==================== design 1
**Design 1: cell outlines without signal wires**

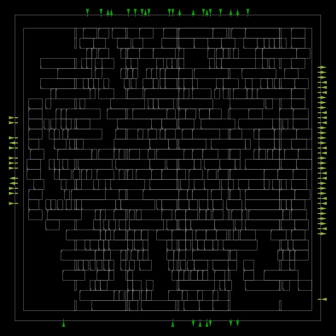

**config.mk**
```make
export PLATFORM = sky130hd
export DESIGN_NAME = bus_cycle_ctrl
export DESIGN_NICKNAME = d
export VERILOG_FILES = /design/src/rtl/bus_pkg.sv /design/src/rtl/bus_cycle_ctrl_wait_timer.sv /design/src/rtl/bus_cycle_ctrl.sv
export SDC_FILE = /design/constraint.sdc
export NUM_CORES = 1
export LEC_CHECK = 0
export ABC_AREA = 1
export CAP_MARGIN = 20
export CORE_MARGIN = 2
export CORE_UTILIZATION = 41
export DETAILED_ROUTE_END_ITERATION = 6
export PLACE_DENSITY = 0.73
export SYNTH_ARGS = -nofsm -noshare
export SYNTH_HDL_FRONTEND = slang
export SYNTH_SLANG_ARGS = --single-unit
```
**constraint.sdc**
```tcl
create_clock -name clk -period 1.9 [get_ports clk]
set_input_delay 0.475 -clock clk [delete_from_list [all_inputs] [get_ports clk]]
set_output_delay 0.475 -clock clk [all_outputs]
set_load 0.02 [all_outputs]
```
**src/rtl/bus_pkg.sv**
```systemverilog
// Shared types and helpers for the 8085-style bus cycle sequencer.
//   t_state_e : T-state encoding of the sequencer FSM
//   t_cyc_e   : transfer type as presented on req_type (5-7 reserved)
//   ST_*      : S1/S0 status encodings
package bus_pkg;

    typedef enum logic [2:0] {
        TI, T1, T2, TW, T3, T4, THOLD
    } t_state_e;

    typedef enum logic [2:0] {
        CYC_FETCH = 3'd0,
        CYC_MRD   = 3'd1,
        CYC_MWR   = 3'd2,
        CYC_IORD  = 3'd3,
        CYC_IOWR  = 3'd4
    } t_cyc_e;

    localparam logic [1:0] ST_FETCH = 2'b11;
    localparam logic [1:0] ST_READ  = 2'b10;
    localparam logic [1:0] ST_WRITE = 2'b01;
    localparam logic [1:0] ST_HALT  = 2'b00;

    function automatic logic cyc_valid(input logic [2:0] t);
        return t <= 3'(CYC_IOWR);
    endfunction

    function automatic logic cyc_is_write(input logic [2:0] t);
        return (t == 3'(CYC_MWR)) || (t == 3'(CYC_IOWR));
    endfunction

    function automatic logic cyc_is_io(input logic [2:0] t);
        return (t == 3'(CYC_IORD)) || (t == 3'(CYC_IOWR));
    endfunction

    function automatic logic [1:0] cyc_status(input logic [2:0] t);
        case (t)
            3'(CYC_FETCH):           return ST_FETCH;
            3'(CYC_MRD), 3'(CYC_IORD): return ST_READ;
            3'(CYC_MWR), 3'(CYC_IOWR): return ST_WRITE;
            default:                 return ST_HALT;
        endcase
    endfunction

endpackage

```
**src/rtl/bus_cycle_ctrl_wait_timer.sv**
```systemverilog
// Wait-state counter for the bus sequencer.
//   load_i : set the count to 1 (first TW)
//   inc_i  : advance the count by one
//   tc_o   : count has reached WAIT_MAX
module wait_timer #(
    parameter int WAIT_MAX = 15
) (
    input  logic clk,
    input  logic rst_n,
    input  logic load_i,
    input  logic inc_i,
    output logic tc_o
);

    logic [7:0] cnt_q, cnt_d;

    always_comb begin
        cnt_d = cnt_q;
        if (load_i)     cnt_d = 8'd1;
        else if (inc_i) cnt_d = cnt_q + 8'd1;
    end

    always_ff @(posedge clk or negedge rst_n) begin
        if (!rst_n) cnt_q <= '0;
        else        cnt_q <= cnt_d;
    end

    assign tc_o = (cnt_q == 8'(WAIT_MAX));

endmodule

```
**src/rtl/bus_cycle_ctrl.sv**
```systemverilog
// 8085-style machine-cycle sequencer. Accepts one transfer at a time from
// the core and walks it through T1/T2/[TW..]/T3/[T4], driving ALE, S1/S0,
// IOMn, RDn, WRn and the multiplexed AD bus; yields the bus to HOLD between
// cycles.
//   req/req_type/req_addr/req_wdata : transfer request (captured on accept)
//   busy/done/err/rdata             : status back to the core
//   ALE,S0,S1,IOMn,RDn,WRn,ad_*,a_hi,bus_oe : system bus
//   READY : slave ready (low = wait), HOLD/HLDA : bus arbitration
module bus_cycle_ctrl
    import bus_pkg::*;
#(
    parameter int ADDR_W   = 16,
    parameter int DATA_W   = 8,
    parameter int WAIT_MAX = 15
) (
    input  logic              clk,
    input  logic              rst,
    input  logic              req,
    input  logic [2:0]        req_type,
    input  logic [ADDR_W-1:0] req_addr,
    input  logic [DATA_W-1:0] req_wdata,
    output logic              busy,
    output logic              done,
    output logic              err,
    output logic [DATA_W-1:0] rdata,
    output logic              ALE,
    output logic              S0,
    output logic              S1,
    output logic              IOMn,
    output logic              RDn,
    output logic              WRn,
    output logic [DATA_W-1:0] ad_out,
    output logic              ad_oe,
    input  logic [DATA_W-1:0] ad_in,
    output logic [ADDR_W-9:0] a_hi,
    output logic              bus_oe,
    input  logic              READY,
    input  logic              HOLD,
    output logic              HLDA
);

    t_state_e          state_q, state_d;
    logic [2:0]        type_q;
    logic [ADDR_W-1:0] addr_q;
    logic [DATA_W-1:0] wdata_q;
    logic              timeout_q;
    logic              done_q, err_q;
    logic [DATA_W-1:0] rdata_q;

    logic accept, tmr_load, tmr_inc, tmr_tc, to_set, fin, fin_err, rd_latch;

    wait_timer #(.WAIT_MAX(WAIT_MAX)) u_wait (
        .clk    (clk),
        .rst_n  (rst),
        .load_i (tmr_load),
        .inc_i  (tmr_inc),
        .tc_o   (tmr_tc)
    );

    // Next state and per-edge control strobes.
    always_comb begin
        state_d  = state_q;
        accept   = 1'b0;
        tmr_load = 1'b0;
        tmr_inc  = 1'b0;
        to_set   = 1'b0;
        fin      = 1'b0;
        fin_err  = 1'b0;
        rd_latch = 1'b0;
        case (state_q)
            TI: begin
                // HOLD wins over a pending request.
                if (HOLD) state_d = THOLD;
                else if (req) begin
                    state_d = T1;
                    accept  = 1'b1;
                end
            end
            T1: begin
                if (!cyc_valid(type_q)) begin
                    state_d = TI;
                    fin     = 1'b1;
                    fin_err = 1'b1;
                end else begin
                    state_d = T2;
                end
            end
            T2: begin
                if (READY) state_d = T3;
                else begin
                    state_d  = TW;
                    tmr_load = 1'b1;
                end
            end
            TW: begin
                if (READY) state_d = T3;
                else if (tmr_tc) begin
                    state_d = T3;
                    to_set  = 1'b1;
                end else begin
                    tmr_inc = 1'b1;
                end
            end
            T3: begin
                // A timed-out read never had valid data on AD.
                rd_latch = !cyc_is_write(type_q) && !timeout_q;
                if (type_q == 3'(CYC_FETCH)) state_d = T4;
                else begin
                    state_d = TI;
                    fin     = 1'b1;
                    fin_err = timeout_q;
                end
            end
            T4: begin
                state_d = TI;
                fin     = 1'b1;
                fin_err = timeout_q;
            end
            THOLD: begin
                if (!HOLD) state_d = TI;
            end
            default: state_d = TI;
        endcase
    end

    always_ff @(posedge clk or negedge rst) begin
        if (!rst) begin
            state_q   <= TI;
            type_q    <= '0;
            addr_q    <= '0;
            wdata_q   <= '0;
            timeout_q <= 1'b0;
            done_q    <= 1'b0;
            err_q     <= 1'b0;
            rdata_q   <= '0;
        end else begin
            state_q <= state_d;
            done_q  <= fin;
            err_q   <= fin_err;
            if (accept) begin
                type_q    <= req_type;
                addr_q    <= req_addr;
                wdata_q   <= req_wdata;
                timeout_q <= 1'b0;
            end else if (to_set) begin
                timeout_q <= 1'b1;
            end
            if (rd_latch) rdata_q <= ad_in;
        end
    end

    // Moore bus decode from state and the captured request.
    logic in_cyc, is_wr;
    logic [1:0] st;

    always_comb begin
        is_wr  = cyc_is_write(type_q);
        in_cyc = cyc_valid(type_q) &&
                 (state_q == T1 || state_q == T2 || state_q == TW ||
                  state_q == T3 || state_q == T4);
        st     = ST_HALT;
        ALE    = 1'b0;
        IOMn   = 1'b0;
        RDn    = 1'b1;
        WRn    = 1'b1;
        ad_out = '0;
        ad_oe  = 1'b0;
        a_hi   = '0;
        bus_oe = 1'b1;
        HLDA   = 1'b0;
        if (in_cyc) begin
            st   = cyc_status(type_q);
            IOMn = cyc_is_io(type_q);
            a_hi = addr_q[ADDR_W-1:8];
            case (state_q)
                T1: begin
                    ALE    = 1'b1;
                    ad_oe  = 1'b1;
                    ad_out = DATA_W'(addr_q[7:0]);
                end
                T2, TW, T3: begin
                    if (is_wr) begin
                        WRn    = 1'b0;
                        ad_oe  = 1'b1;
                        ad_out = wdata_q;
                    end else begin
                        RDn = 1'b0;
                    end
                end
                default: ;
            endcase
        end
        if (state_q == THOLD) begin
            HLDA   = 1'b1;
            bus_oe = 1'b0;
        end
    end

    assign S1    = st[1];
    assign S0    = st[0];
    assign busy  = (state_q != TI);
    assign done  = done_q;
    assign err   = err_q;
    assign rdata = rdata_q;

endmodule

```
==================== design 2
[src/rtl/seq_counter_ctrl.sv]
// Run controller for the 5-state sequence counter (000->010->111->101->110).
// Clears the counter, gates its enable, and stops on a step count or a target code.
module seq_counter_ctrl #(
  parameter int STEP_W = 4
) (
  input  logic              i_clk,
  input  logic              i_rst,
  input  logic              i_start,
  input  logic              i_abort,
  input  logic              i_mode,
  input  logic [STEP_W-1:0] i_n_steps,
  input  logic [2:0]        i_target,
  input  logic              i_q_a,
  input  logic              i_q_b,
  input  logic              i_q_c,
  output logic              o_cnt_clr,
  output logic              o_cnt_en,
  output logic              o_busy,
  output logic              o_done,
  output logic              o_err,
  output logic [STEP_W-1:0] o_steps_done
);

  typedef enum logic [2:0] {
    S_IDLE  = 3'd0,
    S_CLEAR = 3'd1,
    S_RUN   = 3'd2,
    S_DONE  = 3'd3,
    S_ERR   = 3'd4
  } state_t;

  // Codes outside the 5-state cycle: never reachable from 000.
  function automatic logic is_illegal(input logic [2:0] code);
    is_illegal = (code == 3'b001) || (code == 3'b011) || (code == 3'b100);
  endfunction

  state_t              r_state;
  state_t              w_next_state;
  logic                r_mode;
  logic [2:0]          r_target;
  logic [STEP_W-1:0]   r_remaining;
  logic [STEP_W-1:0]   r_steps_done;
  logic [2:0]          w_q;
  logic                w_launch;
  logic                w_en;
  logic                w_step_inc;

  assign w_q        = {i_q_a, i_q_b, i_q_c};
  assign w_step_inc = (r_mode == 1'b0) || (r_steps_done < STEP_W'(3'd4));

  // Next-state and counter-enable decode; abort outranks every state rule.
  always_comb begin
    w_next_state = r_state;
    w_launch     = 1'b0;
    w_en         = 1'b0;
    case (r_state)
      S_IDLE: begin
        if (i_start) begin
          w_launch = 1'b1;
          if (i_mode && is_illegal(i_target)) begin
            w_next_state = S_ERR;
          end else begin
            w_next_state = S_CLEAR;
          end
        end else begin
          w_next_state = S_IDLE;
        end
      end
      S_CLEAR: begin
        if (i_abort) begin
          w_next_state = S_IDLE;
        end else begin
          w_next_state = S_RUN;
        end
      end
      S_RUN: begin
        if (i_abort) begin
          w_next_state = S_IDLE;
        end else if (is_illegal(w_q)) begin
          w_next_state = S_ERR;
        end else if (r_mode) begin
          if (w_q == r_target) begin
            w_next_state = S_DONE;
          end else begin
            w_en = 1'b1;
          end
        end else begin
          if (r_remaining == {STEP_W{1'b0}}) begin
            w_next_state = S_DONE;
          end else begin
            w_en = 1'b1;
          end
        end
      end
      S_DONE: begin
        w_next_state = S_IDLE;
      end
      S_ERR: begin
        if (i_abort) begin
          w_next_state = S_IDLE;
        end else begin
          w_next_state = S_ERR;
        end
      end
      default: begin
        w_next_state = S_IDLE;
      end
    endcase
  end

  // State register.
  always_ff @(posedge i_clk) begin
    if (i_rst) begin
      r_state <= S_IDLE;
    end else begin
      r_state <= w_next_state;
    end
  end

  // Run parameters latched at launch; step bookkeeping follows the enable.
  always_ff @(posedge i_clk) begin
    if (i_rst) begin
      r_mode       <= 1'b0;
      r_target     <= 3'b000;
      r_remaining  <= {STEP_W{1'b0}};
      r_steps_done <= {STEP_W{1'b0}};
    end else if (w_launch) begin
      r_mode       <= i_mode;
      r_target     <= i_target;
      r_remaining  <= i_n_steps;
      r_steps_done <= {STEP_W{1'b0}};
    end else if (w_en) begin
      if (!r_mode) begin
        r_remaining <= r_remaining - STEP_W'(1'b1);
      end
      if (w_step_inc) begin
        r_steps_done <= r_steps_done + STEP_W'(1'b1);
      end
    end
  end

  assign o_cnt_clr    = (r_state == S_CLEAR);
  assign o_busy       = (r_state == S_CLEAR) || (r_state == S_RUN);
  assign o_done       = (r_state == S_DONE);
  assign o_err        = (r_state == S_ERR);
  assign o_cnt_en     = w_en;
  assign o_steps_done = r_steps_done;

endmodule

[config.mk]
export PLATFORM = sky130hd
export DESIGN_NAME = seq_counter_ctrl
export DESIGN_NICKNAME = d
export VERILOG_FILES = /design/src/rtl/seq_counter_ctrl.sv
export SDC_FILE = /design/constraint.sdc
export NUM_CORES = 1
export LEC_CHECK = 0
export CAP_MARGIN = 20
export CELL_PAD_IN_SITES_DETAIL_PLACEMENT = 0
export CELL_PAD_IN_SITES_GLOBAL_PLACEMENT = 1
export CORE_MARGIN = 2
export CORE_UTILIZATION = 37
export CTS_CLUSTER_SIZE = 28
export DETAILED_ROUTE_END_ITERATION = 8
export GPL_TIMING_DRIVEN = 0
export PLACE_DENSITY = 0.91
export SLEW_MARGIN = 5
export SYNTH_ARGS = -nofsm -noshare
export SYNTH_HDL_FRONTEND = slang
export SYNTH_SLANG_ARGS = --single-unit
[constraint.sdc]
create_clock -name i_clk -period 4.95 [get_ports i_clk]
set_clock_uncertainty 0.15 [all_clocks]
set_input_delay 0.7425 -clock i_clk [delete_from_list [all_inputs] [get_ports i_clk]]
set_output_delay 0.7425 -clock i_clk [all_outputs]
set_load 0.005 [all_outputs]
**Design 2: metal layers overlaid**

Only two layers are drawn.
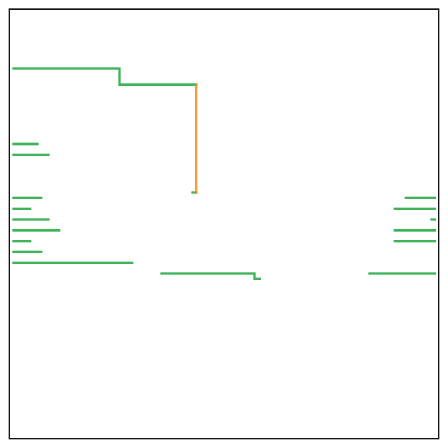
color	layer	wire length
green	met3	109 µm
orange	met4	13.6 µm
Via Count: 898
GRT Resource Usage Total: 16.0%
Wirelength per Cell: 11.7 µm
DRT Wirelength: 2020 µm

==> flow_metrics.tcl, design 2 <==
# flow metrics
set metrics [dict create \
    hold_class "flip-flop to flip-flop" \
    flops 15 \
    required_ns 4.06 \
    grt_pass1_vias 774 \
    power_density_nw_per_um2 219 \
    fp_util_pct 38.3 \
    gr-usage-met2_pct 24.8 \
    lay_top_cells "clkdlybuf4s50_1, dfxtp_1, nand2_1" \
    synth_cells 115 \
    seq_area_um2 300 \
    htree_num_levels 1 \
    use_met3_pct 3.61 \
    synth.cellmix.simpleShare_pct 33.7 \
    drv_slew 0 \
    edf_count 0 \
    swShare_pct 28.5 \
    worst-setup-path-type "input port to output port" \
    drt_iter0_drc 16 \
    grt_remaining_overflow 0 \
    hold_ws_ns 0.326 \
    layout_top_cell "clkdlybuf4s50_1" \
    hold_depth 2 \
    tightest_slew_ns 0.464 \
    crit_path_start_kind "input port" \
    sh_seq_area_pct 24.7 \
    synth_stat.cells 115 \
    clkbuf_count 4 \
    outcome "completed" \
    reg2reg_slack_ns 2.98 \
    n_antenna_cell 0 \
    crit_cells 5 \
    grt_pass1_wl_um 3350 \
    tns_ns 0 \
    syn_area_um2 923 \
    rsz0062_at_grt "no" \
    hold_end "r_target[0]" \
    min_from "r_target[0]" \
    coreArea_um2 2410 \
    nets 160 \
    top_cell "dfxtp_1" \
]
**Design 1: metal layers overlaid**

Only two layers are drawn.
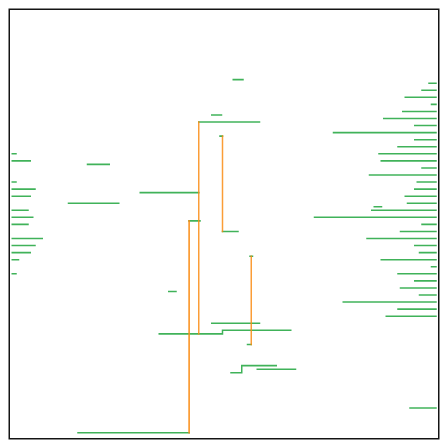
color	layer	wire length
orange	met4	117 µm
green	met3	418 µm

## Picture notes: 'cell outlines without signal wires' of design 1
TAP cells: 75
Final Util: 65.6%
fraction of area in registers: 31.7%
fillers: 494
row cnt: 28

==> flow_metrics.tcl, design 1 <==
# flow metrics
set metrics [dict create \
    outcome "complete, but fails checks" \
    violations "negative setup slack" \
    setup_slack_ns -0.227 \
    clk_pin_slew_ns 0.09 \
    peakVddDrop_uv 999 \
    warnings 28 \
    r2r_cells 8 \
    rsz0062_at_grt "yes" \
    p_clk_uw 590 \
    slowest_stage "dfrtp_2" \
    hold_class "flip-flop to flip-flop" \
    netSwitchingPower_uw 3000 \
    startpoint "state_q[1]" \
    top_usage_layer "met2" \
    synth_nets 363 \
    dr_wl_met2_um 3260 \
    buf_share_pct 25.7 \
    yosys-top-cells-count "nand2_1, dfrtp_1, nand3_1, inv_1, nor2_1" \
    final-clk-cell-share_pct 2.13 \
    ys_sh_mux_pct 0 \
    tns_ns -3.71 \
    cap_violations 0 \
    fmax_ghz 0.470 \
    p_comb_uw 4130 \
    reg2reg_slack_ns 0.35 \
    worst-setup-path-type "flip-flop to output port" \
    hold_viol 0 \
    seq_area_um2 1230 \
    cp-end-kind "output port" \
    avgViaCountPerCell 4.92 \
    drv_slew 0 \
    top_cell "nand2_1" \
    top_area_share_pct 48.6 \
    postCtsSetupBuffers 1 \
    top_area_cell "dfrtp_1" \
    edf_count 0 \
    grt_pass1_wl_um 10300 \
    endpoint "ad_out[7]" \
    place_area_um2 3500 \
    vias 2492 \
    cts_num_sinks 49 \
    grt_pass1_vias 2286 \
    drt-met1-wl_um 2940 \
    comb_area_share_pct 34.4 \
    pwr-share-clk_pct 9.1 \
    synth.cellmix.simpleShare_pct 35.2 \
    setup_viol 22 \
    synth_stat.cells 322 \
    layout_top_cell "nand2_1" \
    portBuffers 75 \
    htree_num_levels 2 \
    largestPowerGroup "combinational logic" \
    wirelength_um 6730 \
    grt_start_max_net_pins 25 \
    fin_skew_ns 0.00666 \
    swShare_pct 46.2 \
    cts_root_buf "clkbuf_8" \
    buffers 106 \
    largest_cell_class "logic gates" \
    crit_buf_inv 3 \
    synthAoiAreaFrac_pct 6.75 \
    drt-pass1-iter-count 4 \
    intPower_uw 3490 \
    crit_path_start_kind "flip-flop" \
    ff_type "dfrtp_1" \
    post-place-cells 493 \
    yosys_warnings 0 \
    p_seq_share_pct 27.4 \
    cts_tree "built" \
    hpwl_um 4710 \
]

==================== design 3
File: src/rtl/id_serialize_sequencer.sv
// rtl/id_serialize_sequencer.sv - decode-stage serializing-instruction sequencer (drain, notify, fetch freeze)
// Optional statistics counters enabled by defining ID_SERIALIZE_STATS_EN.
module id_serialize_sequencer #(
  parameter int NUM_SLOTS    = 2,
  parameter int DRAIN_CYCLES = 4,
  parameter int CNT_W        = 4
) (
  input  logic                 CLK,
  input  logic                 RESET,
  input  logic [NUM_SLOTS-1:0] Slot_Valid_IN,
  input  logic [NUM_SLOTS-1:0] Slot_Serialize_IN,
  input  logic [NUM_SLOTS-1:0] Slot_NotifySim_IN,
  input  logic                 Stall_IN,
  output logic [NUM_SLOTS-1:0] Slot_Pass_OUT,
  output logic [NUM_SLOTS-1:0] Slot_Marker_OUT,
  output logic                 SYS,
  output logic                 WANT_FREEZE,
`ifdef ID_SERIALIZE_STATS_EN
  output logic [15:0]          Serialize_Count_OUT,
  output logic [15:0]          Squash_Count_OUT,
`endif
  output logic                 Busy_OUT
);

  typedef enum logic [1:0] {
    IDLE   = 2'd0,
    DRAIN  = 2'd1,
    NOTIFY = 2'd2
  } state_t;

  state_t               state_q, state_n;
  logic [CNT_W-1:0]     cnt_q, cnt_n;
  logic                 notify_q, notify_n;
  logic [NUM_SLOTS-1:0] pass_n, marker_n;
  logic                 sys_n;

  logic [NUM_SLOTS-1:0] ser_vec;
  logic [NUM_SLOTS-1:0] oldest_onehot;
  logic [NUM_SLOTS-1:0] older_mask;
  logic                 hit;
  logic                 notify_k;

  // Lowest set bit isolates the oldest serializing slot; everything below it is older.
  always_comb begin
    ser_vec       = Slot_Valid_IN & Slot_Serialize_IN;
    hit           = |ser_vec;
    oldest_onehot = ser_vec & (~ser_vec + NUM_SLOTS'(1));
    older_mask    = oldest_onehot - NUM_SLOTS'(1);
    notify_k      = |(oldest_onehot & Slot_NotifySim_IN);
  end

  always_comb begin
    state_n     = state_q;
    cnt_n       = cnt_q;
    notify_n    = notify_q;
    pass_n      = '0;
    marker_n    = '0;
    sys_n       = 1'b0;
    WANT_FREEZE = 1'b0;
    case (state_q)
      IDLE: begin
        WANT_FREEZE = hit;
        if (hit) begin
          pass_n   = Slot_Valid_IN & older_mask;
          marker_n = oldest_onehot;
          notify_n = notify_k;
          cnt_n    = CNT_W'(DRAIN_CYCLES);
          state_n  = DRAIN;
        end else begin
          pass_n = Slot_Valid_IN;
        end
      end
      DRAIN: begin
        WANT_FREEZE = 1'b1;
        if (cnt_q > CNT_W'(1)) begin
          cnt_n = cnt_q - CNT_W'(1);
        end else begin
          cnt_n   = '0;
          sys_n   = notify_q;
          state_n = NOTIFY;
        end
      end
      NOTIFY: begin
        // Freeze stays low here so fetch can step past the serializing instruction.
        state_n = IDLE;
      end
      default: state_n = IDLE;
    endcase
  end

  always_ff @(posedge CLK or negedge RESET) begin
    if (!RESET) begin
      state_q         <= IDLE;
      cnt_q           <= '0;
      notify_q        <= 1'b0;
      Slot_Pass_OUT   <= '0;
      Slot_Marker_OUT <= '0;
      SYS             <= 1'b0;
      Busy_OUT        <= 1'b0;
    end else if (!Stall_IN) begin
      state_q         <= state_n;
      cnt_q           <= cnt_n;
      notify_q        <= notify_n;
      Slot_Pass_OUT   <= pass_n;
      Slot_Marker_OUT <= marker_n;
      SYS             <= sys_n;
      Busy_OUT        <= (state_n != IDLE);
    end
  end

`ifdef ID_SERIALIZE_STATS_EN
  logic [NUM_SLOTS-1:0] squash_vec;
  logic [15:0]          squash_pop;
  logic [16:0]          squash_sum;

  always_comb begin
    squash_vec = '0;
    if (state_q == IDLE) begin
      if (hit) squash_vec = Slot_Valid_IN & ~(oldest_onehot | older_mask);
    end else begin
      squash_vec = Slot_Valid_IN;
    end
    squash_pop = '0;
    for (int i = 0; i < NUM_SLOTS; i++) begin
      squash_pop = squash_pop + 16'(squash_vec[i]);
    end
    squash_sum = {1'b0, Squash_Count_OUT} + {1'b0, squash_pop};
  end

  always_ff @(posedge CLK or negedge RESET) begin
    if (!RESET) begin
      Serialize_Count_OUT <= '0;
      Squash_Count_OUT    <= '0;
    end else if (!Stall_IN) begin
      if (state_q == IDLE && hit) Serialize_Count_OUT <= Serialize_Count_OUT + 16'd1;
      Squash_Count_OUT <= squash_sum[16] ? 16'hFFFF : squash_sum[15:0];
    end
  end
`endif

endmodule

File: config.mk
export PLATFORM = sky130hd
export DESIGN_NAME = id_serialize_sequencer
export DESIGN_NICKNAME = d
export VERILOG_FILES = /design/src/rtl/id_serialize_sequencer.sv
export SDC_FILE = /design/constraint.sdc
export NUM_CORES = 1
export LEC_CHECK = 0
export CORE_MARGIN = 4
export CORE_UTILIZATION = 28
export DETAILED_ROUTE_END_ITERATION = 12
export PLACE_DENSITY = 0.55
export SLEW_MARGIN = 30
export SYNTH_ARGS = -nofsm -noshare
export SYNTH_HDL_FRONTEND = slang
export SYNTH_SLANG_ARGS = --single-unit
File: constraint.sdc
create_clock -name CLK -period 3.7 [get_ports CLK]
set_input_delay 0.555 -clock CLK [delete_from_list [all_inputs] [get_ports CLK]]
set_output_delay 0.555 -clock CLK [all_outputs]
set_load 0.01 [all_outputs]
==================== design 4
### config.mk
export PLATFORM = sky130hd
export DESIGN_NAME = syn_down_counter
export DESIGN_NICKNAME = d
export VERILOG_FILES = /design/src/rtl/syn_down_counter.sv
export SDC_FILE = /design/constraint.sdc
export NUM_CORES = 1
export LEC_CHECK = 0
export CORE_AREA = 2 2 39 41
export CTS_CLUSTER_SIZE = 16
export DETAILED_ROUTE_END_ITERATION = 10
export DIE_AREA = 0 0 41 43
export HOLD_SLACK_MARGIN = 0.12
export SLEW_MARGIN = 10
export SYNTH_ARGS = -nofsm -noshare
export SYNTH_HDL_FRONTEND = slang
export SYNTH_SLANG_ARGS = --single-unit
### constraint.sdc
create_clock -name clk -period 1.5 [get_ports clk]
set_clock_uncertainty 0.05 [all_clocks]
set_input_delay 0.3 -clock clk [delete_from_list [all_inputs] [get_ports clk]]
set_output_delay 0.3 -clock clk [all_outputs]
set_load 0.05 [all_outputs]
### src/rtl/syn_down_counter.sv
// ---------------------------------------------------------------------------
// syn_down_counter
//
// Synchronous binary down counter, WIDTH bits wide (legal range 2..16).
// The count register is a bank of per-bit D flip-flops. The decrement is
// dataflow: each bit toggles when a borrow ripples in, meaning en is high and
// every lower bit is 0. The counter also provides a parallel load, a zero
// flag and a cascadable borrow output.
//
// Next-state priority per rising edge: reset, then load, then decrement,
// then hold.
//
// Optional feature (macro SYN_DOWN_COUNTER_RELOAD_EN):
//   A reload register captures din on every load. When the count is 0 and
//   en is high, the count wraps to the reload value instead of all ones.
//   This gives a periodic divide-by-(din+1) timer. Before the first load the
//   reload register holds all ones, so behaviour matches the default build.
//
// Ports
//   clk    in   rising-edge clock
//   rst    in   synchronous reset, active-low
//   en     in   count enable (decrement by one per edge)
//   load   in   parallel load strobe; takes priority over en
//   din    in   WIDTH-bit load value
//   out    out  WIDTH-bit registered count
//   zero   out  out == 0 (combinational)
//   borrow out  en & zero (combinational); feeds en of the next-higher stage
// ---------------------------------------------------------------------------
module syn_down_counter #(
    parameter int WIDTH = 4
) (
    input  logic             clk,
    input  logic             rst,
    input  logic             en,
    input  logic             load,
    input  logic [WIDTH-1:0] din,
    output logic [WIDTH-1:0] out,
    output logic             zero,
    output logic             borrow
);

    logic [WIDTH-1:0] count_q;
    logic [WIDTH-1:0] count_d;
    logic [WIDTH-1:0] dec_val;
    logic [WIDTH:0]   borrow_chain;

    // borrow_chain[i] is high when bit i must toggle. That happens when en is
    // high and bits 0..i-1 are all zero. When the count is 0 every bit
    // toggles, which produces the natural wrap to all ones.
    always_comb begin
        borrow_chain[0] = en;
        dec_val         = '0;
        for (int i = 0; i < WIDTH; i++) begin
            dec_val[i]        = count_q[i] ^ borrow_chain[i];
            borrow_chain[i+1] = borrow_chain[i] & ~count_q[i];
        end
    end

`ifdef SYN_DOWN_COUNTER_RELOAD_EN
    logic [WIDTH-1:0] reload_q;
    logic [WIDTH-1:0] reload_d;

    always_comb begin
        reload_d = reload_q;
        if (load) begin
            reload_d = din;
        end
    end

    always_ff @(posedge clk) begin
        if (!rst) begin
            reload_q <= '1;
        end else begin
            reload_q <= reload_d;
        end
    end

    always_comb begin
        count_d = count_q;
        if (load) begin
            count_d = din;
        end else if (en && zero) begin
            count_d = reload_q;
        end else if (en) begin
            count_d = dec_val;
        end
    end
`else
    always_comb begin
        count_d = count_q;
        if (load) begin
            count_d = din;
        end else if (en) begin
            count_d = dec_val;
        end
    end
`endif

    // Reset overrides load and en in the same cycle.
    always_ff @(posedge clk) begin
        if (!rst) begin
            count_q <= '1;
        end else begin
            count_q <= count_d;
        end
    end

    assign out    = count_q;
    assign zero   = ~|count_q;
    assign borrow = en & zero;

endmodule

==================== design 5
### src/rtl/snax_hwpe_regs_pkg.sv
// rtl/snax_hwpe_regs_pkg.sv - register map constants and helpers for the HWPE periph register file
package snax_hwpe_regs_pkg;

    localparam logic [5:0] IDX_CMD    = 6'd0;
    localparam logic [5:0] IDX_STATUS = 6'd1;
    localparam logic [5:0] IDX_JOBCNT = 6'd2;
    localparam int         CFG_BASE   = 3;

    localparam int CMD_START_BIT = 0;
    localparam int CMD_CLEAR_BIT = 1;

    localparam int STATUS_BUSY_BIT       = 0;
    localparam int STATUS_START_DROP_BIT = 1;
    localparam int STATUS_CFG_LOCK_BIT   = 2;

    localparam logic [31:0] RDATA_DEFAULT = 32'h0000_0000;

    // Byte-lane merge: lanes with be set take the new data, others keep the old value.
    function automatic logic [31:0] be_merge(input logic [31:0] old_v,
                                             input logic [31:0] new_v,
                                             input logic [3:0]  be);
        logic [31:0] res;
        for (int b = 0; b < 4; b++) begin
            res[8*b+:8] = be[b] ? new_v[8*b+:8] : old_v[8*b+:8];
        end
        return res;
    endfunction

endpackage

### src/rtl/snax_hwpe_be_reg.sv
// rtl/snax_hwpe_be_reg.sv - 32-bit byte-enabled register with synchronous clear
module snax_hwpe_be_reg
    import snax_hwpe_regs_pkg::*;
(
    input  logic        clk_i,
    input  logic        rst_ni,
    input  logic        clr_i,
    input  logic        we_i,
    input  logic [3:0]  be_i,
    input  logic [31:0] data_i,
    output logic [31:0] q_o
);

    logic [31:0] q_d, q_q;

    always_comb begin
        q_d = q_q;
        if (clr_i) begin
            q_d = '0;
        end else if (we_i) begin
            q_d = be_merge(q_q, data_i, be_i);
        end
    end

    always_ff @(posedge clk_i or negedge rst_ni) begin
        if (!rst_ni) begin
            q_q <= '0;
        end else begin
            q_q <= q_d;
        end
    end

    assign q_o = q_q;

endmodule

### src/rtl/snax_hwpe_periph_regs.sv
// rtl/snax_hwpe_periph_regs.sv - periph responder decoding requests into the accelerator register file
module snax_hwpe_periph_regs
    import snax_hwpe_regs_pkg::*;
#(
    parameter int NumCfgRegs = 4,
    parameter int IdWidth    = 5,
    parameter int CntWidth   = 16
) (
    input  logic                       clk_i,
    input  logic                       rst_ni,
    input  logic                       periph_req_i,
    output logic                       periph_gnt_o,
    input  logic [31:0]                periph_add_i,
    input  logic                       periph_wen_i,
    input  logic [3:0]                 periph_be_i,
    input  logic [31:0]                periph_data_i,
    input  logic [IdWidth-1:0]         periph_id_i,
    output logic [31:0]                periph_r_data_o,
    output logic                       periph_r_valid_o,
    output logic [IdWidth-1:0]         periph_r_id_o,
    output logic [NumCfgRegs*32-1:0]   cfg_o,
    output logic                       start_o,
    output logic                       busy_o,
    input  logic                       done_i
);

    logic [5:0]         idx;
    logic               unused_add;
    logic               gnt, rd_en, wr_en, be_any;
    logic               cmd_wr, status_wr, jobcnt_wr, cfg_wr;
    logic               start_req, soft_clr, start_acc;
    logic [31:0]        status_w, rdata;
    logic [31:0]        cfg_q [NumCfgRegs];

    logic               r_valid_q;
    logic [31:0]        r_data_q;
    logic [IdWidth-1:0] r_id_q;
    logic               start_q;
    logic               busy_d, busy_q;
    logic               start_drop_d, start_drop_q;
    logic               cfg_lock_err_d, cfg_lock_err_q;
    logic [CntWidth-1:0] jobcnt_d, jobcnt_q;

    assign idx        = periph_add_i[7:2];
    assign unused_add = ^{periph_add_i[31:8], periph_add_i[1:0]};

    // No grant while a read response is on the bus, so a held read is accepted only once.
    assign gnt    = periph_req_i & ~r_valid_q;
    assign rd_en  = gnt & periph_wen_i;
    assign wr_en  = gnt & ~periph_wen_i;
    assign be_any = |periph_be_i;

    assign cmd_wr    = wr_en & be_any & (idx == IDX_CMD);
    assign status_wr = wr_en & be_any & (idx == IDX_STATUS);
    assign jobcnt_wr = wr_en & (idx == IDX_JOBCNT);
    assign cfg_wr    = wr_en & (int'(idx) >= CFG_BASE) & (int'(idx) < CFG_BASE + NumCfgRegs);

    assign start_req = cmd_wr & periph_data_i[CMD_START_BIT];
    assign soft_clr  = cmd_wr & periph_data_i[CMD_CLEAR_BIT];
    assign start_acc = start_req & (~busy_q | done_i) & ~soft_clr;

    for (genvar i = 0; i < NumCfgRegs; i++) begin : g_cfg
        snax_hwpe_be_reg u_cfg (
            .clk_i  (clk_i),
            .rst_ni (rst_ni),
            .clr_i  (soft_clr),
            .we_i   (cfg_wr & ~busy_q & (int'(idx) == CFG_BASE + i)),
            .be_i   (periph_be_i),
            .data_i (periph_data_i),
            .q_o    (cfg_q[i])
        );
        assign cfg_o[32*i+:32] = cfg_q[i];
    end

    always_comb begin
        status_w = '0;
        status_w[STATUS_BUSY_BIT]       = busy_q;
        status_w[STATUS_START_DROP_BIT] = start_drop_q;
        status_w[STATUS_CFG_LOCK_BIT]   = cfg_lock_err_q;
    end

    always_comb begin
        rdata = RDATA_DEFAULT;
        case (idx)
            IDX_CMD:    rdata = '0;
            IDX_STATUS: rdata = status_w;
            IDX_JOBCNT: rdata = 32'(jobcnt_q);
            default: begin
                for (int i = 0; i < NumCfgRegs; i++) begin
                    if (int'(idx) == CFG_BASE + i) rdata = cfg_q[i];
                end
            end
        endcase
    end

    always_comb begin
        busy_d         = soft_clr ? 1'b0 : (start_acc | (busy_q & ~done_i));
        start_drop_d   = start_drop_q;
        cfg_lock_err_d = cfg_lock_err_q;
        if (soft_clr || status_wr) begin
            start_drop_d   = 1'b0;
            cfg_lock_err_d = 1'b0;
        end else begin
            if (start_req && busy_q && !done_i) start_drop_d = 1'b1;
            if (cfg_wr && busy_q)               cfg_lock_err_d = 1'b1;
        end

        // A register write in the same cycle as done_i overrides the increment.
        jobcnt_d = jobcnt_q;
        if (soft_clr) begin
            jobcnt_d = '0;
        end else if (jobcnt_wr) begin
            jobcnt_d = CntWidth'(be_merge(32'(jobcnt_q), periph_data_i, periph_be_i));
        end else if (done_i && busy_q) begin
            jobcnt_d = jobcnt_q + CntWidth'(1);
        end
    end

    always_ff @(posedge clk_i or negedge rst_ni) begin
        if (!rst_ni) begin
            r_valid_q      <= 1'b0;
            r_data_q       <= '0;
            r_id_q         <= '0;
            start_q        <= 1'b0;
            busy_q         <= 1'b0;
            start_drop_q   <= 1'b0;
            cfg_lock_err_q <= 1'b0;
            jobcnt_q       <= '0;
        end else begin
            r_valid_q <= rd_en;
            if (rd_en) begin
                r_data_q <= rdata;
                r_id_q   <= periph_id_i;
            end
            start_q        <= start_acc;
            busy_q         <= busy_d;
            start_drop_q   <= start_drop_d;
            cfg_lock_err_q <= cfg_lock_err_d;
            jobcnt_q       <= jobcnt_d;
        end
    end

    assign periph_gnt_o     = gnt;
    assign periph_r_valid_o = r_valid_q;
    assign periph_r_data_o  = r_data_q;
    assign periph_r_id_o    = r_id_q;
    assign start_o          = start_q;
    assign busy_o           = busy_q;

endmodule

### config.mk
export PLATFORM = sky130hd
export DESIGN_NAME = snax_hwpe_periph_regs
export DESIGN_NICKNAME = d
export VERILOG_FILES = /design/src/rtl/snax_hwpe_regs_pkg.sv /design/src/rtl/snax_hwpe_be_reg.sv /design/src/rtl/snax_hwpe_periph_regs.sv
export SDC_FILE = /design/constraint.sdc
export NUM_CORES = 1
export LEC_CHECK = 0
export CORE_ASPECT_RATIO = 1.75
export CORE_MARGIN = 5
export CORE_UTILIZATION = 35
export CTS_CLUSTER_DIAMETER = 200
export DETAILED_ROUTE_END_ITERATION = 10
export HOLD_SLACK_MARGIN = 0.03
export PLACE_DENSITY = 0.69
export SLEW_MARGIN = 15
export SYNTH_ARGS = -nofsm -noshare
export SYNTH_HDL_FRONTEND = slang
export SYNTH_SLANG_ARGS = --single-unit
### constraint.sdc
create_clock -name clk_i -period 2.3 [get_ports clk_i]
set_input_delay 0.46 -clock clk_i [delete_from_list [all_inputs] [get_ports clk_i]]
set_output_delay 0.46 -clock clk_i [all_outputs]
set_load 0.01 [all_outputs]
**Design 4: wire density map**

The die is cut into 8 by 9 equal tiles; white is low, dark blue is high, scaled to the fullest tile. Values are wire area over tile area, all layers added.
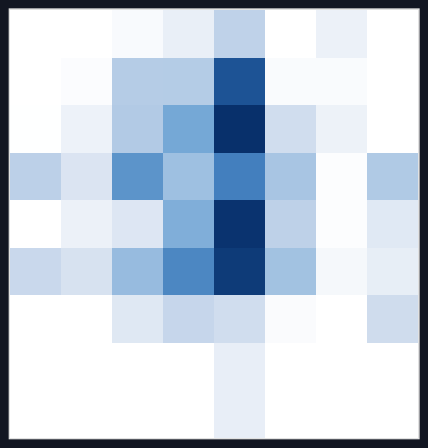
emptiest ninth of the die	bottom left
nearly empty tiles	40%
mean over tiles	0.057

==> flow_metrics.tcl, design 4 <==
# flow metrics
set metrics [dict create \
    comb_cells 22 \
    mi_logic_area_um2 205 \
    grt_start_max_net_pins 10 \
    setup_slack_ns -0.0161 \
    r2r-start "out[0]" \
    cts_repair_resize_count 2 \
    htree_num_levels 1 \
    crit_cells 3 \
    drt_iter0_drc 4 \
    p_seq_share_pct 30.0 \
    wire_per_inst_um 9.76 \
    synth_stat.cells 30 \
    die_h_um 43 \
    syn_area_um2 265 \
    fmax_ghz 0.660 \
    drv_slew 0 \
    vias 290 \
    avgViaCountPerCell 4.33 \
    r2r_end "out[2]" \
    outcome "complete, but fails checks" \
    slowest_stage "dfxtp_4" \
    coreArea_um2 1380 \
    tightest_slew_ns 0.320 \
    ff_type "dfxtp_1" \
    crit_path_start_kind "flip-flop" \
    seq_area_um2 92.6 \
    top_layer_used "met3" \
    largest_cell_class "buffers" \
    xor_share_pct 0 \
    cp-end-kind "output port" \
    reg2reg_slack_ns 0 \
    buf_share_pct 39.3 \
    cts_num_sinks 4 \
    top_usage_layer "met1" \
    synth_cells 30 \
    p_total_uw 417 \
    fp_util_pct 19.2 \
    crit_buf_inv 1 \
    clk_latency_ns 0.24 \
    power_density_nw_per_um2 712 \
    required_ns 1.15 \
    largest_register_ffs 4 \
    setup_viol 1 \
    flops 4 \
    hold_end "out[2]" \
    hold_ws_ns 0.592 \
    clock_path_buffers 2 \
    violations "negative setup slack" \
    numCtsBuffers 3 \
    post-place-cells 61 \
    buffers 18 \
    combPwrFrac_pct 33.8 \
    cp_slowest_stage_delay_ns 0.34 \
    r2r_cells 6 \
    final-clk-cell-share_pct 4.49 \
    intPower_uw 290 \
    ys_seq_share_pct 30.2 \
    edf_count 0 \
    drt-pass1-iter-count 4 \
    layout.cells.non_filler 67 \
    synth_nets 41 \
    hold_depth 2 \
    grt_usage_pct 8.82 \
    rsz0062_at_grt "yes" \
    wirelength_um 654 \
]
**Design 5: where the registers sit**

Other sequential cells in the stronger gray, the rest of the logic in the fainter gray.
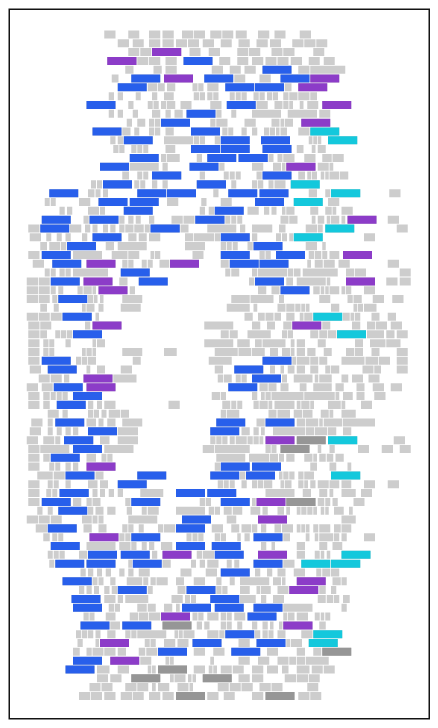
color	signal	placed flops
cyan	`jobcnt_q`	16
blue	`g_cfg.u_cfg.q_o`	128
purple	`periph_r_data_o`	32
not colored	10

==> flow_metrics.tcl, design 5 <==
# flow metrics
set metrics [dict create \
    synth.cellmix.simpleShare_pct 19.5 \
    grt_pass1_wl_um 48600 \
    nets 1261 \
    use_met3_pct 4.35 \
    required_ns 2.66 \
    top_cell "dfrtp_1" \
    antenna_found_initial 0 \
    use_met1_pct 25.1 \
    buffers 339 \
    mi_logic_area_um2 3820 \
    drt_iter0_drc 592 \
    wl_met3_um 1690 \
    numCtsBuffers 17 \
    inv_count 6 \
    htree_num_levels 4 \
    postCtsSetupBuffers 1 \
    top_area_cell "dfrtp_1" \
    netSwitchingPower_uw 1730 \
    crit_cells 9 \
    grt_usage_pct 22.6 \
    worstPathArrival_ns 2.64 \
    r2r-start "periph_r_valid_o" \
    avgSynthCellArea_um2 9.73 \
    layout.cells.non_filler 1507 \
    drc 0 \
    intPower_uw 5630 \
    tap_cells 312 \
    worst-setup-path-type "input port to flip-flop" \
    fmax_ghz 0.439 \
    p_seq_share_pct 46.3 \
    grt_remaining_overflow 0 \
    cp-end-kind "flip-flop" \
    fin_crit_ns 2.28 \
    xor_share_pct 0 \
    p_total_uw 7360 \
    crit_path_start_kind "input port" \
    min_period_over_period_pct 99.0 \
    yosys-top-cells-count "dfrtp_1, o21ai_0, nand3_1, nand2_1, nor2_1" \
    sh_seq_area_pct 36.0 \
    n_antenna_cell 0 \
    startpoint "periph_req_i" \
    tightest_slew_ns 0.544 \
    synthTopLogicFamily "AND-OR/OR-AND gates" \
    io_pins 247 \
    outcome "completed" \
    layout_top_cell "clkdlybuf4s50_1" \
    crit_buf_inv 5 \
    p_clk_uw 3230 \
    die_h_um 218 \
]
**Design 3: nets reached from selected ports**

The bar under the picture is 20 µm long.
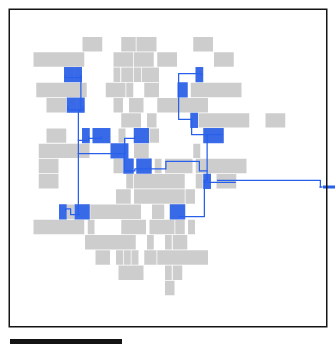
color	port	direction	edge	end cells	buffers	wire
blue	`Stall_IN`	input	right	18	1	146 µm
IO Pins: 16
port buffer count: 15

==> flow_metrics.tcl, design 3 <==
# flow metrics
set metrics [dict create \
    drtAntennaViolNets 0 \
    hold_ws_ns 0.495 \
    synth_stat.cells 70 \
    layout.cells.non_filler 114 \
    largest_register_ffs 4 \
    p_clk_uw 90.4 \
    slew_headroom_pct 59.8 \
    htree_num_levels 1 \
    top_layer_used "met4" \
    wire_per_inst_um 12.2 \
    cpLargestDelayFamily "buffers and inverters" \
    largest_cell_class "flip-flops and latches" \
    crit_path_start_kind "input port" \
    netSwitchingPower_uw 212 \
    ys_seq_share_pct 49.5 \
    drv_slew 0 \
    hpwl_um 1000 \
    crit_cells 4 \
    vias 550 \
    cp_slowest_stage_delay_ns 0.49 \
    place_area_um2 823 \
    cts_tree "built" \
    buf_share_pct 17.7 \
    swShare_pct 38.1 \
    crit_fanout 5 \
    path_common_cell "clkdlybuf4s50_1" \
    clkbuf_count 4 \
    powerSeq_uw 239 \
    design_area_um2 850 \
    ff_type "dfrtp_1" \
    dr_wl_met2_um 607 \
    leakagePower_uw 0.000368 \
    async_flop_share_pct 100 \
    buffers 15 \
    grt_pass1_vias 543 \
    outcome "completed" \
    cp-end-kind "output port" \
    r2r-start "cnt_q[0]" \
    gr-usage-met2_pct 14.0 \
    synth_nets 81 \
    post-place-cells 110 \
    worst-setup-path-type "input port to output port" \
    drc 0 \
    top_area_cell "dfrtp_1" \
    nets 98 \
    tns_ns 0 \
    setup_slack_ns 1.13 \
    area.growth.synth_to_final_pct 29.3 \
    power_density_nw_per_um2 656 \
    combPwrFrac_pct 40.8 \
    gp_congestion 0.654 \
    comb_cells 50 \
    grt_usage_pct 10.1 \
    crit_buf_inv 2 \
    intPower_uw 345 \
    hold_viol 0 \
]

==================== design 6
**Design 6: where the registers sit**

Other sequential cells in the stronger gray, the rest of the logic in the fainter gray.
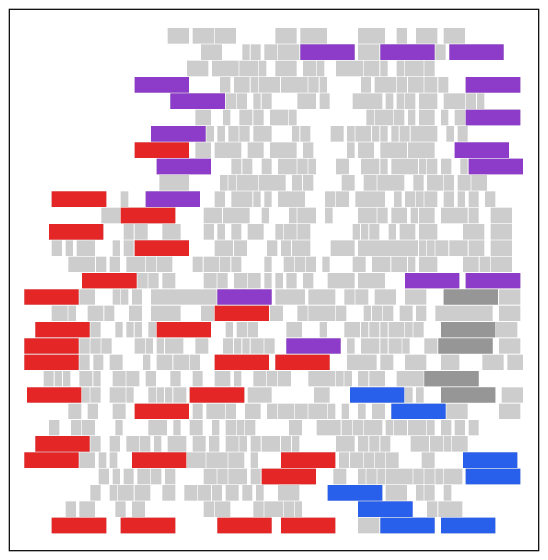

[config.mk]
export PLATFORM = sky130hd
export DESIGN_NAME = cnt_timer_ctrl
export DESIGN_NICKNAME = d
export VERILOG_FILES = /design/src/rtl/cnt_timer_ctrl.sv
export SDC_FILE = /design/constraint.sdc
export NUM_CORES = 1
export LEC_CHECK = 0
export CAP_MARGIN = 30
export CORE_AREA = 2 2 86 88
export CTS_CLUSTER_SIZE = 16
export DETAILED_ROUTE_END_ITERATION = 10
export DIE_AREA = 0 0 88 90
export PLACE_DENSITY = 0.85
export REMOVE_ABC_BUFFERS = 1
export SLEW_MARGIN = 40
export SYNTH_ARGS = -nofsm -noshare
export SYNTH_HDL_FRONTEND = slang
export SYNTH_SLANG_ARGS = --single-unit
[constraint.sdc]
create_clock -name clk -period 8.26 [get_ports clk]
set_input_delay 1.652 -clock clk [delete_from_list [all_inputs] [get_ports clk]]
set_output_delay 1.652 -clock clk [all_outputs]
set_load 0.005 [all_outputs]
[src/rtl/cnt_timer_ctrl.sv]
// Countdown timer controller: mm:ss BCD value, set/run/pause/alarm sequencing
// from one-cycle command pulses, with an internal 1 Hz prescaler that only
// advances while the timer is running or alarming.
module cnt_timer_ctrl #(
  parameter int FREQ      = 50_000_000,
  parameter int ALARM_SEC = 10
) (
  input  logic       clk,
  input  logic       n_rst,
  input  logic       start,
  input  logic       stop,
  input  logic       clr,
  input  logic       inc_min,
  input  logic       inc_sec,
  output logic [3:0] min10,
  output logic [3:0] min1,
  output logic [3:0] sec10,
  output logic [3:0] sec1,
  output logic       run,
  output logic       alarm,
  output logic       done,
  output logic       blink
);

  localparam int CW = $clog2(FREQ);

  localparam logic [CW-1:0] CNT_ZERO = {CW{1'b0}};
  localparam logic [CW-1:0] CNT_ONE  = CW'(1);
  localparam logic [CW-1:0] CNT_MAX  = CW'(FREQ - 1);
  localparam logic [CW-1:0] CNT_Q1   = CW'(FREQ / 4);
  localparam logic [CW-1:0] CNT_HALF = CW'(FREQ / 2);
  localparam logic [CW-1:0] CNT_Q3   = CW'((3 * FREQ) / 4);
  localparam logic [7:0]    AL_INIT  = 8'(ALARM_SEC);

  typedef enum logic [1:0] {
    S_IDLE  = 2'd0,
    S_RUN   = 2'd1,
    S_PAUSE = 2'd2,
    S_ALARM = 2'd3
  } state_t;

  state_t        r_state;
  logic [CW-1:0] r_cnt;
  logic [7:0]    r_al_cnt;
  logic [15:0]   r_time;    // {min10, min1, sec10, sec1}
  logic          r_run;
  logic          r_alarm;
  logic          r_done;

  state_t        w_state_nxt;
  logic [CW-1:0] w_cnt_nxt;
  logic [7:0]    w_al_nxt;
  logic [15:0]   w_time_nxt;
  logic [15:0]   w_dec;
  logic          w_done_nxt;
  logic          w_tick;
  logic          w_blink;

  // Decrement a non-zero mm:ss BCD value, borrowing digit by digit.
  function automatic logic [15:0] bcd_dec_time(input logic [15:0] t);
    logic [15:0] r;
    r = t;
    if (t[3:0] != 4'd0) begin
      r[3:0] = t[3:0] - 4'd1;
    end else begin
      r[3:0] = 4'd9;
      if (t[7:4] != 4'd0) begin
        r[7:4] = t[7:4] - 4'd1;
      end else begin
        r[7:4] = 4'd5;
        if (t[11:8] != 4'd0) begin
          r[11:8] = t[11:8] - 4'd1;
        end else begin
          r[11:8]  = 4'd9;
          r[15:12] = t[15:12] - 4'd1;
        end
      end
    end
    return r;
  endfunction

  // Two-digit BCD increment that wraps to 00 after {tens_max, 9}.
  function automatic logic [7:0] bcd_inc(input logic [7:0] v, input logic [3:0] tens_max);
    logic [7:0] r;
    if (v[3:0] == 4'd9) begin
      r[3:0] = 4'd0;
      if (v[7:4] == tens_max) begin
        r[7:4] = 4'd0;
      end else begin
        r[7:4] = v[7:4] + 4'd1;
      end
    end else begin
      r[7:4] = v[7:4];
      r[3:0] = v[3:0] + 4'd1;
    end
    return r;
  endfunction

  assign w_tick = (r_cnt == CNT_MAX);
  assign w_dec  = bcd_dec_time(r_time);

  // Next-state, prescaler, alarm counter and time update with command priority
  // clr > stop > start > inc_min > inc_sec.
  always_comb begin
    w_state_nxt = r_state;
    w_cnt_nxt   = r_cnt;
    w_al_nxt    = r_al_cnt;
    w_time_nxt  = r_time;
    w_done_nxt  = 1'b0;
    case (r_state)
      S_IDLE: begin
        w_cnt_nxt = CNT_ZERO;
        if (clr) begin
          w_time_nxt = 16'h0000;
        end else if (stop) begin
          w_state_nxt = S_IDLE;
        end else if (start) begin
          if (r_time != 16'h0000) begin
            w_state_nxt = S_RUN;
          end else begin
            w_state_nxt = S_IDLE;
          end
        end else if (inc_min) begin
          w_time_nxt[15:8] = bcd_inc(r_time[15:8], 4'd9);
        end else if (inc_sec) begin
          w_time_nxt[7:0] = bcd_inc(r_time[7:0], 4'd5);
        end else begin
          w_state_nxt = S_IDLE;
        end
      end
      S_RUN: begin
        if (clr) begin
          w_state_nxt = S_IDLE;
          w_time_nxt  = 16'h0000;
          w_cnt_nxt   = CNT_ZERO;
        end else if (w_tick) begin
          // A decrement to zero wins over a concurrent stop.
          w_time_nxt = w_dec;
          w_cnt_nxt  = CNT_ZERO;
          if (w_dec == 16'h0000) begin
            w_state_nxt = S_ALARM;
            w_done_nxt  = 1'b1;
            w_al_nxt    = AL_INIT;
          end else if (stop) begin
            w_state_nxt = S_PAUSE;
          end else begin
            w_state_nxt = S_RUN;
          end
        end else begin
          w_cnt_nxt = r_cnt + CNT_ONE;
          if (stop) begin
            w_state_nxt = S_PAUSE;
          end else begin
            w_state_nxt = S_RUN;
          end
        end
      end
      S_PAUSE: begin
        // Prescaler is held so a resume continues the interrupted second.
        if (clr) begin
          w_state_nxt = S_IDLE;
          w_time_nxt  = 16'h0000;
          w_cnt_nxt   = CNT_ZERO;
        end else if (stop) begin
          w_state_nxt = S_PAUSE;
        end else if (start) begin
          w_state_nxt = S_RUN;
        end else begin
          w_state_nxt = S_PAUSE;
        end
      end
      S_ALARM: begin
        if (clr || stop || start) begin
          w_state_nxt = S_IDLE;
          w_cnt_nxt   = CNT_ZERO;
          w_al_nxt    = 8'd0;
        end else if (w_tick) begin
          w_cnt_nxt = CNT_ZERO;
          if (r_al_cnt <= 8'd1) begin
            w_state_nxt = S_IDLE;
            w_al_nxt    = 8'd0;
          end else begin
            w_al_nxt = r_al_cnt - 8'd1;
          end
        end else begin
          w_cnt_nxt = r_cnt + CNT_ONE;
        end
      end
      default: begin
        w_state_nxt = S_IDLE;
        w_time_nxt  = 16'h0000;
        w_cnt_nxt   = CNT_ZERO;
        w_al_nxt    = 8'd0;
      end
    endcase
  end

  // State, datapath and registered status outputs.
  always_ff @(posedge clk or negedge n_rst) begin
    if (!n_rst) begin
      r_state  <= S_IDLE;
      r_cnt    <= CNT_ZERO;
      r_al_cnt <= 8'd0;
      r_time   <= 16'h0000;
      r_run    <= 1'b0;
      r_alarm  <= 1'b0;
      r_done   <= 1'b0;
    end else begin
      r_state  <= w_state_nxt;
      r_cnt    <= w_cnt_nxt;
      r_al_cnt <= w_al_nxt;
      r_time   <= w_time_nxt;
      r_run    <= (w_state_nxt == S_RUN);
      r_alarm  <= (w_state_nxt == S_ALARM);
      r_done   <= w_done_nxt;
    end
  end

  // Colon/alarm blink: steady when idle or paused, 1 Hz in RUN, 2 Hz in ALARM.
  always_comb begin
    w_blink = 1'b1;
    case (r_state)
      S_IDLE:  w_blink = 1'b1;
      S_PAUSE: w_blink = 1'b1;
      S_RUN:   w_blink = (r_cnt < CNT_HALF);
      S_ALARM: w_blink = (r_cnt < CNT_Q1) || ((r_cnt >= CNT_HALF) && (r_cnt < CNT_Q3));
      default: w_blink = 1'b1;
    endcase
  end

  assign min10 = r_time[15:12];
  assign min1  = r_time[11:8];
  assign sec10 = r_time[7:4];
  assign sec1  = r_time[3:0];
  assign run   = r_run;
  assign alarm = r_alarm;
  assign done  = r_done;
  assign blink = w_blink;

endmodule

==================== design 7
==> config.mk <==
export PLATFORM = sky130hd
export DESIGN_NAME = ilvds_deser
export DESIGN_NICKNAME = d
export VERILOG_FILES = /design/src/rtl/ilvds_deser_pkg.sv /design/src/rtl/ilvds_deser.sv
export SDC_FILE = /design/constraint.sdc
export NUM_CORES = 1
export LEC_CHECK = 0
export CELL_PAD_IN_SITES_DETAIL_PLACEMENT = 0
export CELL_PAD_IN_SITES_GLOBAL_PLACEMENT = 2
export CORE_ASPECT_RATIO = 2
export CORE_MARGIN = 1
export CORE_UTILIZATION = 31
export CTS_CLUSTER_SIZE = 14
export DETAILED_ROUTE_END_ITERATION = 8
export PLACE_DENSITY_LB_ADDON = 0.1
export SLEW_MARGIN = 20
export SYNTH_ARGS = -nofsm -noshare
export SYNTH_HDL_FRONTEND = slang
export SYNTH_SLANG_ARGS = --single-unit
==> constraint.sdc <==
create_clock -name CLK -period 2 [get_ports CLK]
set_input_delay 0.3 -clock CLK [delete_from_list [all_inputs] [get_ports CLK]]
set_output_delay 0.3 -clock CLK [all_outputs]
set_load 0.01 [all_outputs]
==> src/rtl/ilvds_deser_pkg.sv <==
// Shared definitions for the differential-serial deserializer:
// FSM encoding, alignment defaults and a small saturating helper.
package ilvds_deser_pkg;

   typedef enum logic [1:0] {
      ST_HUNT   = 2'd0,
      ST_SYNC   = 2'd1,
      ST_LOCKED = 2'd2
   } state_e;

   localparam logic [7:0]  SYNC_PAT_DEF = 8'hA5;
   localparam int unsigned SYNC_CNT_DEF = 2;

   function automatic logic [7:0] sat_inc8(input logic [7:0] v);
      return (v == 8'hFF) ? v : v + 8'd1;
   endfunction

endpackage

==> src/rtl/ilvds_deser.sv <==
// Differential serial-to-parallel converter: hunts for SYNC_PAT, confirms
// SYNC_CNT aligned words, then emits each following byte MSB-first with a QV strobe.
module ilvds_deser
   import ilvds_deser_pkg::*;
#(
   parameter logic [7:0]  SYNC_PAT = SYNC_PAT_DEF,
   parameter int unsigned SYNC_CNT = SYNC_CNT_DEF
) (
   input  logic       CLK,
   input  logic       RST,
   input  logic       EN,
   input  logic       A,
   input  logic       AN,
   output logic [7:0] Q,
   output logic       QV,
   output logic       LOCK,
   output logic       DERR,
   output logic [7:0] ERRCNT
);

   localparam logic [3:0] SYNC_CNT_L = 4'(SYNC_CNT);

   state_e     state_q, state_d;
   logic [7:0] sr_q, sr_d;
   logic [7:0] q_q, q_d;
   logic [7:0] errcnt_q, errcnt_d;
   logic [2:0] bit_q, bit_d;
   logic [3:0] sync_q, sync_d;
   logic       qv_q, qv_d;
   logic       derr_q, derr_d;
   logic       lock_q, lock_d;

   logic       smp_ok, smp_bad, word_end, pat_hit;
   logic [7:0] sr_upd;

   assign smp_ok   = EN & (A ^ AN);
   assign smp_bad  = EN & ~(A ^ AN);
   assign sr_upd   = {sr_q[6:0], A};
   assign word_end = (bit_q == 3'd7);
   assign pat_hit  = (sr_upd == SYNC_PAT);

   always_ff @(posedge CLK) begin
      if (RST) state_q <= ST_HUNT;
      else     state_q <= state_d;
   end

   always_comb begin
      state_d = state_q;
      if (smp_bad) begin
         state_d = ST_HUNT;
      end else if (smp_ok) begin
         case (state_q)
            ST_HUNT:
               if (pat_hit) state_d = (SYNC_CNT_L == 4'd1) ? ST_LOCKED : ST_SYNC;
            ST_SYNC:
               if (word_end) begin
                  if (!pat_hit)                          state_d = ST_HUNT;
                  else if (sync_q + 4'd1 == SYNC_CNT_L)  state_d = ST_LOCKED;
               end
            default: ;
         endcase
      end
   end

   // Bit counter stays parked at 0 while hunting so the first word after the
   // anchor pattern is counted from a clean boundary.
   always_comb begin
      sr_d     = sr_q;
      bit_d    = bit_q;
      sync_d   = sync_q;
      q_d      = q_q;
      qv_d     = 1'b0;
      derr_d   = 1'b0;
      errcnt_d = errcnt_q;
      lock_d   = (state_d == ST_LOCKED);
      if (smp_bad) begin
         derr_d   = 1'b1;
         errcnt_d = sat_inc8(errcnt_q);
         bit_d    = 3'd0;
         sync_d   = 4'd0;
      end else if (smp_ok) begin
         sr_d  = sr_upd;
         bit_d = bit_q + 3'd1;
         case (state_q)
            ST_HUNT: begin
               bit_d  = 3'd0;
               sync_d = pat_hit ? 4'd1 : 4'd0;
            end
            ST_SYNC:
               if (word_end) sync_d = pat_hit ? sync_q + 4'd1 : 4'd0;
            ST_LOCKED:
               if (word_end) begin
                  q_d  = sr_upd;
                  qv_d = 1'b1;
               end
            default: ;
         endcase
      end
   end

   always_ff @(posedge CLK) begin
      if (RST) begin
         sr_q     <= 8'd0;
         q_q      <= 8'd0;
         errcnt_q <= 8'd0;
         bit_q    <= 3'd0;
         sync_q   <= 4'd0;
         qv_q     <= 1'b0;
         derr_q   <= 1'b0;
         lock_q   <= 1'b0;
      end else begin
         sr_q     <= sr_d;
         q_q      <= q_d;
         errcnt_q <= errcnt_d;
         bit_q    <= bit_d;
         sync_q   <= sync_d;
         qv_q     <= qv_d;
         derr_q   <= derr_d;
         lock_q   <= lock_d;
      end
   end

   assign Q      = q_q;
   assign QV     = qv_q;
   assign LOCK   = lock_q;
   assign DERR   = derr_q;
   assign ERRCNT = errcnt_q;

endmodule

==================== design 8
[src/rtl/media_ctrl.sv]
// Averaging sequencer: runs K=2**LOG_K ADC conversions over soc/eoc, averages them and
// presents the mean over dav_/rfd. Define MEDIA_CTRL_MINMAX_EN to also report batch min/max.
module media_ctrl #(
  parameter int N     = 8,
  parameter int LOG_K = 2
) (
  input  logic         clock,
  input  logic         reset_,
  output logic         soc,
  input  logic         eoc,
  input  logic [N-1:0] x,
  output logic         dav_,
  input  logic         rfd,
  output logic [N-1:0] media
`ifdef MEDIA_CTRL_MINMAX_EN
  ,
  output logic [N-1:0] min_v,
  output logic [N-1:0] max_v
`endif
);

  localparam int AW = N + LOG_K;
  localparam logic [LOG_K-1:0] CNT_LAST = {LOG_K{1'b1}};

  typedef enum logic [2:0] {
    S_START,
    S_SOC,
    S_WAIT,
    S_OUT,
    S_ACK,
    S_REL
  } state_t;

  state_t           state_reg, state_next;
  logic             soc_reg, soc_next;
  logic             dav_reg, dav_next;
  logic [N-1:0]     media_reg, media_next;
  logic [AW-1:0]    acc_reg, acc_next;
  logic [LOG_K-1:0] cnt_reg, cnt_next;
  logic [AW-1:0]    sum;

  // Accumulator width holds K full-scale samples, so the sum never wraps.
  assign sum = acc_reg + AW'(x);

`ifdef MEDIA_CTRL_MINMAX_EN
  logic [N-1:0] mn_reg, mn_next;
  logic [N-1:0] mx_reg, mx_next;
  logic [N-1:0] min_reg, min_next;
  logic [N-1:0] max_reg, max_next;

  assign min_v = min_reg;
  assign max_v = max_reg;
`endif

  assign soc   = soc_reg;
  assign dav_  = dav_reg;
  assign media = media_reg;

  always_ff @(posedge clock or negedge reset_) begin
    if (!reset_) begin
      state_reg <= S_START;
      soc_reg   <= 1'b0;
      dav_reg   <= 1'b1;
      media_reg <= '0;
      acc_reg   <= '0;
      cnt_reg   <= '0;
`ifdef MEDIA_CTRL_MINMAX_EN
      mn_reg    <= '1;
      mx_reg    <= '0;
      min_reg   <= '0;
      max_reg   <= '0;
`endif
    end else begin
      state_reg <= state_next;
      soc_reg   <= soc_next;
      dav_reg   <= dav_next;
      media_reg <= media_next;
      acc_reg   <= acc_next;
      cnt_reg   <= cnt_next;
`ifdef MEDIA_CTRL_MINMAX_EN
      mn_reg    <= mn_next;
      mx_reg    <= mx_next;
      min_reg   <= min_next;
      max_reg   <= max_next;
`endif
    end
  end

  always_comb begin
    state_next = state_reg;
    soc_next   = soc_reg;
    dav_next   = dav_reg;
    media_next = media_reg;
    acc_next   = acc_reg;
    cnt_next   = cnt_reg;
`ifdef MEDIA_CTRL_MINMAX_EN
    mn_next    = mn_reg;
    mx_next    = mx_reg;
    min_next   = min_reg;
    max_next   = max_reg;
`endif
    case (state_reg)
      S_START: begin
        soc_next   = 1'b1;
        acc_next   = '0;
        cnt_next   = '0;
`ifdef MEDIA_CTRL_MINMAX_EN
        mn_next    = '1;
        mx_next    = '0;
`endif
        state_next = S_SOC;
      end
      // eoc already high here is stale; only its fall acknowledges this request.
      S_SOC: begin
        if (!eoc) begin
          soc_next   = 1'b0;
          state_next = S_WAIT;
        end
      end
      S_WAIT: begin
        if (eoc) begin
          acc_next = sum;
          cnt_next = cnt_reg + LOG_K'(1);
`ifdef MEDIA_CTRL_MINMAX_EN
          if (x < mn_reg) mn_next = x;
          if (mx_reg < x) mx_next = x;
`endif
          if (cnt_reg == CNT_LAST) begin
            state_next = S_OUT;
          end else begin
            soc_next   = 1'b1;
            state_next = S_SOC;
          end
        end
      end
      S_OUT: begin
        media_next = acc_reg[AW-1:LOG_K];
`ifdef MEDIA_CTRL_MINMAX_EN
        min_next   = mn_reg;
        max_next   = mx_reg;
`endif
        dav_next   = 1'b0;
        state_next = S_ACK;
      end
      S_ACK: begin
        if (!rfd) begin
          dav_next   = 1'b1;
          state_next = S_REL;
        end
      end
      S_REL: begin
        if (rfd) state_next = S_START;
      end
      default: state_next = S_START;
    endcase
  end

endmodule
[config.mk]
export PLATFORM = sky130hd
export DESIGN_NAME = media_ctrl
export DESIGN_NICKNAME = d
export VERILOG_FILES = /design/src/rtl/media_ctrl.sv
export SDC_FILE = /design/constraint.sdc
export NUM_CORES = 1
export LEC_CHECK = 0
export ABC_AREA = 1
export CAP_MARGIN = 20
export CORE_MARGIN = 1.5
export CORE_UTILIZATION = 40
export DETAILED_ROUTE_END_ITERATION = 12
export GPL_ROUTABILITY_DRIVEN = 0
export GPL_TIMING_DRIVEN = 0
export PLACE_DENSITY = 0.59
export SLEW_MARGIN = 20
export SYNTH_ARGS = -nofsm -noshare
export SYNTH_HDL_FRONTEND = slang
export SYNTH_SLANG_ARGS = --single-unit
[constraint.sdc]
create_clock -name clock -period 2.92 [get_ports clock]
set_input_delay 0.292 -clock clock [delete_from_list [all_inputs] [get_ports clock]]
set_output_delay 0.292 -clock clock [all_outputs]
set_load 0.01 [all_outputs]
**Design 8: where the registers sit**

Other sequential cells in the stronger gray, the rest of the logic in the fainter gray.
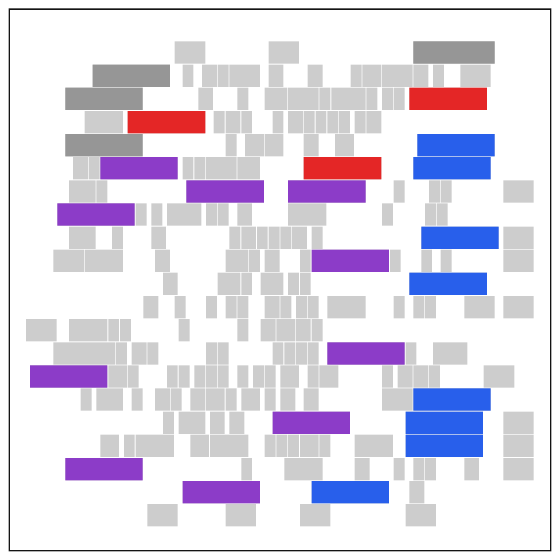
color	signal	placed flops
red	`state_reg`	3
purple	`acc_reg`	10
blue	`media`	8
not colored	4

==> flow_metrics.tcl, design 8 <==
# flow metrics
set metrics [dict create \
    r2r_end "acc_reg[8]" \
    top_area_share_pct 41.0 \
    drtAntennaViolNets 0 \
    numCtsBuffers 3 \
    buffers 24 \
    edf_count 0 \
    wirelength_um 2850 \
    power_density_nw_per_um2 823 \
    design_area_um2 1760 \
    crit_fanout 3 \
    synth_stat.cells 187 \
    p_total_uw 1450 \
    crit_buf_inv 3 \
    reg2reg_slack_ns 1.16 \
    cpLargestDelayFamily "buffers and inverters" \
    outcome "completed" \
    rsz0062_at_grt "no" \
    yosys-top-cells-count "nand2_1, dfrtp_1, inv_1, nor2_1, nand3_1" \
    synthAoiAreaFrac_pct 10.2 \
    p_clk_uw 154 \
    place_area_um2 1730 \
    flops 25 \
    endpoint "acc_reg[8]" \
    startpoint "x[0]" \
    setup_slack_ns 1.10 \
    top_usage_layer "met2" \
    fp_util_pct 42.9 \
    setup_viol 0 \
    slew_headroom_pct 63.5 \
    dp_slack_ns 0.783 \
    cp_slowest_stage_delay_ns 0.46 \
    clk_latency_ns 0.32 \
    ys_types 29 \
    yosysChipArea_um2 1460 \
    r2r_cells 11 \
    cp-end-kind "flip-flop" \
    seq_area_um2 627 \
    clkbuf_count 3 \
    sh_seq_area_pct 35.5 \
    clock_path_buffers 2 \
    synth_cells 187 \
    htree_num_levels 1 \
    nets 236 \
    use_met3_pct 2.32 \
    vias 1257 \
    required_ns 3.13 \
    worst-setup-path-type "input port to flip-flop" \
    synthTopLogicFamily "simple AND/OR/NAND/NOR gates" \
    ys_seq_elements 25 \
    post-place-cells 254 \
    n_antenna_cell 0 \
    grt_pass1_vias 1213 \
    async_flop_share_pct 100 \
    comb_cells 137 \
]
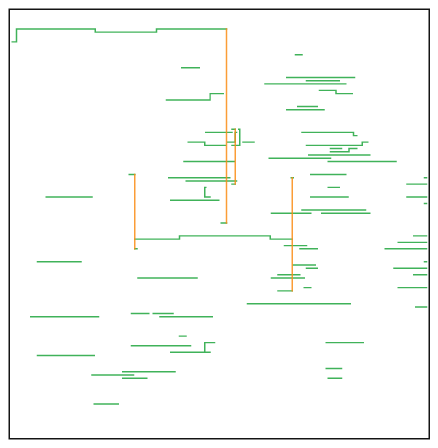
**Above:** design 6 (metal layers overlaid).
Only two layers are drawn.
color	layer	wire length
orange	met4	91.8 µm
green	met3	604 µm
Via Count: 3932
DRT Wirelength: 9840 µm
Wirelength per Cell: 15.9 µm
GRT Resource Usage Total: 25.4%

About 'where the registers sit' of design 6:
color	signal	placed flops
purple	`r_time`	16
red	`r_cnt`	26
blue	`r_al_cnt`	8
fraction of area in registers: 30.4%
Seq. pwr: 369 µW

==> flow_metrics.tcl, design 6 <==
# flow metrics
set metrics [dict create \
    outcome "completed" \
    min_from "r_al_cnt[6]" \
    peakVddDrop_uv 105 \
    swShare_pct 44.1 \
    gr-usage-met2_pct 39.4 \
    top_area_share_pct 33.5 \
    area.growth.synth_to_final_pct 9.92 \
    reg2reg_slack_ns 4.57 \
    comb_cells 406 \
    comb_area_share_pct 56.1 \
    setup_slack_ns 3.84 \
    grt_start_max_net_pins 56 \
    fillCellCount 590 \
    ys_types 70 \
    p_seq_share_pct 32.7 \
    rsz0062_at_grt "no" \
    r2r_cells 9 \
    mi_logic_area_um2 2540 \
    final-clk-cell-share_pct 2.57 \
    netSwitchingPower_uw 498 \
    drtAntennaViolNets 0 \
    yosys-top-cells-count "o21ai_0, dfrtp_1, nor2_1, nand2_1, a21oi_1" \
    cp_slowest_stage_delay_ns 0.50 \
    clock_path_buffers 2 \
    antenna_found_initial 0 \
    synthTopLogicFamily "AND-OR/OR-AND gates" \
    syn_area_um2 4110 \
    tns_ns 0 \
    die_h_um 90 \
    slew_headroom_pct 49.5 \
    hold_end "r_al_cnt[6]" \
    worst-setup-path-type "flip-flop to output port" \
    fin_skew_ns 0.0184 \
    edf_count 0 \
    combPwrFrac_pct 50.6 \
    cap_violations 0 \
    crit_buf_inv 1 \
    cpLargestDelayFamily "simple AND/OR/NAND/NOR gates" \
    crit_cells 8 \
    clkbuf_count 5 \
    p_total_uw 1130 \
    drv_slew 0 \
    hold_ws_ns 0.524 \
    min_period_over_period_pct 53.5 \
    fin_util_pct 64.4 \
    drt_iter0_drc 300 \
    synth_stat.cells 511 \
    layout.cells.non_filler 620 \
    required_ns 6.61 \
    coreArea_um2 7020 \
    gp_congestion 0.939 \
    ys_seq_share_pct 33.5 \
    htree_num_levels 2 \
    top_area_cell "dfrtp_1" \
    postCtsSetupBuffers 0 \
    yosysChipArea_um2 4110 \
    top_cells_by_area "dfrtp_1, o21ai_0, ha_1" \
    buf_share_pct 6.31 \
]
**Design 7: metal layers overlaid**

Only two layers are drawn.
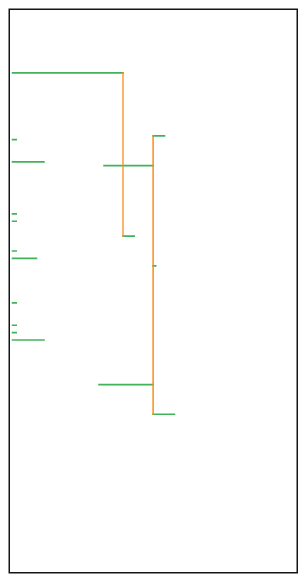
color	layer	wire length
green	met3	68.1 µm
orange	met4	80.9 µm
DRT Wirelength: 3960 µm
GRT Resource Usage Total: 16.7%
Via Count: 1464
Wirelength per Cell: 13.8 µm

==> flow_metrics.tcl, design 7 <==
# flow metrics
set metrics [dict create \
    hold_end "bit_q[1]" \
    synthAoiAreaFrac_pct 14.8 \
    cts_num_sinks 35 \
    top_area_cell "dfxtp_1" \
    wl_met3_um 68 \
    clkbuf_count 7 \
    cts_root_buf "clkbuf_8" \
    layout.cells.non_filler 286 \
    ys_seq_elements 35 \
    hold_buffers 0 \
    drt-met1-wl_um 1700 \
    setup_viol 0 \
    pwr-share-clk_pct 37.5 \
    drtAntennaViolNets 0 \
    avgSynthCellArea_um2 8.64 \
    largest_cell_class "logic gates" \
    gr-usage-met2_pct 30.0 \
    r2r_end "sync_q[3]" \
    drt_iter0_drc 16 \
    yosys-top-cells-count "dfxtp_1, nand2_1, a21oi_1, nor2_1, mux2i_1" \
    sh_seq_area_pct 33.3 \
    rows 36 \
    outcome "completed" \
    tap_cells 57 \
    p_comb_uw 116 \
    area.growth.synth_to_final_pct 33.3 \
    ys_seq_share_pct 44.3 \
    flops 35 \
    cap_violations 0 \
    place_area_um2 2030 \
    n_antenna_cell 0 \
    worstPathArrival_ns 1.99 \
    synth.cellmix.simpleShare_pct 26.4 \
    yosys_warnings 0 \
    avgViaCountPerCell 5.12 \
    top_area_share_pct 44.3 \
    async_flop_share_pct 0 \
    setup_slack_ns 0.219 \
    lay_top_cells "dfxtp_1, nand2_1, clkdlybuf4s50_1" \
    post-place-cells 278 \
    grt_remaining_overflow 0 \
    clk_latency_ns 0.28 \
    hpwl_um 3010 \
    hold_ws_ns 0.460 \
    min_period_over_period_pct 89.0 \
    fp_util_pct 32.5 \
    p_total_uw 1320 \
    postCtsSetupBuffers 0 \
    slowest_stage "or4_1" \
    mi_logic_area_um2 838 \
    ys_types 36 \
    tns_ns 0 \
    synthTopLogicFamily "simple AND/OR/NAND/NOR gates" \
    r2r_cells 4 \
    startpoint "A" \
    die_h_um 103 \
]

==================== design 9
**Design 9: metal layers overlaid**

Only two layers are drawn.
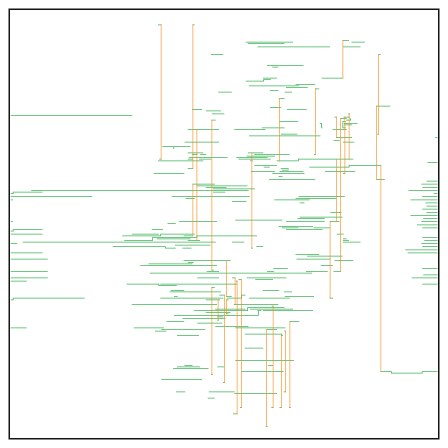

==> config.mk <==
export PLATFORM = sky130hd
export DESIGN_NAME = alu_seq_exec
export DESIGN_NICKNAME = d
export VERILOG_FILES = /design/src/rtl/alu_pkg.sv /design/src/rtl/alu_shift_iter.sv /design/src/rtl/alu_seq_exec.sv
export SDC_FILE = /design/constraint.sdc
export NUM_CORES = 1
export LEC_CHECK = 0
export CAP_MARGIN = 20
export CORE_UTILIZATION = 25
export DETAILED_ROUTE_END_ITERATION = 10
export HOLD_SLACK_MARGIN = 0.1
export SYNTH_ARGS = -nofsm -noshare
export SYNTH_HDL_FRONTEND = slang
export SYNTH_SLANG_ARGS = --single-unit
==> constraint.sdc <==
create_clock -name i_clk -period 3.4 [get_ports i_clk]
set_input_delay 0.68 -clock i_clk [delete_from_list [all_inputs] [get_ports i_clk]]
set_output_delay 0.68 -clock i_clk [all_outputs]
set_load 0.01 [all_outputs]
==> src/rtl/alu_pkg.sv <==
// Shared ALU definitions.
// Holds the 4-bit ALU op-code enum that the decode stage also uses, the op-code
// width, and the state type of the sequential execute FSM.
package alu_pkg;

    localparam int ALU_OP_W = 4;

    typedef enum logic [ALU_OP_W-1:0] {
        ALU_ADD  = 4'd0,
        ALU_SUB  = 4'd1,
        ALU_SLT  = 4'd2,
        ALU_SLTU = 4'd3,
        ALU_XOR  = 4'd4,
        ALU_OR   = 4'd5,
        ALU_AND  = 4'd6,
        ALU_SLL  = 4'd7,
        ALU_SRL  = 4'd8,
        ALU_SRA  = 4'd9
    } alu_op_e;

    typedef enum logic [1:0] {
        ST_IDLE  = 2'd0,
        ST_SHIFT = 2'd1,
        ST_DONE  = 2'd2
    } alu_state_e;

endpackage

==> src/rtl/alu_shift_iter.sv <==
// Iterative one-bit-per-cycle shifter.
// Ports:
//   i_clk, i_reset  clock, synchronous active-high reset
//   i_start         load i_data / i_shamt / shift kind from i_op
//   i_op            shift op (SLL, SRL or SRA)
//   i_data          value to shift
//   i_shamt         shift amount (nonzero when started)
//   o_next          shift register value after one more step
//   o_last          the coming edge performs the final step
module alu_shift_iter
    import alu_pkg::*;
#(
    parameter int DATA_W  = 32,
    localparam int SHAMT_W = $clog2(DATA_W)
) (
    input  logic               i_clk,
    input  logic               i_reset,
    input  logic               i_start,
    input  logic [ALU_OP_W-1:0] i_op,
    input  logic [DATA_W-1:0]  i_data,
    input  logic [SHAMT_W-1:0] i_shamt,
    output logic [DATA_W-1:0]  o_next,
    output logic               o_last
);

    logic [DATA_W-1:0]  sh_q;
    logic [SHAMT_W-1:0] cnt_q;
    logic               left_q;
    logic               arith_q;

    // Single-step shift; SRA replicates the sign bit.
    always_comb begin
        o_next = sh_q;
        if (left_q)
            o_next = {sh_q[DATA_W-2:0], 1'b0};
        else
            o_next = {arith_q & sh_q[DATA_W-1], sh_q[DATA_W-1:1]};
    end

    assign o_last = (cnt_q == SHAMT_W'(1));

    always_ff @(posedge i_clk) begin
        if (i_reset) begin
            sh_q    <= '0;
            cnt_q   <= '0;
            left_q  <= 1'b0;
            arith_q <= 1'b0;
        end else if (i_start) begin
            sh_q    <= i_data;
            cnt_q   <= i_shamt;
            left_q  <= (alu_op_e'(i_op) == ALU_SLL);
            arith_q <= (alu_op_e'(i_op) == ALU_SRA);
        end else if (cnt_q != '0) begin
            sh_q  <= o_next;
            cnt_q <= cnt_q - SHAMT_W'(1);
        end
    end

endmodule

==> src/rtl/alu_seq_exec.sv <==
// Sequential ALU execute unit with valid/ready on both sides.
// Arithmetic/logic ops finish in one cycle; shifts step one bit per cycle
// unless ALU_SEQ_FAST_SHIFT_EN is defined, which selects a barrel shifter.
// Ports:
//   i_clk, i_reset              clock, synchronous active-high reset
//   i_valid / o_ready           request handshake
//   i_alu_op, i_operand_a/_b    op code and operands (sampled at accept)
//   o_valid / i_ready           result handshake
//   o_result, o_illegal         registered result, illegal-op flag
module alu_seq_exec
    import alu_pkg::*;
#(
    parameter int DATA_W  = 32,
    localparam int SHAMT_W = $clog2(DATA_W)
) (
    input  logic                i_clk,
    input  logic                i_reset,
    input  logic                i_valid,
    output logic                o_ready,
    input  logic [ALU_OP_W-1:0] i_alu_op,
    input  logic [DATA_W-1:0]   i_operand_a,
    input  logic [DATA_W-1:0]   i_operand_b,
    output logic                o_valid,
    input  logic                i_ready,
    output logic [DATA_W-1:0]   o_result,
    output logic                o_illegal
);

    alu_state_e        state_q, state_d;
    logic [DATA_W-1:0] result_q, result_d;
    logic              illegal_q, illegal_d;

    logic [SHAMT_W-1:0] shamt;
    logic               is_shift;
    logic               op_illegal;
    logic               accept;
    logic               iter_go;
    logic [DATA_W-1:0]  comb_res;

    assign shamt      = i_operand_b[SHAMT_W-1:0];
    assign op_illegal = (i_alu_op > ALU_OP_W'(ALU_SRA));
    assign is_shift   = (i_alu_op == ALU_OP_W'(ALU_SLL)) ||
                        (i_alu_op == ALU_OP_W'(ALU_SRL)) ||
                        (i_alu_op == ALU_OP_W'(ALU_SRA));

    assign o_valid   = (state_q == ST_DONE);
    assign o_ready   = (state_q == ST_IDLE) || ((state_q == ST_DONE) && i_ready);
    assign accept    = i_valid && o_ready;
    assign o_result  = result_q;
    assign o_illegal = illegal_q;

    // Single-cycle datapath. Without the barrel shifter, a shift reaching
    // this path has shamt=0, so it simply passes operand A through.
    always_comb begin
        comb_res = '0;
        case (alu_op_e'(i_alu_op))
            ALU_ADD:  comb_res = i_operand_a + i_operand_b;
            ALU_SUB:  comb_res = i_operand_a - i_operand_b;
            ALU_SLT:  comb_res = DATA_W'($signed(i_operand_a) < $signed(i_operand_b));
            ALU_SLTU: comb_res = DATA_W'(i_operand_a < i_operand_b);
            ALU_XOR:  comb_res = i_operand_a ^ i_operand_b;
            ALU_OR:   comb_res = i_operand_a | i_operand_b;
            ALU_AND:  comb_res = i_operand_a & i_operand_b;
`ifdef ALU_SEQ_FAST_SHIFT_EN
            ALU_SLL:  comb_res = i_operand_a << shamt;
            ALU_SRL:  comb_res = i_operand_a >> shamt;
            ALU_SRA:  comb_res = DATA_W'($signed(i_operand_a) >>> shamt);
`else
            ALU_SLL, ALU_SRL, ALU_SRA: comb_res = i_operand_a;
`endif
            default:  comb_res = '0;
        endcase
    end

`ifdef ALU_SEQ_FAST_SHIFT_EN
    assign iter_go = 1'b0;
`else
    logic [DATA_W-1:0] shift_next;
    logic              shift_last;

    assign iter_go = is_shift && (shamt != '0);

    alu_shift_iter #(.DATA_W(DATA_W)) u_shift (
        .i_clk   (i_clk),
        .i_reset (i_reset),
        .i_start (accept && iter_go),
        .i_op    (i_alu_op),
        .i_data  (i_operand_a),
        .i_shamt (shamt),
        .o_next  (shift_next),
        .o_last  (shift_last)
    );
`endif

    always_comb begin
        state_d   = state_q;
        result_d  = result_q;
        illegal_d = illegal_q;
        // Drain without a new request returns to IDLE; an accept overrides it.
        if (state_q == ST_DONE && i_ready)
            state_d = ST_IDLE;
        if (accept) begin
            if (iter_go) begin
                state_d = ST_SHIFT;
            end else begin
                state_d   = ST_DONE;
                result_d  = comb_res;
                illegal_d = op_illegal;
            end
        end
`ifndef ALU_SEQ_FAST_SHIFT_EN
        if (state_q == ST_SHIFT && shift_last) begin
            state_d   = ST_DONE;
            result_d  = shift_next;
            illegal_d = 1'b0;
        end
`endif
    end

    always_ff @(posedge i_clk) begin
        if (i_reset) begin
            state_q   <= ST_IDLE;
            result_q  <= '0;
            illegal_q <= 1'b0;
        end else begin
            state_q   <= state_d;
            result_q  <= result_d;
            illegal_q <= illegal_d;
        end
    end

endmodule

==================== design 10
`config.mk`:
```
export PLATFORM = sky130hd
export DESIGN_NAME = output_port_allocator_flat
export DESIGN_NICKNAME = d
export VERILOG_FILES = /design/src/rtl/router_pkg.sv /design/src/rtl/output_port_allocator_if.sv /design/src/rtl/rr_arbiter.sv /design/src/rtl/output_port_allocator.sv /design/src/flat_wrapper.sv
export SDC_FILE = /design/constraint.sdc
export NUM_CORES = 1
export LEC_CHECK = 0
export ABC_AREA = 0
export CAP_MARGIN = 20
export CORE_UTILIZATION = 40
export CTS_BUF_LIST = sky130_fd_sc_hd__clkbuf_2
export DETAILED_ROUTE_END_ITERATION = 8
export DONT_BUFFER_PORTS = 1
export GPL_TIMING_DRIVEN = 0
export SYNTH_ARGS = -nofsm -noshare
export SYNTH_HDL_FRONTEND = slang
export SYNTH_HIERARCHICAL = 1
export SYNTH_SLANG_ARGS = --single-unit
export TNS_END_PERCENT = 10
```
`constraint.sdc`:
```
create_clock -name clk -period 6.83 [get_ports clk]
set_input_delay 1.366 -clock clk [delete_from_list [all_inputs] [get_ports clk]]
set_output_delay 1.366 -clock clk [all_outputs]
set_load 0.005 [all_outputs]
```
`src/rtl/router_pkg.sv`:
```
// router_pkg: shared allocator types and router port count.
package router_pkg;
    localparam int NUM_PORTS = 5;
    typedef enum logic [2:0] {IDLE, ARB, REQ, XFER, REL} alloc_state_t;
    typedef logic [$clog2(NUM_PORTS)-1:0] alloc_sel_t;
endpackage

```
`src/rtl/output_port_allocator_if.sv`:
```
// output_port_allocator_if: switch request, crossbar select and downstream handshake bundle.
interface output_port_allocator_if
    import router_pkg::*;
#(
    parameter int NUM_INPUTS = NUM_PORTS
);
    logic [NUM_INPUTS-1:0] i_switch_req, o_switch_ack, o_grant;
    logic [$clog2(NUM_INPUTS)-1:0] o_sel;
    logic i_flit_valid, i_flit_tail, i_transmit_ack;
    logic o_transmit_req, o_busy, o_timeout;
    modport master (
        output i_switch_req, i_flit_valid, i_flit_tail, i_transmit_ack,
        input  o_switch_ack, o_grant, o_sel, o_transmit_req, o_busy, o_timeout
    );
    modport slave (
        input  i_switch_req, i_flit_valid, i_flit_tail, i_transmit_ack,
        output o_switch_ack, o_grant, o_sel, o_transmit_req, o_busy, o_timeout
    );
endinterface

```
`src/rtl/rr_arbiter.sv`:
```
// rr_arbiter: combinational round-robin pick of the first request at or after ptr.
module rr_arbiter #(
    parameter int N = 5,
    parameter int W = $clog2(N)
) (
    input  logic [N-1:0] req,
    input  logic [W-1:0] ptr,
    output logic [N-1:0] gnt,
    output logic [W-1:0] idx,
    output logic         any
);
    always_comb begin
        gnt = '0;
        idx = '0;
        any = |req;
        // Scan farthest offset first so the nearest request to ptr is the last write.
        for (int k = N - 1; k >= 0; k--) begin
            automatic int j = (int'(ptr) + k) % N;
            if (req[j]) begin
                gnt = '0;
                gnt[j] = 1'b1;
                idx = W'(j);
            end
        end
    end
endmodule

```
`src/rtl/output_port_allocator.sv`:
```
// output_port_allocator: round-robin switch allocator for one crossbar output port.
// Define ALLOC_TIMEOUT_EN to abort the downstream handshake after TIMEOUT_CYC cycles.
module output_port_allocator
    import router_pkg::*;
#(
    parameter int NUM_INPUTS  = NUM_PORTS,
    parameter int PKT_FLITS   = 4,
    parameter int TIMEOUT_CYC = 16
) (
    input logic clk,
    input logic reset,
    output_port_allocator_if.slave bus
);
    localparam int SW = $clog2(NUM_INPUTS);
    localparam int CW = $clog2(PKT_FLITS + 1);
    alloc_state_t state;
    logic [SW-1:0] rr_ptr, arb_idx, next_ptr;
    logic [NUM_INPUTS-1:0] arb_gnt;
    logic arb_any;
    logic [CW-1:0] flit_cnt;

    rr_arbiter #(.N(NUM_INPUTS)) u_arb (
        .req(bus.i_switch_req),
        .ptr(rr_ptr),
        .gnt(arb_gnt),
        .idx(arb_idx),
        .any(arb_any)
    );

    // Previous winner drops to lowest priority.
    assign next_ptr = (bus.o_sel == SW'(NUM_INPUTS - 1)) ? '0 : bus.o_sel + SW'(1);

`ifdef ALLOC_TIMEOUT_EN
    localparam int TW = $clog2(TIMEOUT_CYC + 1);
    logic [TW-1:0] wait_cnt;
`else
    assign bus.o_timeout = 1'b0 && (TIMEOUT_CYC > 0);
`endif

    always_ff @(posedge clk or posedge reset) begin
        if (reset) begin
            state              <= IDLE;
            rr_ptr             <= '0;
            flit_cnt           <= '0;
            bus.o_switch_ack   <= '0;
            bus.o_grant        <= '0;
            bus.o_sel          <= '0;
            bus.o_transmit_req <= 1'b0;
            bus.o_busy         <= 1'b0;
`ifdef ALLOC_TIMEOUT_EN
            bus.o_timeout      <= 1'b0;
            wait_cnt           <= '0;
`endif
        end else begin
            bus.o_switch_ack <= '0;
`ifdef ALLOC_TIMEOUT_EN
            bus.o_timeout    <= 1'b0;
`endif
            case (state)
                IDLE: if (|bus.i_switch_req) begin
                    state      <= ARB;
                    bus.o_busy <= 1'b1;
                end
                ARB: if (arb_any) begin
                    state              <= REQ;
                    bus.o_grant        <= arb_gnt;
                    bus.o_sel          <= arb_idx;
                    bus.o_transmit_req <= 1'b1;
`ifdef ALLOC_TIMEOUT_EN
                    wait_cnt           <= '0;
`endif
                end else begin
                    state      <= IDLE;
                    bus.o_busy <= 1'b0;
                end
                REQ: if (bus.i_transmit_ack) begin
                    state              <= XFER;
                    bus.o_switch_ack   <= bus.o_grant;
                    bus.o_transmit_req <= 1'b0;
                    flit_cnt           <= '0;
                end
`ifdef ALLOC_TIMEOUT_EN
                else if (wait_cnt == TW'(TIMEOUT_CYC - 1)) begin
                    state              <= REL;
                    bus.o_timeout      <= 1'b1;
                    bus.o_grant        <= '0;
                    bus.o_transmit_req <= 1'b0;
                    rr_ptr             <= next_ptr;
                end else wait_cnt <= wait_cnt + TW'(1);
`endif
                XFER: if (bus.i_flit_valid) begin
                    flit_cnt <= flit_cnt + CW'(1);
                    if (bus.i_flit_tail || flit_cnt == CW'(PKT_FLITS - 1)) begin
                        state       <= REL;
                        bus.o_grant <= '0;
                        rr_ptr      <= next_ptr;
                    end
                end
                REL: begin
                    state      <= IDLE;
                    bus.o_busy <= 1'b0;
                end
                default: state <= IDLE;
            endcase
        end
    end
endmodule

```
`src/flat_wrapper.sv`:
```
// flat-port wrapper written by rule: the top's interface ports become plain ports
module output_port_allocator_flat import router_pkg::*;
#(
    parameter int NUM_INPUTS  = NUM_PORTS,
    parameter int PKT_FLITS   = 4,
    parameter int TIMEOUT_CYC = 16
)
  (clk, reset, bus_i_switch_req, bus_i_flit_valid, bus_i_flit_tail, bus_i_transmit_ack, bus_o_switch_ack, bus_o_grant, bus_o_sel, bus_o_transmit_req, bus_o_busy, bus_o_timeout);
  output_port_allocator_if #(.NUM_INPUTS(NUM_INPUTS)) bus_i ();
  input logic clk;
  input logic reset;
  input wire logic [$bits(bus_i.i_switch_req)-1:0] bus_i_switch_req;
  input wire logic [$bits(bus_i.i_flit_valid)-1:0] bus_i_flit_valid;
  input wire logic [$bits(bus_i.i_flit_tail)-1:0] bus_i_flit_tail;
  input wire logic [$bits(bus_i.i_transmit_ack)-1:0] bus_i_transmit_ack;
  output wire logic [$bits(bus_i.o_switch_ack)-1:0] bus_o_switch_ack;
  output wire logic [$bits(bus_i.o_grant)-1:0] bus_o_grant;
  output wire logic [$bits(bus_i.o_sel)-1:0] bus_o_sel;
  output wire logic [$bits(bus_i.o_transmit_req)-1:0] bus_o_transmit_req;
  output wire logic [$bits(bus_i.o_busy)-1:0] bus_o_busy;
  output wire logic [$bits(bus_i.o_timeout)-1:0] bus_o_timeout;
  assign bus_i.i_switch_req = bus_i_switch_req;
  assign bus_i.i_flit_valid = bus_i_flit_valid;
  assign bus_i.i_flit_tail = bus_i_flit_tail;
  assign bus_i.i_transmit_ack = bus_i_transmit_ack;
  assign bus_o_switch_ack = bus_i.o_switch_ack;
  assign bus_o_grant = bus_i.o_grant;
  assign bus_o_sel = bus_i.o_sel;
  assign bus_o_transmit_req = bus_i.o_transmit_req;
  assign bus_o_busy = bus_i.o_busy;
  assign bus_o_timeout = bus_i.o_timeout;
  output_port_allocator #(.NUM_INPUTS(NUM_INPUTS), .PKT_FLITS(PKT_FLITS), .TIMEOUT_CYC(TIMEOUT_CYC)) u_core (.clk(clk), .reset(reset), .bus(bus_i));
endmodule
```
**Design 10: where the registers sit**

Other sequential cells in the stronger gray, the rest of the logic in the fainter gray.
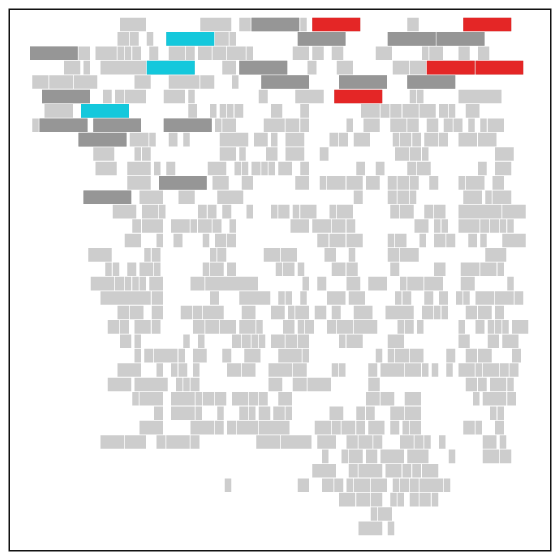
color	signal	placed flops
red	`u_core/bus.o_switch_ack`	5
cyan	`u_core/state`	3
not colored	16

==> flow_metrics.tcl, design 10 <==
# flow metrics
set metrics [dict create \
    setup_slack_ns 0.549 \
    top_layer_used "met4" \
    xor_share_pct 1.91 \
    drv_slew 0 \
    post-place-cells 652 \
    fin_crit_ns 6.28 \
    design_area_um2 4190 \
    fillCellCount 1033 \
    hold_depth 1 \
    use_met3_pct 2.33 \
    wire_per_inst_um 19.1 \
    wl_met3_um 741 \
    warnings 44 \
    hpwl_um 9710 \
    hold_buffers 0 \
    lay_top_cells "nand2_1, nor2_1, a21oi_1" \
    flops 24 \
    dp_slack_ns 0.737 \
    synthTopLogicFamily "AND-OR/OR-AND gates" \
    setup_viol 0 \
    area.growth.synth_to_final_pct 4.63 \
    grt_start_max_net_pins 25 \
    drt-pass1-iter-count 7 \
    worst-setup-path-type "flip-flop to flip-flop" \
    min_from "u_core/flit_cnt[2]" \
    fin_util_pct 43.0 \
    rows 36 \
    syn_area_um2 4000 \
    slew_headroom_pct 39.3 \
    drc 0 \
    avgViaCountPerCell 6.33 \
    final-clk-cell-share_pct 0.448 \
    fmax_ghz 0.159 \
    top_usage_layer "met2" \
    die_h_um 102 \
    hold_class "flip-flop to flip-flop" \
    r2r-start "u_core/rr_ptr[0]" \
    crit_cells 20 \
    r2r_cells 20 \
    cp_slowest_stage_delay_ns 0.66 \
    antenna_found_initial 0 \
    chipArea_um2 10400 \
    tns_ns 0 \
    outcome "completed" \
    synth_stat.cells 519 \
    crit_path_start_kind "flip-flop" \
    cts_repair_resize_count 0 \
    layout.cells.non_filler 656 \
    drt_iter0_drc 284 \
    clkbuf_count 3 \
]
**Design 9: cell outlines without signal wires**

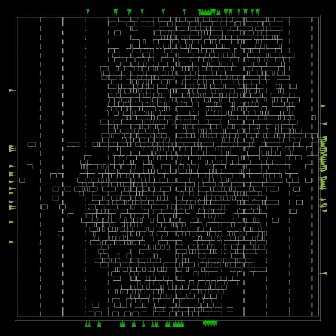
core area: 33400 µm²
TAP cells: 448

**Design 9: met2 routing**

The bar under the picture is 50 µm long.
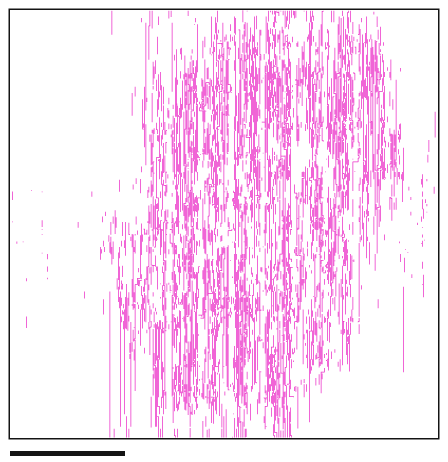
longest straight run	63.4 µm
nets with wire on the layer	1291
wire length on this layer	15600 µm
share of all routed wire	43%
main direction	vertical

About 'metal layers overlaid' of design 9:
color	layer	wire length
green	met3	2720 µm
orange	met4	1120 µm
GRT Resource Usage Total: 20.3%
Wirelength per Cell: 18.9 µm
DRT Wirelength: 36200 µm
Via Count: 10026

==> flow_metrics.tcl, design 9 <==
# flow metrics
set metrics [dict create \
    outcome "completed" \
    dp_slack_ns -0.609 \
    top_layer_used "met4" \
    hold_viol 0 \
    mi_logic_area_um2 6600 \
    layout_top_cell "buf_4" \
    drtAntennaViolNets 0 \
    io_pins 107 \
    grt_remaining_overflow 0 \
    fin_crit_ns 3.37 \
    drt_iter0_drc 770 \
    avgViaCountPerCell 5.24 \
    worst-setup-path-type "input port to flip-flop" \
    cap_violations 0 \
    ys_seq_elements 74 \
    min_period_over_period_pct 99.2 \
    reg2reg_slack_ns 1.10 \
    crit_cells 13 \
    required_ns 3.63 \
    clkbuf_count 12 \
    tightest_slew_ns 0.798 \
    rows 67 \
    hold_buffers 0 \
    drt-met1-wl_um 16800 \
    endpoint "o_result[23]" \
    use_met3_pct 3.44 \
    dr_wl_met2_um 15600 \
    synthAoiAreaFrac_pct 33.9 \
    comb_cells 929 \
    synth_cells 1181 \
    grt_pass1_wl_um 55800 \
    path_cells "clkdlybuf4s15_1 -> inv_1 -> ha_1 -> a211o_1 -> a2111o_1 -> a21oi_4 -> o31ai_4 -> a21oi_2 -> nand2_2 -> a311oi_4 -> nor3_2 -> o21a_1 -> o221a_1" \
    drc 0 \
    slew_headroom_pct 46.7 \
    grt_pass1_vias 9697 \
    setup_slack_ns 0.0286 \
    hold_depth 2 \
    hold_end "o_illegal" \
    place_area_um2 11600 \
    fillCellCount 3430 \
    inv_count 96 \
    post-place-cells 1891 \
    nets 1642 \
    fmax_ghz 0.297 \
    ys_types 72 \
    seq_area_um2 1480 \
    avgSynthCellArea_um2 7.19 \
    xor_share_pct 2.89 \
    layout-drive-gt1-share_pct 22.4 \
    crit_path_start_kind "input port" \
    top_area_cell "dfxtp_1" \
    r2r-start "u_shift.cnt_q[0]" \
    cts_root_buf "clkbuf_16" \
    die_w_um 186 \
    fp_util_pct 25.4 \
    ff_type "dfxtp_1" \
    top_cell "a21oi_1" \
    startpoint "i_operand_a[1]" \
    yosysChipArea_um2 8500 \
    cp_slowest_stage_delay_ns 0.46 \
]

==================== design 11
`src/rtl/crypto_core_pkg.sv`:
```
`default_nettype none
// ============================================================================
//  Module      : crypto_core_pkg
//  Description : Shared types and constants for the crypto core bus-side logic.
//  Revision    : 1.0 - initial release
// ============================================================================
package crypto_core_pkg;

    localparam int DEFAULT_DATA_W = 16;

    localparam logic CMD_LOAD  = 1'b0;
    localparam logic CMD_STORE = 1'b1;

    typedef enum logic [2:0] {
        ST_IDLE   = 3'd0,
        ST_LOAD   = 3'd1,
        ST_RD_REQ = 3'd2,
        ST_RD_CAP = 3'd3,
        ST_RD_OUT = 3'd4,
        ST_DONE   = 3'd5
    } xfer_state_t;

endpackage : crypto_core_pkg
`default_nettype wire

```
`src/rtl/crypto_idx_decoder.sv`:
```
`default_nettype none
// ============================================================================
//  Module      : crypto_idx_decoder
//  Description : Register index to one-hot strobe decoder with enable.
//  Revision    : 1.0 - initial release
// ============================================================================
module crypto_idx_decoder #(
    parameter int N     = 4,
    parameter int IDX_W = 2
) (
    input  logic             i_en,
    input  logic [IDX_W-1:0] i_idx,
    output logic [N-1:0]     o_onehot
);

    for (genvar g = 0; g < N; g++) begin : g_bit
        assign o_onehot[g] = i_en && (i_idx == IDX_W'(g));
    end

endmodule : crypto_idx_decoder
`default_nettype wire

```
`src/rtl/crypto_bus_xfer.sv`:
```
`default_nettype none
// ============================================================================
//  Module      : crypto_bus_xfer
//  Description : Bus <-> data-register-bank transfer sequencer (LOAD / STORE).
//  Revision    : 1.0 - initial release
// ============================================================================
module crypto_bus_xfer
    import crypto_core_pkg::*;
#(
    parameter int NUM_REGS = 4,
    parameter int DATA_W   = DEFAULT_DATA_W
) (
    input  logic                       clk,
    input  logic                       rst,
    input  logic                       cmd_valid,
    input  logic                       cmd_op,
    output logic                       cmd_ready,
    input  logic                       core_busy,
    input  logic [DATA_W-1:0]          in_data,
    input  logic                       in_valid,
    output logic                       in_ready,
    output logic [DATA_W-1:0]          out_data,
    output logic                       out_valid,
    input  logic                       out_ready,
    output logic [NUM_REGS-1:0]        reg_save_bus,
    output logic [DATA_W-1:0]          reg_wdata,
    output logic [NUM_REGS-1:0]        reg_send_bus,
    input  logic [NUM_REGS*DATA_W-1:0] reg_rdata,
    output logic                       done
);

    localparam int               IDX_W      = (NUM_REGS > 1) ? $clog2(NUM_REGS) : 1;
    localparam logic [IDX_W-1:0] C_LAST_IDX = IDX_W'(NUM_REGS - 1);

    xfer_state_t       r_state;
    xfer_state_t       w_state_nxt;
    logic [IDX_W-1:0]  r_idx;
    logic [IDX_W-1:0]  w_idx_nxt;
    logic [DATA_W-1:0] r_out_data;
    logic [DATA_W-1:0] w_out_data_nxt;
    logic              r_out_valid;
    logic              w_out_valid_nxt;

    logic              w_cmd_ready;
    logic              w_save_en;
    logic              w_send_en;
    logic              w_last;
    logic [DATA_W-1:0] w_rdata_sel;

    assign w_cmd_ready = (r_state == ST_IDLE) && !core_busy;
    // Save strobe only ever fires alongside a valid bus word.
    assign w_save_en   = (r_state == ST_LOAD) && in_valid;
    assign w_send_en   = (r_state == ST_RD_REQ);
    assign w_last      = (r_idx == C_LAST_IDX);
    assign w_rdata_sel = reg_rdata[int'(r_idx) * DATA_W +: DATA_W];

    always_ff @(posedge clk) begin
        if (rst) begin
            r_state     <= ST_IDLE;
            r_idx       <= '0;
            r_out_data  <= '0;
            r_out_valid <= 1'b0;
        end else begin
            r_state     <= w_state_nxt;
            r_idx       <= w_idx_nxt;
            r_out_data  <= w_out_data_nxt;
            r_out_valid <= w_out_valid_nxt;
        end
    end

    always_comb begin
        w_state_nxt     = r_state;
        w_idx_nxt       = r_idx;
        w_out_data_nxt  = r_out_data;
        w_out_valid_nxt = r_out_valid;

        case (r_state)
            ST_IDLE: begin
                if (cmd_valid && w_cmd_ready) begin
                    w_idx_nxt   = '0;
                    w_state_nxt = (cmd_op == CMD_LOAD) ? ST_LOAD : ST_RD_REQ;
                end
            end
            ST_LOAD: begin
                if (in_valid) begin
                    if (w_last) begin
                        w_state_nxt = ST_DONE;
                    end else begin
                        w_idx_nxt = r_idx + IDX_W'(1);
                    end
                end
            end
            ST_RD_REQ: begin
                w_state_nxt = ST_RD_CAP;
            end
            ST_RD_CAP: begin
                // Register send output was refreshed by last cycle's strobe.
                w_out_data_nxt  = w_rdata_sel;
                w_out_valid_nxt = 1'b1;
                w_state_nxt     = ST_RD_OUT;
            end
            ST_RD_OUT: begin
                if (out_ready) begin
                    w_out_valid_nxt = 1'b0;
                    if (w_last) begin
                        w_state_nxt = ST_DONE;
                    end else begin
                        w_idx_nxt   = r_idx + IDX_W'(1);
                        w_state_nxt = ST_RD_REQ;
                    end
                end
            end
            ST_DONE: begin
                w_state_nxt = ST_IDLE;
            end
            default: begin
                w_state_nxt = ST_IDLE;
            end
        endcase
    end

    crypto_idx_decoder #(
        .N     (NUM_REGS),
        .IDX_W (IDX_W)
    ) u_save_dec (
        .i_en     (w_save_en),
        .i_idx    (r_idx),
        .o_onehot (reg_save_bus)
    );

    crypto_idx_decoder #(
        .N     (NUM_REGS),
        .IDX_W (IDX_W)
    ) u_send_dec (
        .i_en     (w_send_en),
        .i_idx    (r_idx),
        .o_onehot (reg_send_bus)
    );

    assign cmd_ready = w_cmd_ready;
    assign in_ready  = (r_state == ST_LOAD);
    assign reg_wdata = w_save_en ? in_data : '0;
    assign out_data  = r_out_data;
    assign out_valid = r_out_valid;
    assign done      = (r_state == ST_DONE);

endmodule : crypto_bus_xfer
`default_nettype wire

```
`config.mk`:
```
export PLATFORM = sky130hd
export DESIGN_NAME = crypto_bus_xfer
export DESIGN_NICKNAME = d
export VERILOG_FILES = /design/src/rtl/crypto_core_pkg.sv /design/src/rtl/crypto_idx_decoder.sv /design/src/rtl/crypto_bus_xfer.sv
export SDC_FILE = /design/constraint.sdc
export NUM_CORES = 1
export LEC_CHECK = 0
export CAP_MARGIN = 10
export CORE_ASPECT_RATIO = 1.2
export CORE_MARGIN = 10
export CORE_UTILIZATION = 35
export CTS_CLUSTER_DIAMETER = 200
export DETAILED_ROUTE_END_ITERATION = 8
export HOLD_SLACK_MARGIN = 0.08
export PLACE_DENSITY_LB_ADDON = 0.1
export SETUP_SLACK_MARGIN = 0.05
export SYNTH_ARGS = -nofsm -noshare
export SYNTH_HDL_FRONTEND = slang
export SYNTH_HIERARCHICAL = 1
export SYNTH_SLANG_ARGS = --single-unit
```
`constraint.sdc`:
```
create_clock -name clk -period 5.23 [get_ports clk]
set_clock_uncertainty 0.15 [all_clocks]
set_input_delay 0.523 -clock clk [delete_from_list [all_inputs] [get_ports clk]]
set_output_delay 0.523 -clock clk [all_outputs]
set_load 0.05 [all_outputs]
```
==================== design 12
<file path="src/rtl/fwd_pkg.sv">
// Shared types and constants for the forwarding / load-use hazard unit.
// Latency: n/a (types, constants and a constant function only).
// Backpressure: n/a.
package fwd_pkg;

    // Operand source encodings driven on each fwd_sel slice
    localparam logic [1:0] FWD_RF    = 2'b00;
    localparam logic [1:0] FWD_EXMEM = 2'b01;
    localparam logic [1:0] FWD_MEMWB = 2'b10;

    // Widest register address the shadow entries can hold; narrower
    // addresses are zero-extended, which keeps equality exact.
    localparam int FWD_MAX_AW = 16;

    // One shadow pipeline entry
    typedef struct packed {
        logic [FWD_MAX_AW-1:0] rd;
        logic                  regwrite;
        logic                  memread;
    } stage_t;

    // Ceiling log2 usable in constant expressions; fwd_clog2(1) = 0
    function automatic int fwd_clog2(input int value);
        int r;
        r = 0;
        for (int v = value - 1; v > 0; v = v >> 1) begin
            r = r + 1;
        end
        return r;
    endfunction

endpackage

</file>
<file path="src/rtl/fwd_match.sv">
// Destination/source match: hit when the entry really writes a register equal to src.
// Latency: combinational.
// Backpressure: none.
module fwd_match
    import fwd_pkg::*;
#(
    parameter int AW       = 5,
    parameter bit ZERO_REG = 1'b1
) (
    input  logic [AW-1:0] rd,
    input  logic          regwrite,
    input  logic [AW-1:0] src,
    output logic          hit
);

    logic writes;

    // Writes to r0 are discarded when r0 is hard-wired, so they never match
    assign writes = regwrite && (!ZERO_REG || (rd != '0));
    assign hit    = writes && (rd == src);

endmodule

</file>
<file path="src/rtl/fwd_hazard_unit.sv">
// Operand forwarding selects, write-through bypass and load-use stall for the EX stage.
// Latency: all outputs combinational from id_* inputs and shadow state updated each clk.
// Backpressure: stall holds PC/IF-ID for LOAD_LAT cycles after a load-use; bubble = stall | flush.
module fwd_hazard_unit
    import fwd_pkg::*;
#(
    parameter int AW       = 5,
    parameter int NSRC     = 2,
    parameter int LOAD_LAT = 1,
    parameter bit ZERO_REG = 1'b1
) (
    input  logic                 clk,
    input  logic                 rst_n,
    input  logic                 id_valid,
    input  logic [NSRC*AW-1:0]   id_src,
    input  logic [AW-1:0]        id_rd,
    input  logic                 id_regwrite,
    input  logic                 id_memread,
    input  logic                 flush,
    output logic [NSRC*2-1:0]    fwd_sel,
    output logic [NSRC-1:0]      id_bypass,
    output logic                 stall,
    output logic                 bubble
);

    localparam int            CW       = fwd_clog2(LOAD_LAT) + 1;
    localparam logic [CW-1:0] CNT_LOAD = CW'(LOAD_LAT - 1);

    if (NSRC != 2 && NSRC != 3) begin : g_bad_nsrc
        $error("fwd_hazard_unit: NSRC must be 2 or 3");
    end
    if (LOAD_LAT < 1 || LOAD_LAT > 4) begin : g_bad_lat
        $error("fwd_hazard_unit: LOAD_LAT must be 1..4");
    end
    if (AW < 1 || AW > FWD_MAX_AW) begin : g_bad_aw
        $error("fwd_hazard_unit: AW out of range");
    end

    stage_t                idex;
    stage_t                exmem;
    stage_t                memwb;
    logic [NSRC*AW-1:0]    idex_src;
    logic [CW-1:0]         cnt;

    logic [NSRC-1:0]       hit_exmem;
    logic [NSRC-1:0]       hit_memwb;
    logic [NSRC-1:0]       hit_load;
    logic                  detect;
    logic                  kill;

    // A load in MEM/WB has already produced its data, so only the ID/EX
    // copy of memread matters; the later copies just travel along.
    logic                  unused_memwb_memread;
    assign unused_memwb_memread = memwb.memread;

    // ID/EX takes a bubble on stall, flush or an empty ID slot
    assign kill = stall | flush | !id_valid;

    // Shadow pipeline: ID/EX captures ID (or a bubble), later stages always advance
    always_ff @(posedge clk or negedge rst_n) begin
        if (!rst_n) begin
            idex     <= '0;
            idex_src <= '0;
            exmem    <= '0;
            memwb    <= '0;
        end else begin
            if (kill) begin
                idex     <= '0;
                idex_src <= '0;
            end else begin
                idex.rd       <= FWD_MAX_AW'(id_rd);
                idex.regwrite <= id_regwrite;
                idex.memread  <= id_memread;
                idex_src      <= id_src;
            end
            exmem <= idex;
            memwb <= exmem;
        end
    end

    // Per-operand comparators: EX operands against EX/MEM and MEM/WB,
    // ID operands against MEM/WB (write-through) and ID/EX (load-use).
    for (genvar k = 0; k < NSRC; k++) begin : g_src
        logic [FWD_MAX_AW-1:0] ex_src;
        logic [FWD_MAX_AW-1:0] dec_src;
        logic [1:0]            sel;

        assign ex_src  = FWD_MAX_AW'(idex_src[k*AW +: AW]);
        assign dec_src = FWD_MAX_AW'(id_src[k*AW +: AW]);

        fwd_match #(.AW(FWD_MAX_AW), .ZERO_REG(ZERO_REG)) u_exmem (
            .rd       (exmem.rd),
            .regwrite (exmem.regwrite),
            .src      (ex_src),
            .hit      (hit_exmem[k])
        );

        fwd_match #(.AW(FWD_MAX_AW), .ZERO_REG(ZERO_REG)) u_memwb (
            .rd       (memwb.rd),
            .regwrite (memwb.regwrite),
            .src      (ex_src),
            .hit      (hit_memwb[k])
        );

        fwd_match #(.AW(FWD_MAX_AW), .ZERO_REG(ZERO_REG)) u_bypass (
            .rd       (memwb.rd),
            .regwrite (memwb.regwrite),
            .src      (dec_src),
            .hit      (id_bypass[k])
        );

        fwd_match #(.AW(FWD_MAX_AW), .ZERO_REG(ZERO_REG)) u_load (
            .rd       (idex.rd),
            .regwrite (idex.regwrite),
            .src      (dec_src),
            .hit      (hit_load[k])
        );

        // Youngest producer wins: EX/MEM before MEM/WB, so never both bits
        always_comb begin
            sel = FWD_RF;
            if (hit_exmem[k]) begin
                sel = FWD_EXMEM;
            end else if (hit_memwb[k]) begin
                sel = FWD_MEMWB;
            end
        end

        assign fwd_sel[k*2 +: 2] = sel;
    end

    assign detect = id_valid && idex.memread && (|hit_load);

    // Stall counter: arms on a fresh detect, counts down, flush cancels it
    always_ff @(posedge clk or negedge rst_n) begin
        if (!rst_n) begin
            cnt <= '0;
        end else if (flush) begin
            cnt <= '0;
        end else if (cnt != '0) begin
            cnt <= cnt - CW'(1);
        end else if (detect) begin
            cnt <= CNT_LOAD;
        end
    end

    assign stall  = detect | (cnt != '0);
    assign bubble = stall | flush;

endmodule

</file>
<file path="config.mk">
export PLATFORM = sky130hd
export DESIGN_NAME = fwd_hazard_unit
export DESIGN_NICKNAME = d
export VERILOG_FILES = /design/src/rtl/fwd_pkg.sv /design/src/rtl/fwd_match.sv /design/src/rtl/fwd_hazard_unit.sv
export SDC_FILE = /design/constraint.sdc
export NUM_CORES = 1
export LEC_CHECK = 0
export CAP_MARGIN = 20
export CORE_UTILIZATION = 51
export CTS_BUF_LIST = sky130_fd_sc_hd__clkbuf_4 sky130_fd_sc_hd__clkbuf_8 sky130_fd_sc_hd__clkbuf_16
export CTS_CLUSTER_DIAMETER = 30
export DETAILED_ROUTE_END_ITERATION = 12
export GPL_TIMING_DRIVEN = 0
export PLACE_DENSITY_LB_ADDON = 0.2
export SETUP_SLACK_MARGIN = 0.3
export SLEW_MARGIN = 15
export SYNTH_ARGS = -nofsm -noshare
export SYNTH_HDL_FRONTEND = slang
export SYNTH_SLANG_ARGS = --single-unit
</file>
<file path="constraint.sdc">
create_clock -name clk -period 2 [get_ports clk]
set_input_delay 0.3 -clock clk [delete_from_list [all_inputs] [get_ports clk]]
set_output_delay 0.3 -clock clk [all_outputs]
set_load 0.02 [all_outputs]
</file>
**Design 11: metal layers overlaid**

Only two layers are drawn.
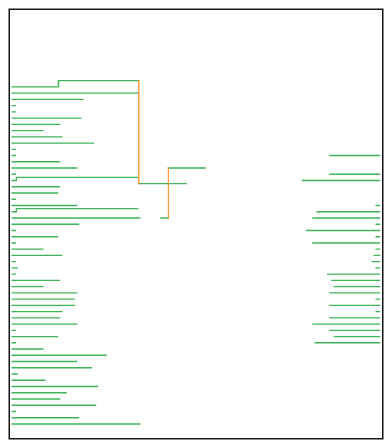
color	layer	wire length
green	met3	836 µm
orange	met4	33.3 µm

==> flow_metrics.tcl, design 11 <==
# flow metrics
set metrics [dict create \
    outcome "completed" \
    intPower_uw 513 \
    rows 26 \
    synthAdderAreaFrac_pct 0.799 \
    syn_area_um2 1570 \
    seq_area_um2 440 \
    tap_cells 56 \
    dr_wl_met2_um 2770 \
    swShare_pct 39.8 \
    top_layer_used "met4" \
    htree_num_levels 1 \
    p_comb_uw 479 \
    power_density_nw_per_um2 290 \
    p_total_uw 852 \
    drt-met1-wl_um 1970 \
    crit_cells 4 \
    synth_nets 262 \
    slowest_stage "clkdlybuf4s50_1" \
    p_seq_share_pct 25.3 \
    ys_seq_share_pct 28.1 \
    edf_count 0 \
    fin_util_pct 68.4 \
    gp_congestion 0.787 \
    layout-drive-gt1-share_pct 9.93 \
    comb_area_share_pct 35.3 \
    grt_pass1_wl_um 8940 \
    crit_path_start_kind "flip-flop" \
    largest_register_ffs 16 \
    ff_type "dfxtp_1" \
    min_period_over_period_pct 64.3 \
    top_cells_by_area "dfxtp_1, mux4_2, nand2_1" \
    worst-setup-path-type "flip-flop to output port" \
    hold_buffers 0 \
    yosysChipArea_um2 1570 \
    top_usage_layer "met2" \
    yosys-top-cells-count "nand2_1, dfxtp_1, a21oi_1, and3_1, mux4_2" \
    pwr-share-clk_pct 18.4 \
    cpLargestDelayFamily "simple AND/OR/NAND/NOR gates" \
    xor_share_pct 0.560 \
    cp_slowest_stage_delay_ns 0.83 \
    layout_top_cell "clkdlybuf4s50_1" \
    buffers 131 \
    clk_pin_slew_ns 0.07 \
    tightest_slew_ns 1.01 \
    flops 22 \
    fmax_ghz 0.298 \
    final-clk-cell-share_pct 2.43 \
    mi_logic_area_um2 1040 \
    cap_violations 0 \
    fin_crit_ns 3.36 \
    synth.cellmix.simpleShare_pct 27.9 \
    chipArea_um2 7560 \
    hold_class "flip-flop to flip-flop" \
]
**Design 12: where the registers sit**

Other sequential cells in the stronger gray, the rest of the logic in the fainter gray.
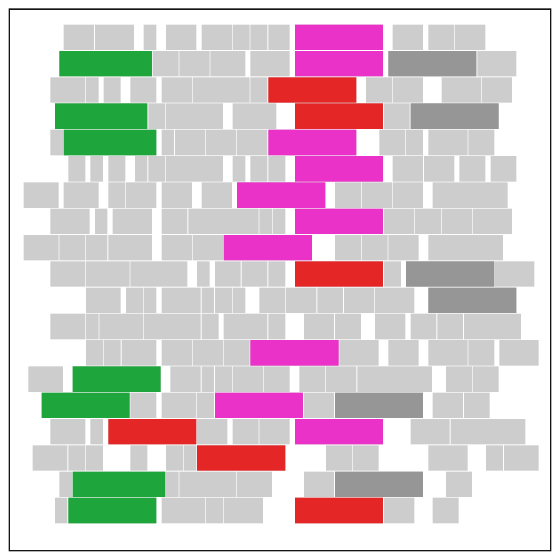
color	signal	placed flops
green	`idex`	7
magenta	`idex_src`	10
red	`exmem`	6
not colored	6
Register Area: 731 µm²
fraction of area in registers: 32.5%
Final Util: 81.6%

==> flow_metrics.tcl, design 12 <==
# flow metrics
set metrics [dict create \
    post-place-cells 203 \
    slew_headroom_pct 57.9 \
    portBuffers 28 \
    hold_end "idex_src[1]" \
    grt_start_max_net_pins 30 \
    setup_viol 6 \
    crit_fanout 4 \
    drv_slew 0 \
    drc 0 \
    buffers 66 \
    violations "negative setup slack" \
    ys_seq_share_pct 49.0 \
    synth.cellmix.simpleShare_pct 14.0 \
    avgSynthCellArea_um2 10.3 \
    intPower_uw 896 \
    cp-end-kind "output port" \
    top_usage_layer "met2" \
    min_period_over_period_pct 118 \
    setup_slack_ns -0.364 \
    reg2reg_slack_ns 0.29 \
    fillCellCount 153 \
    design_area_um2 2250 \
    xor_share_pct 23.7 \
    comb_area_share_pct 37.2 \
    fin_crit_ns 2.36 \
    powerSeq_uw 633 \
    coreArea_um2 2760 \
    fin_skew_ns 0.0129 \
    crit_path_start_kind "flip-flop" \
    dr_wl_met2_um 2150 \
    mi_logic_area_um2 836 \
    outcome "complete, but fails checks" \
    tns_ns -1.58 \
    chipArea_um2 3120 \
    leakagePower_uw 0.00111 \
    path_common_cell "buf_4" \
    htree_num_levels 2 \
    yosys_warnings 0 \
    postCtsSetupBuffers 17 \
]

==> notes/layouts.md <==
Pictures saved along the way, in no particular order.

Nets reached from selected ports.
The bar under the picture is 20 µm long.
image #1
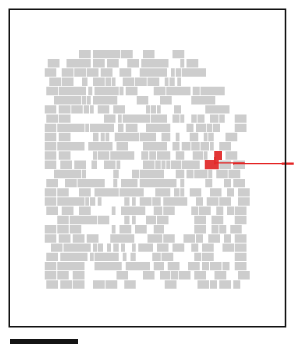
image #2
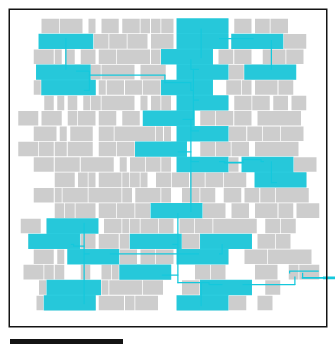
- design 11 = image #1
- design 12 = image #2
Of these, largest die: image #1



## Gallery

Where the registers sit.
Other sequential cells in the stronger gray, the rest of the logic in the fainter gray.
shot_01.png
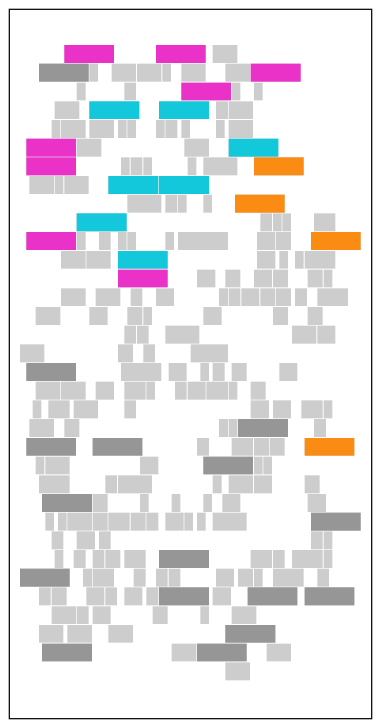
shot_02.png
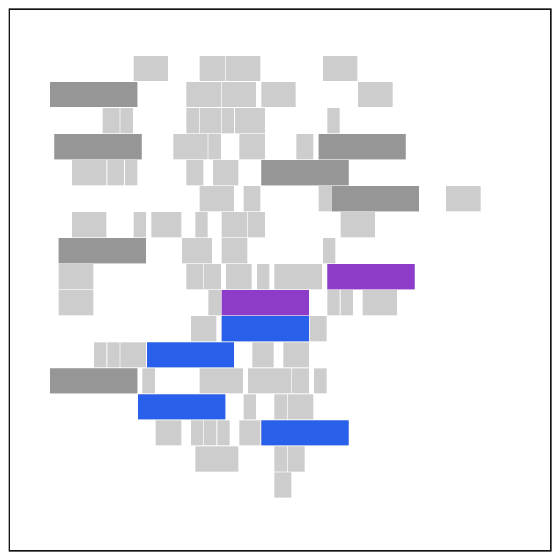
shot_03.png
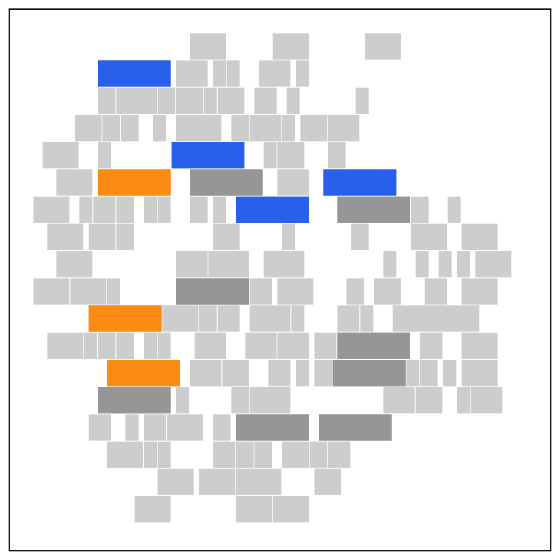
shot_04.png
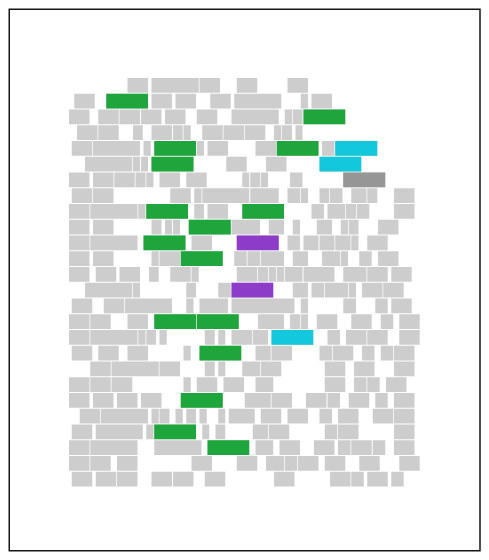
shot_05.png
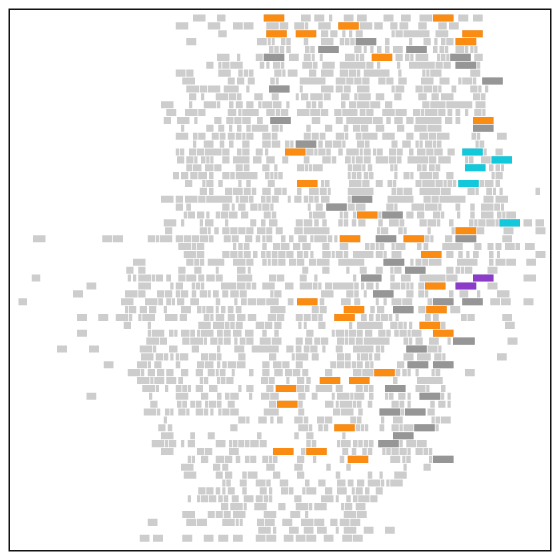
shot_06.png
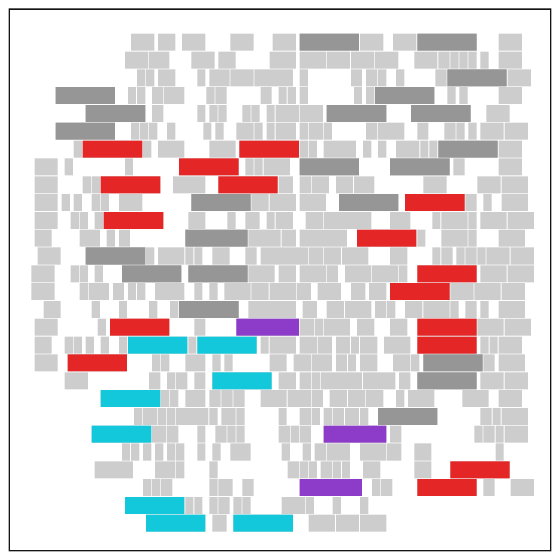
For design 2, see shot_03.png.
For design 7, see shot_01.png.
For design 9, see shot_05.png.
For design 1, see shot_06.png.
For design 11, see shot_04.png.
For design 3, see shot_02.png.
Of these, fewest cells: shot_02.png
Of these, most sequential cells: shot_05.png

Key to shot_06.png:
color	signal	placed flops
red	`addr_q`	16
purple	`state_q`	3
cyan	`u_wait.cnt_q`	8


==> gallery <==
Met2 routing.
(a)
The bar under the picture is 20 µm long.
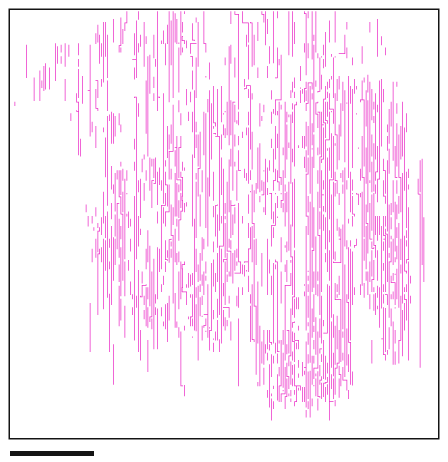
(b)
The bar under the picture is 50 µm long.
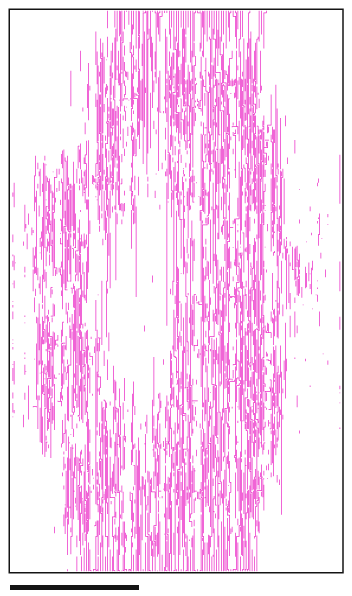
(c)
The bar under the picture is 20 µm long.
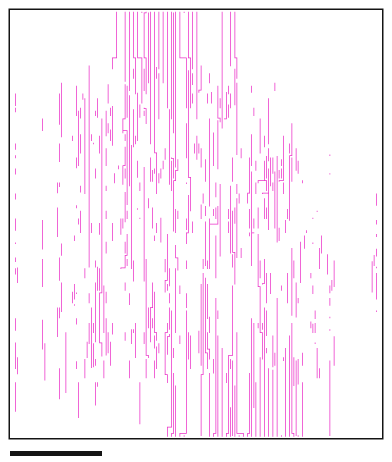
(d)
The bar under the picture is 20 µm long.
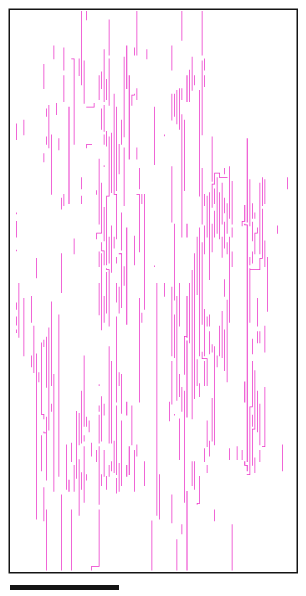
(e)
The bar under the picture is 20 µm long.
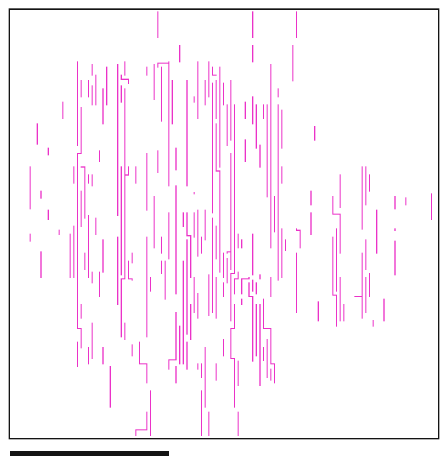
(f)
The bar under the picture is 10 µm long.
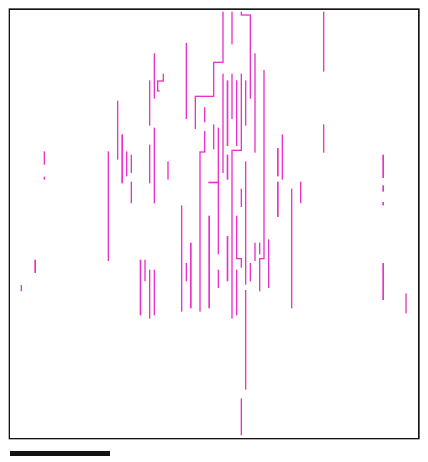
(a) comes from design 10.
(b) comes from design 5.
(d) comes from design 7.
(f) comes from design 4.
(c) comes from design 11.
(e) comes from design 2.

No activity file was given, so power comes from the tool's default toggle rates.
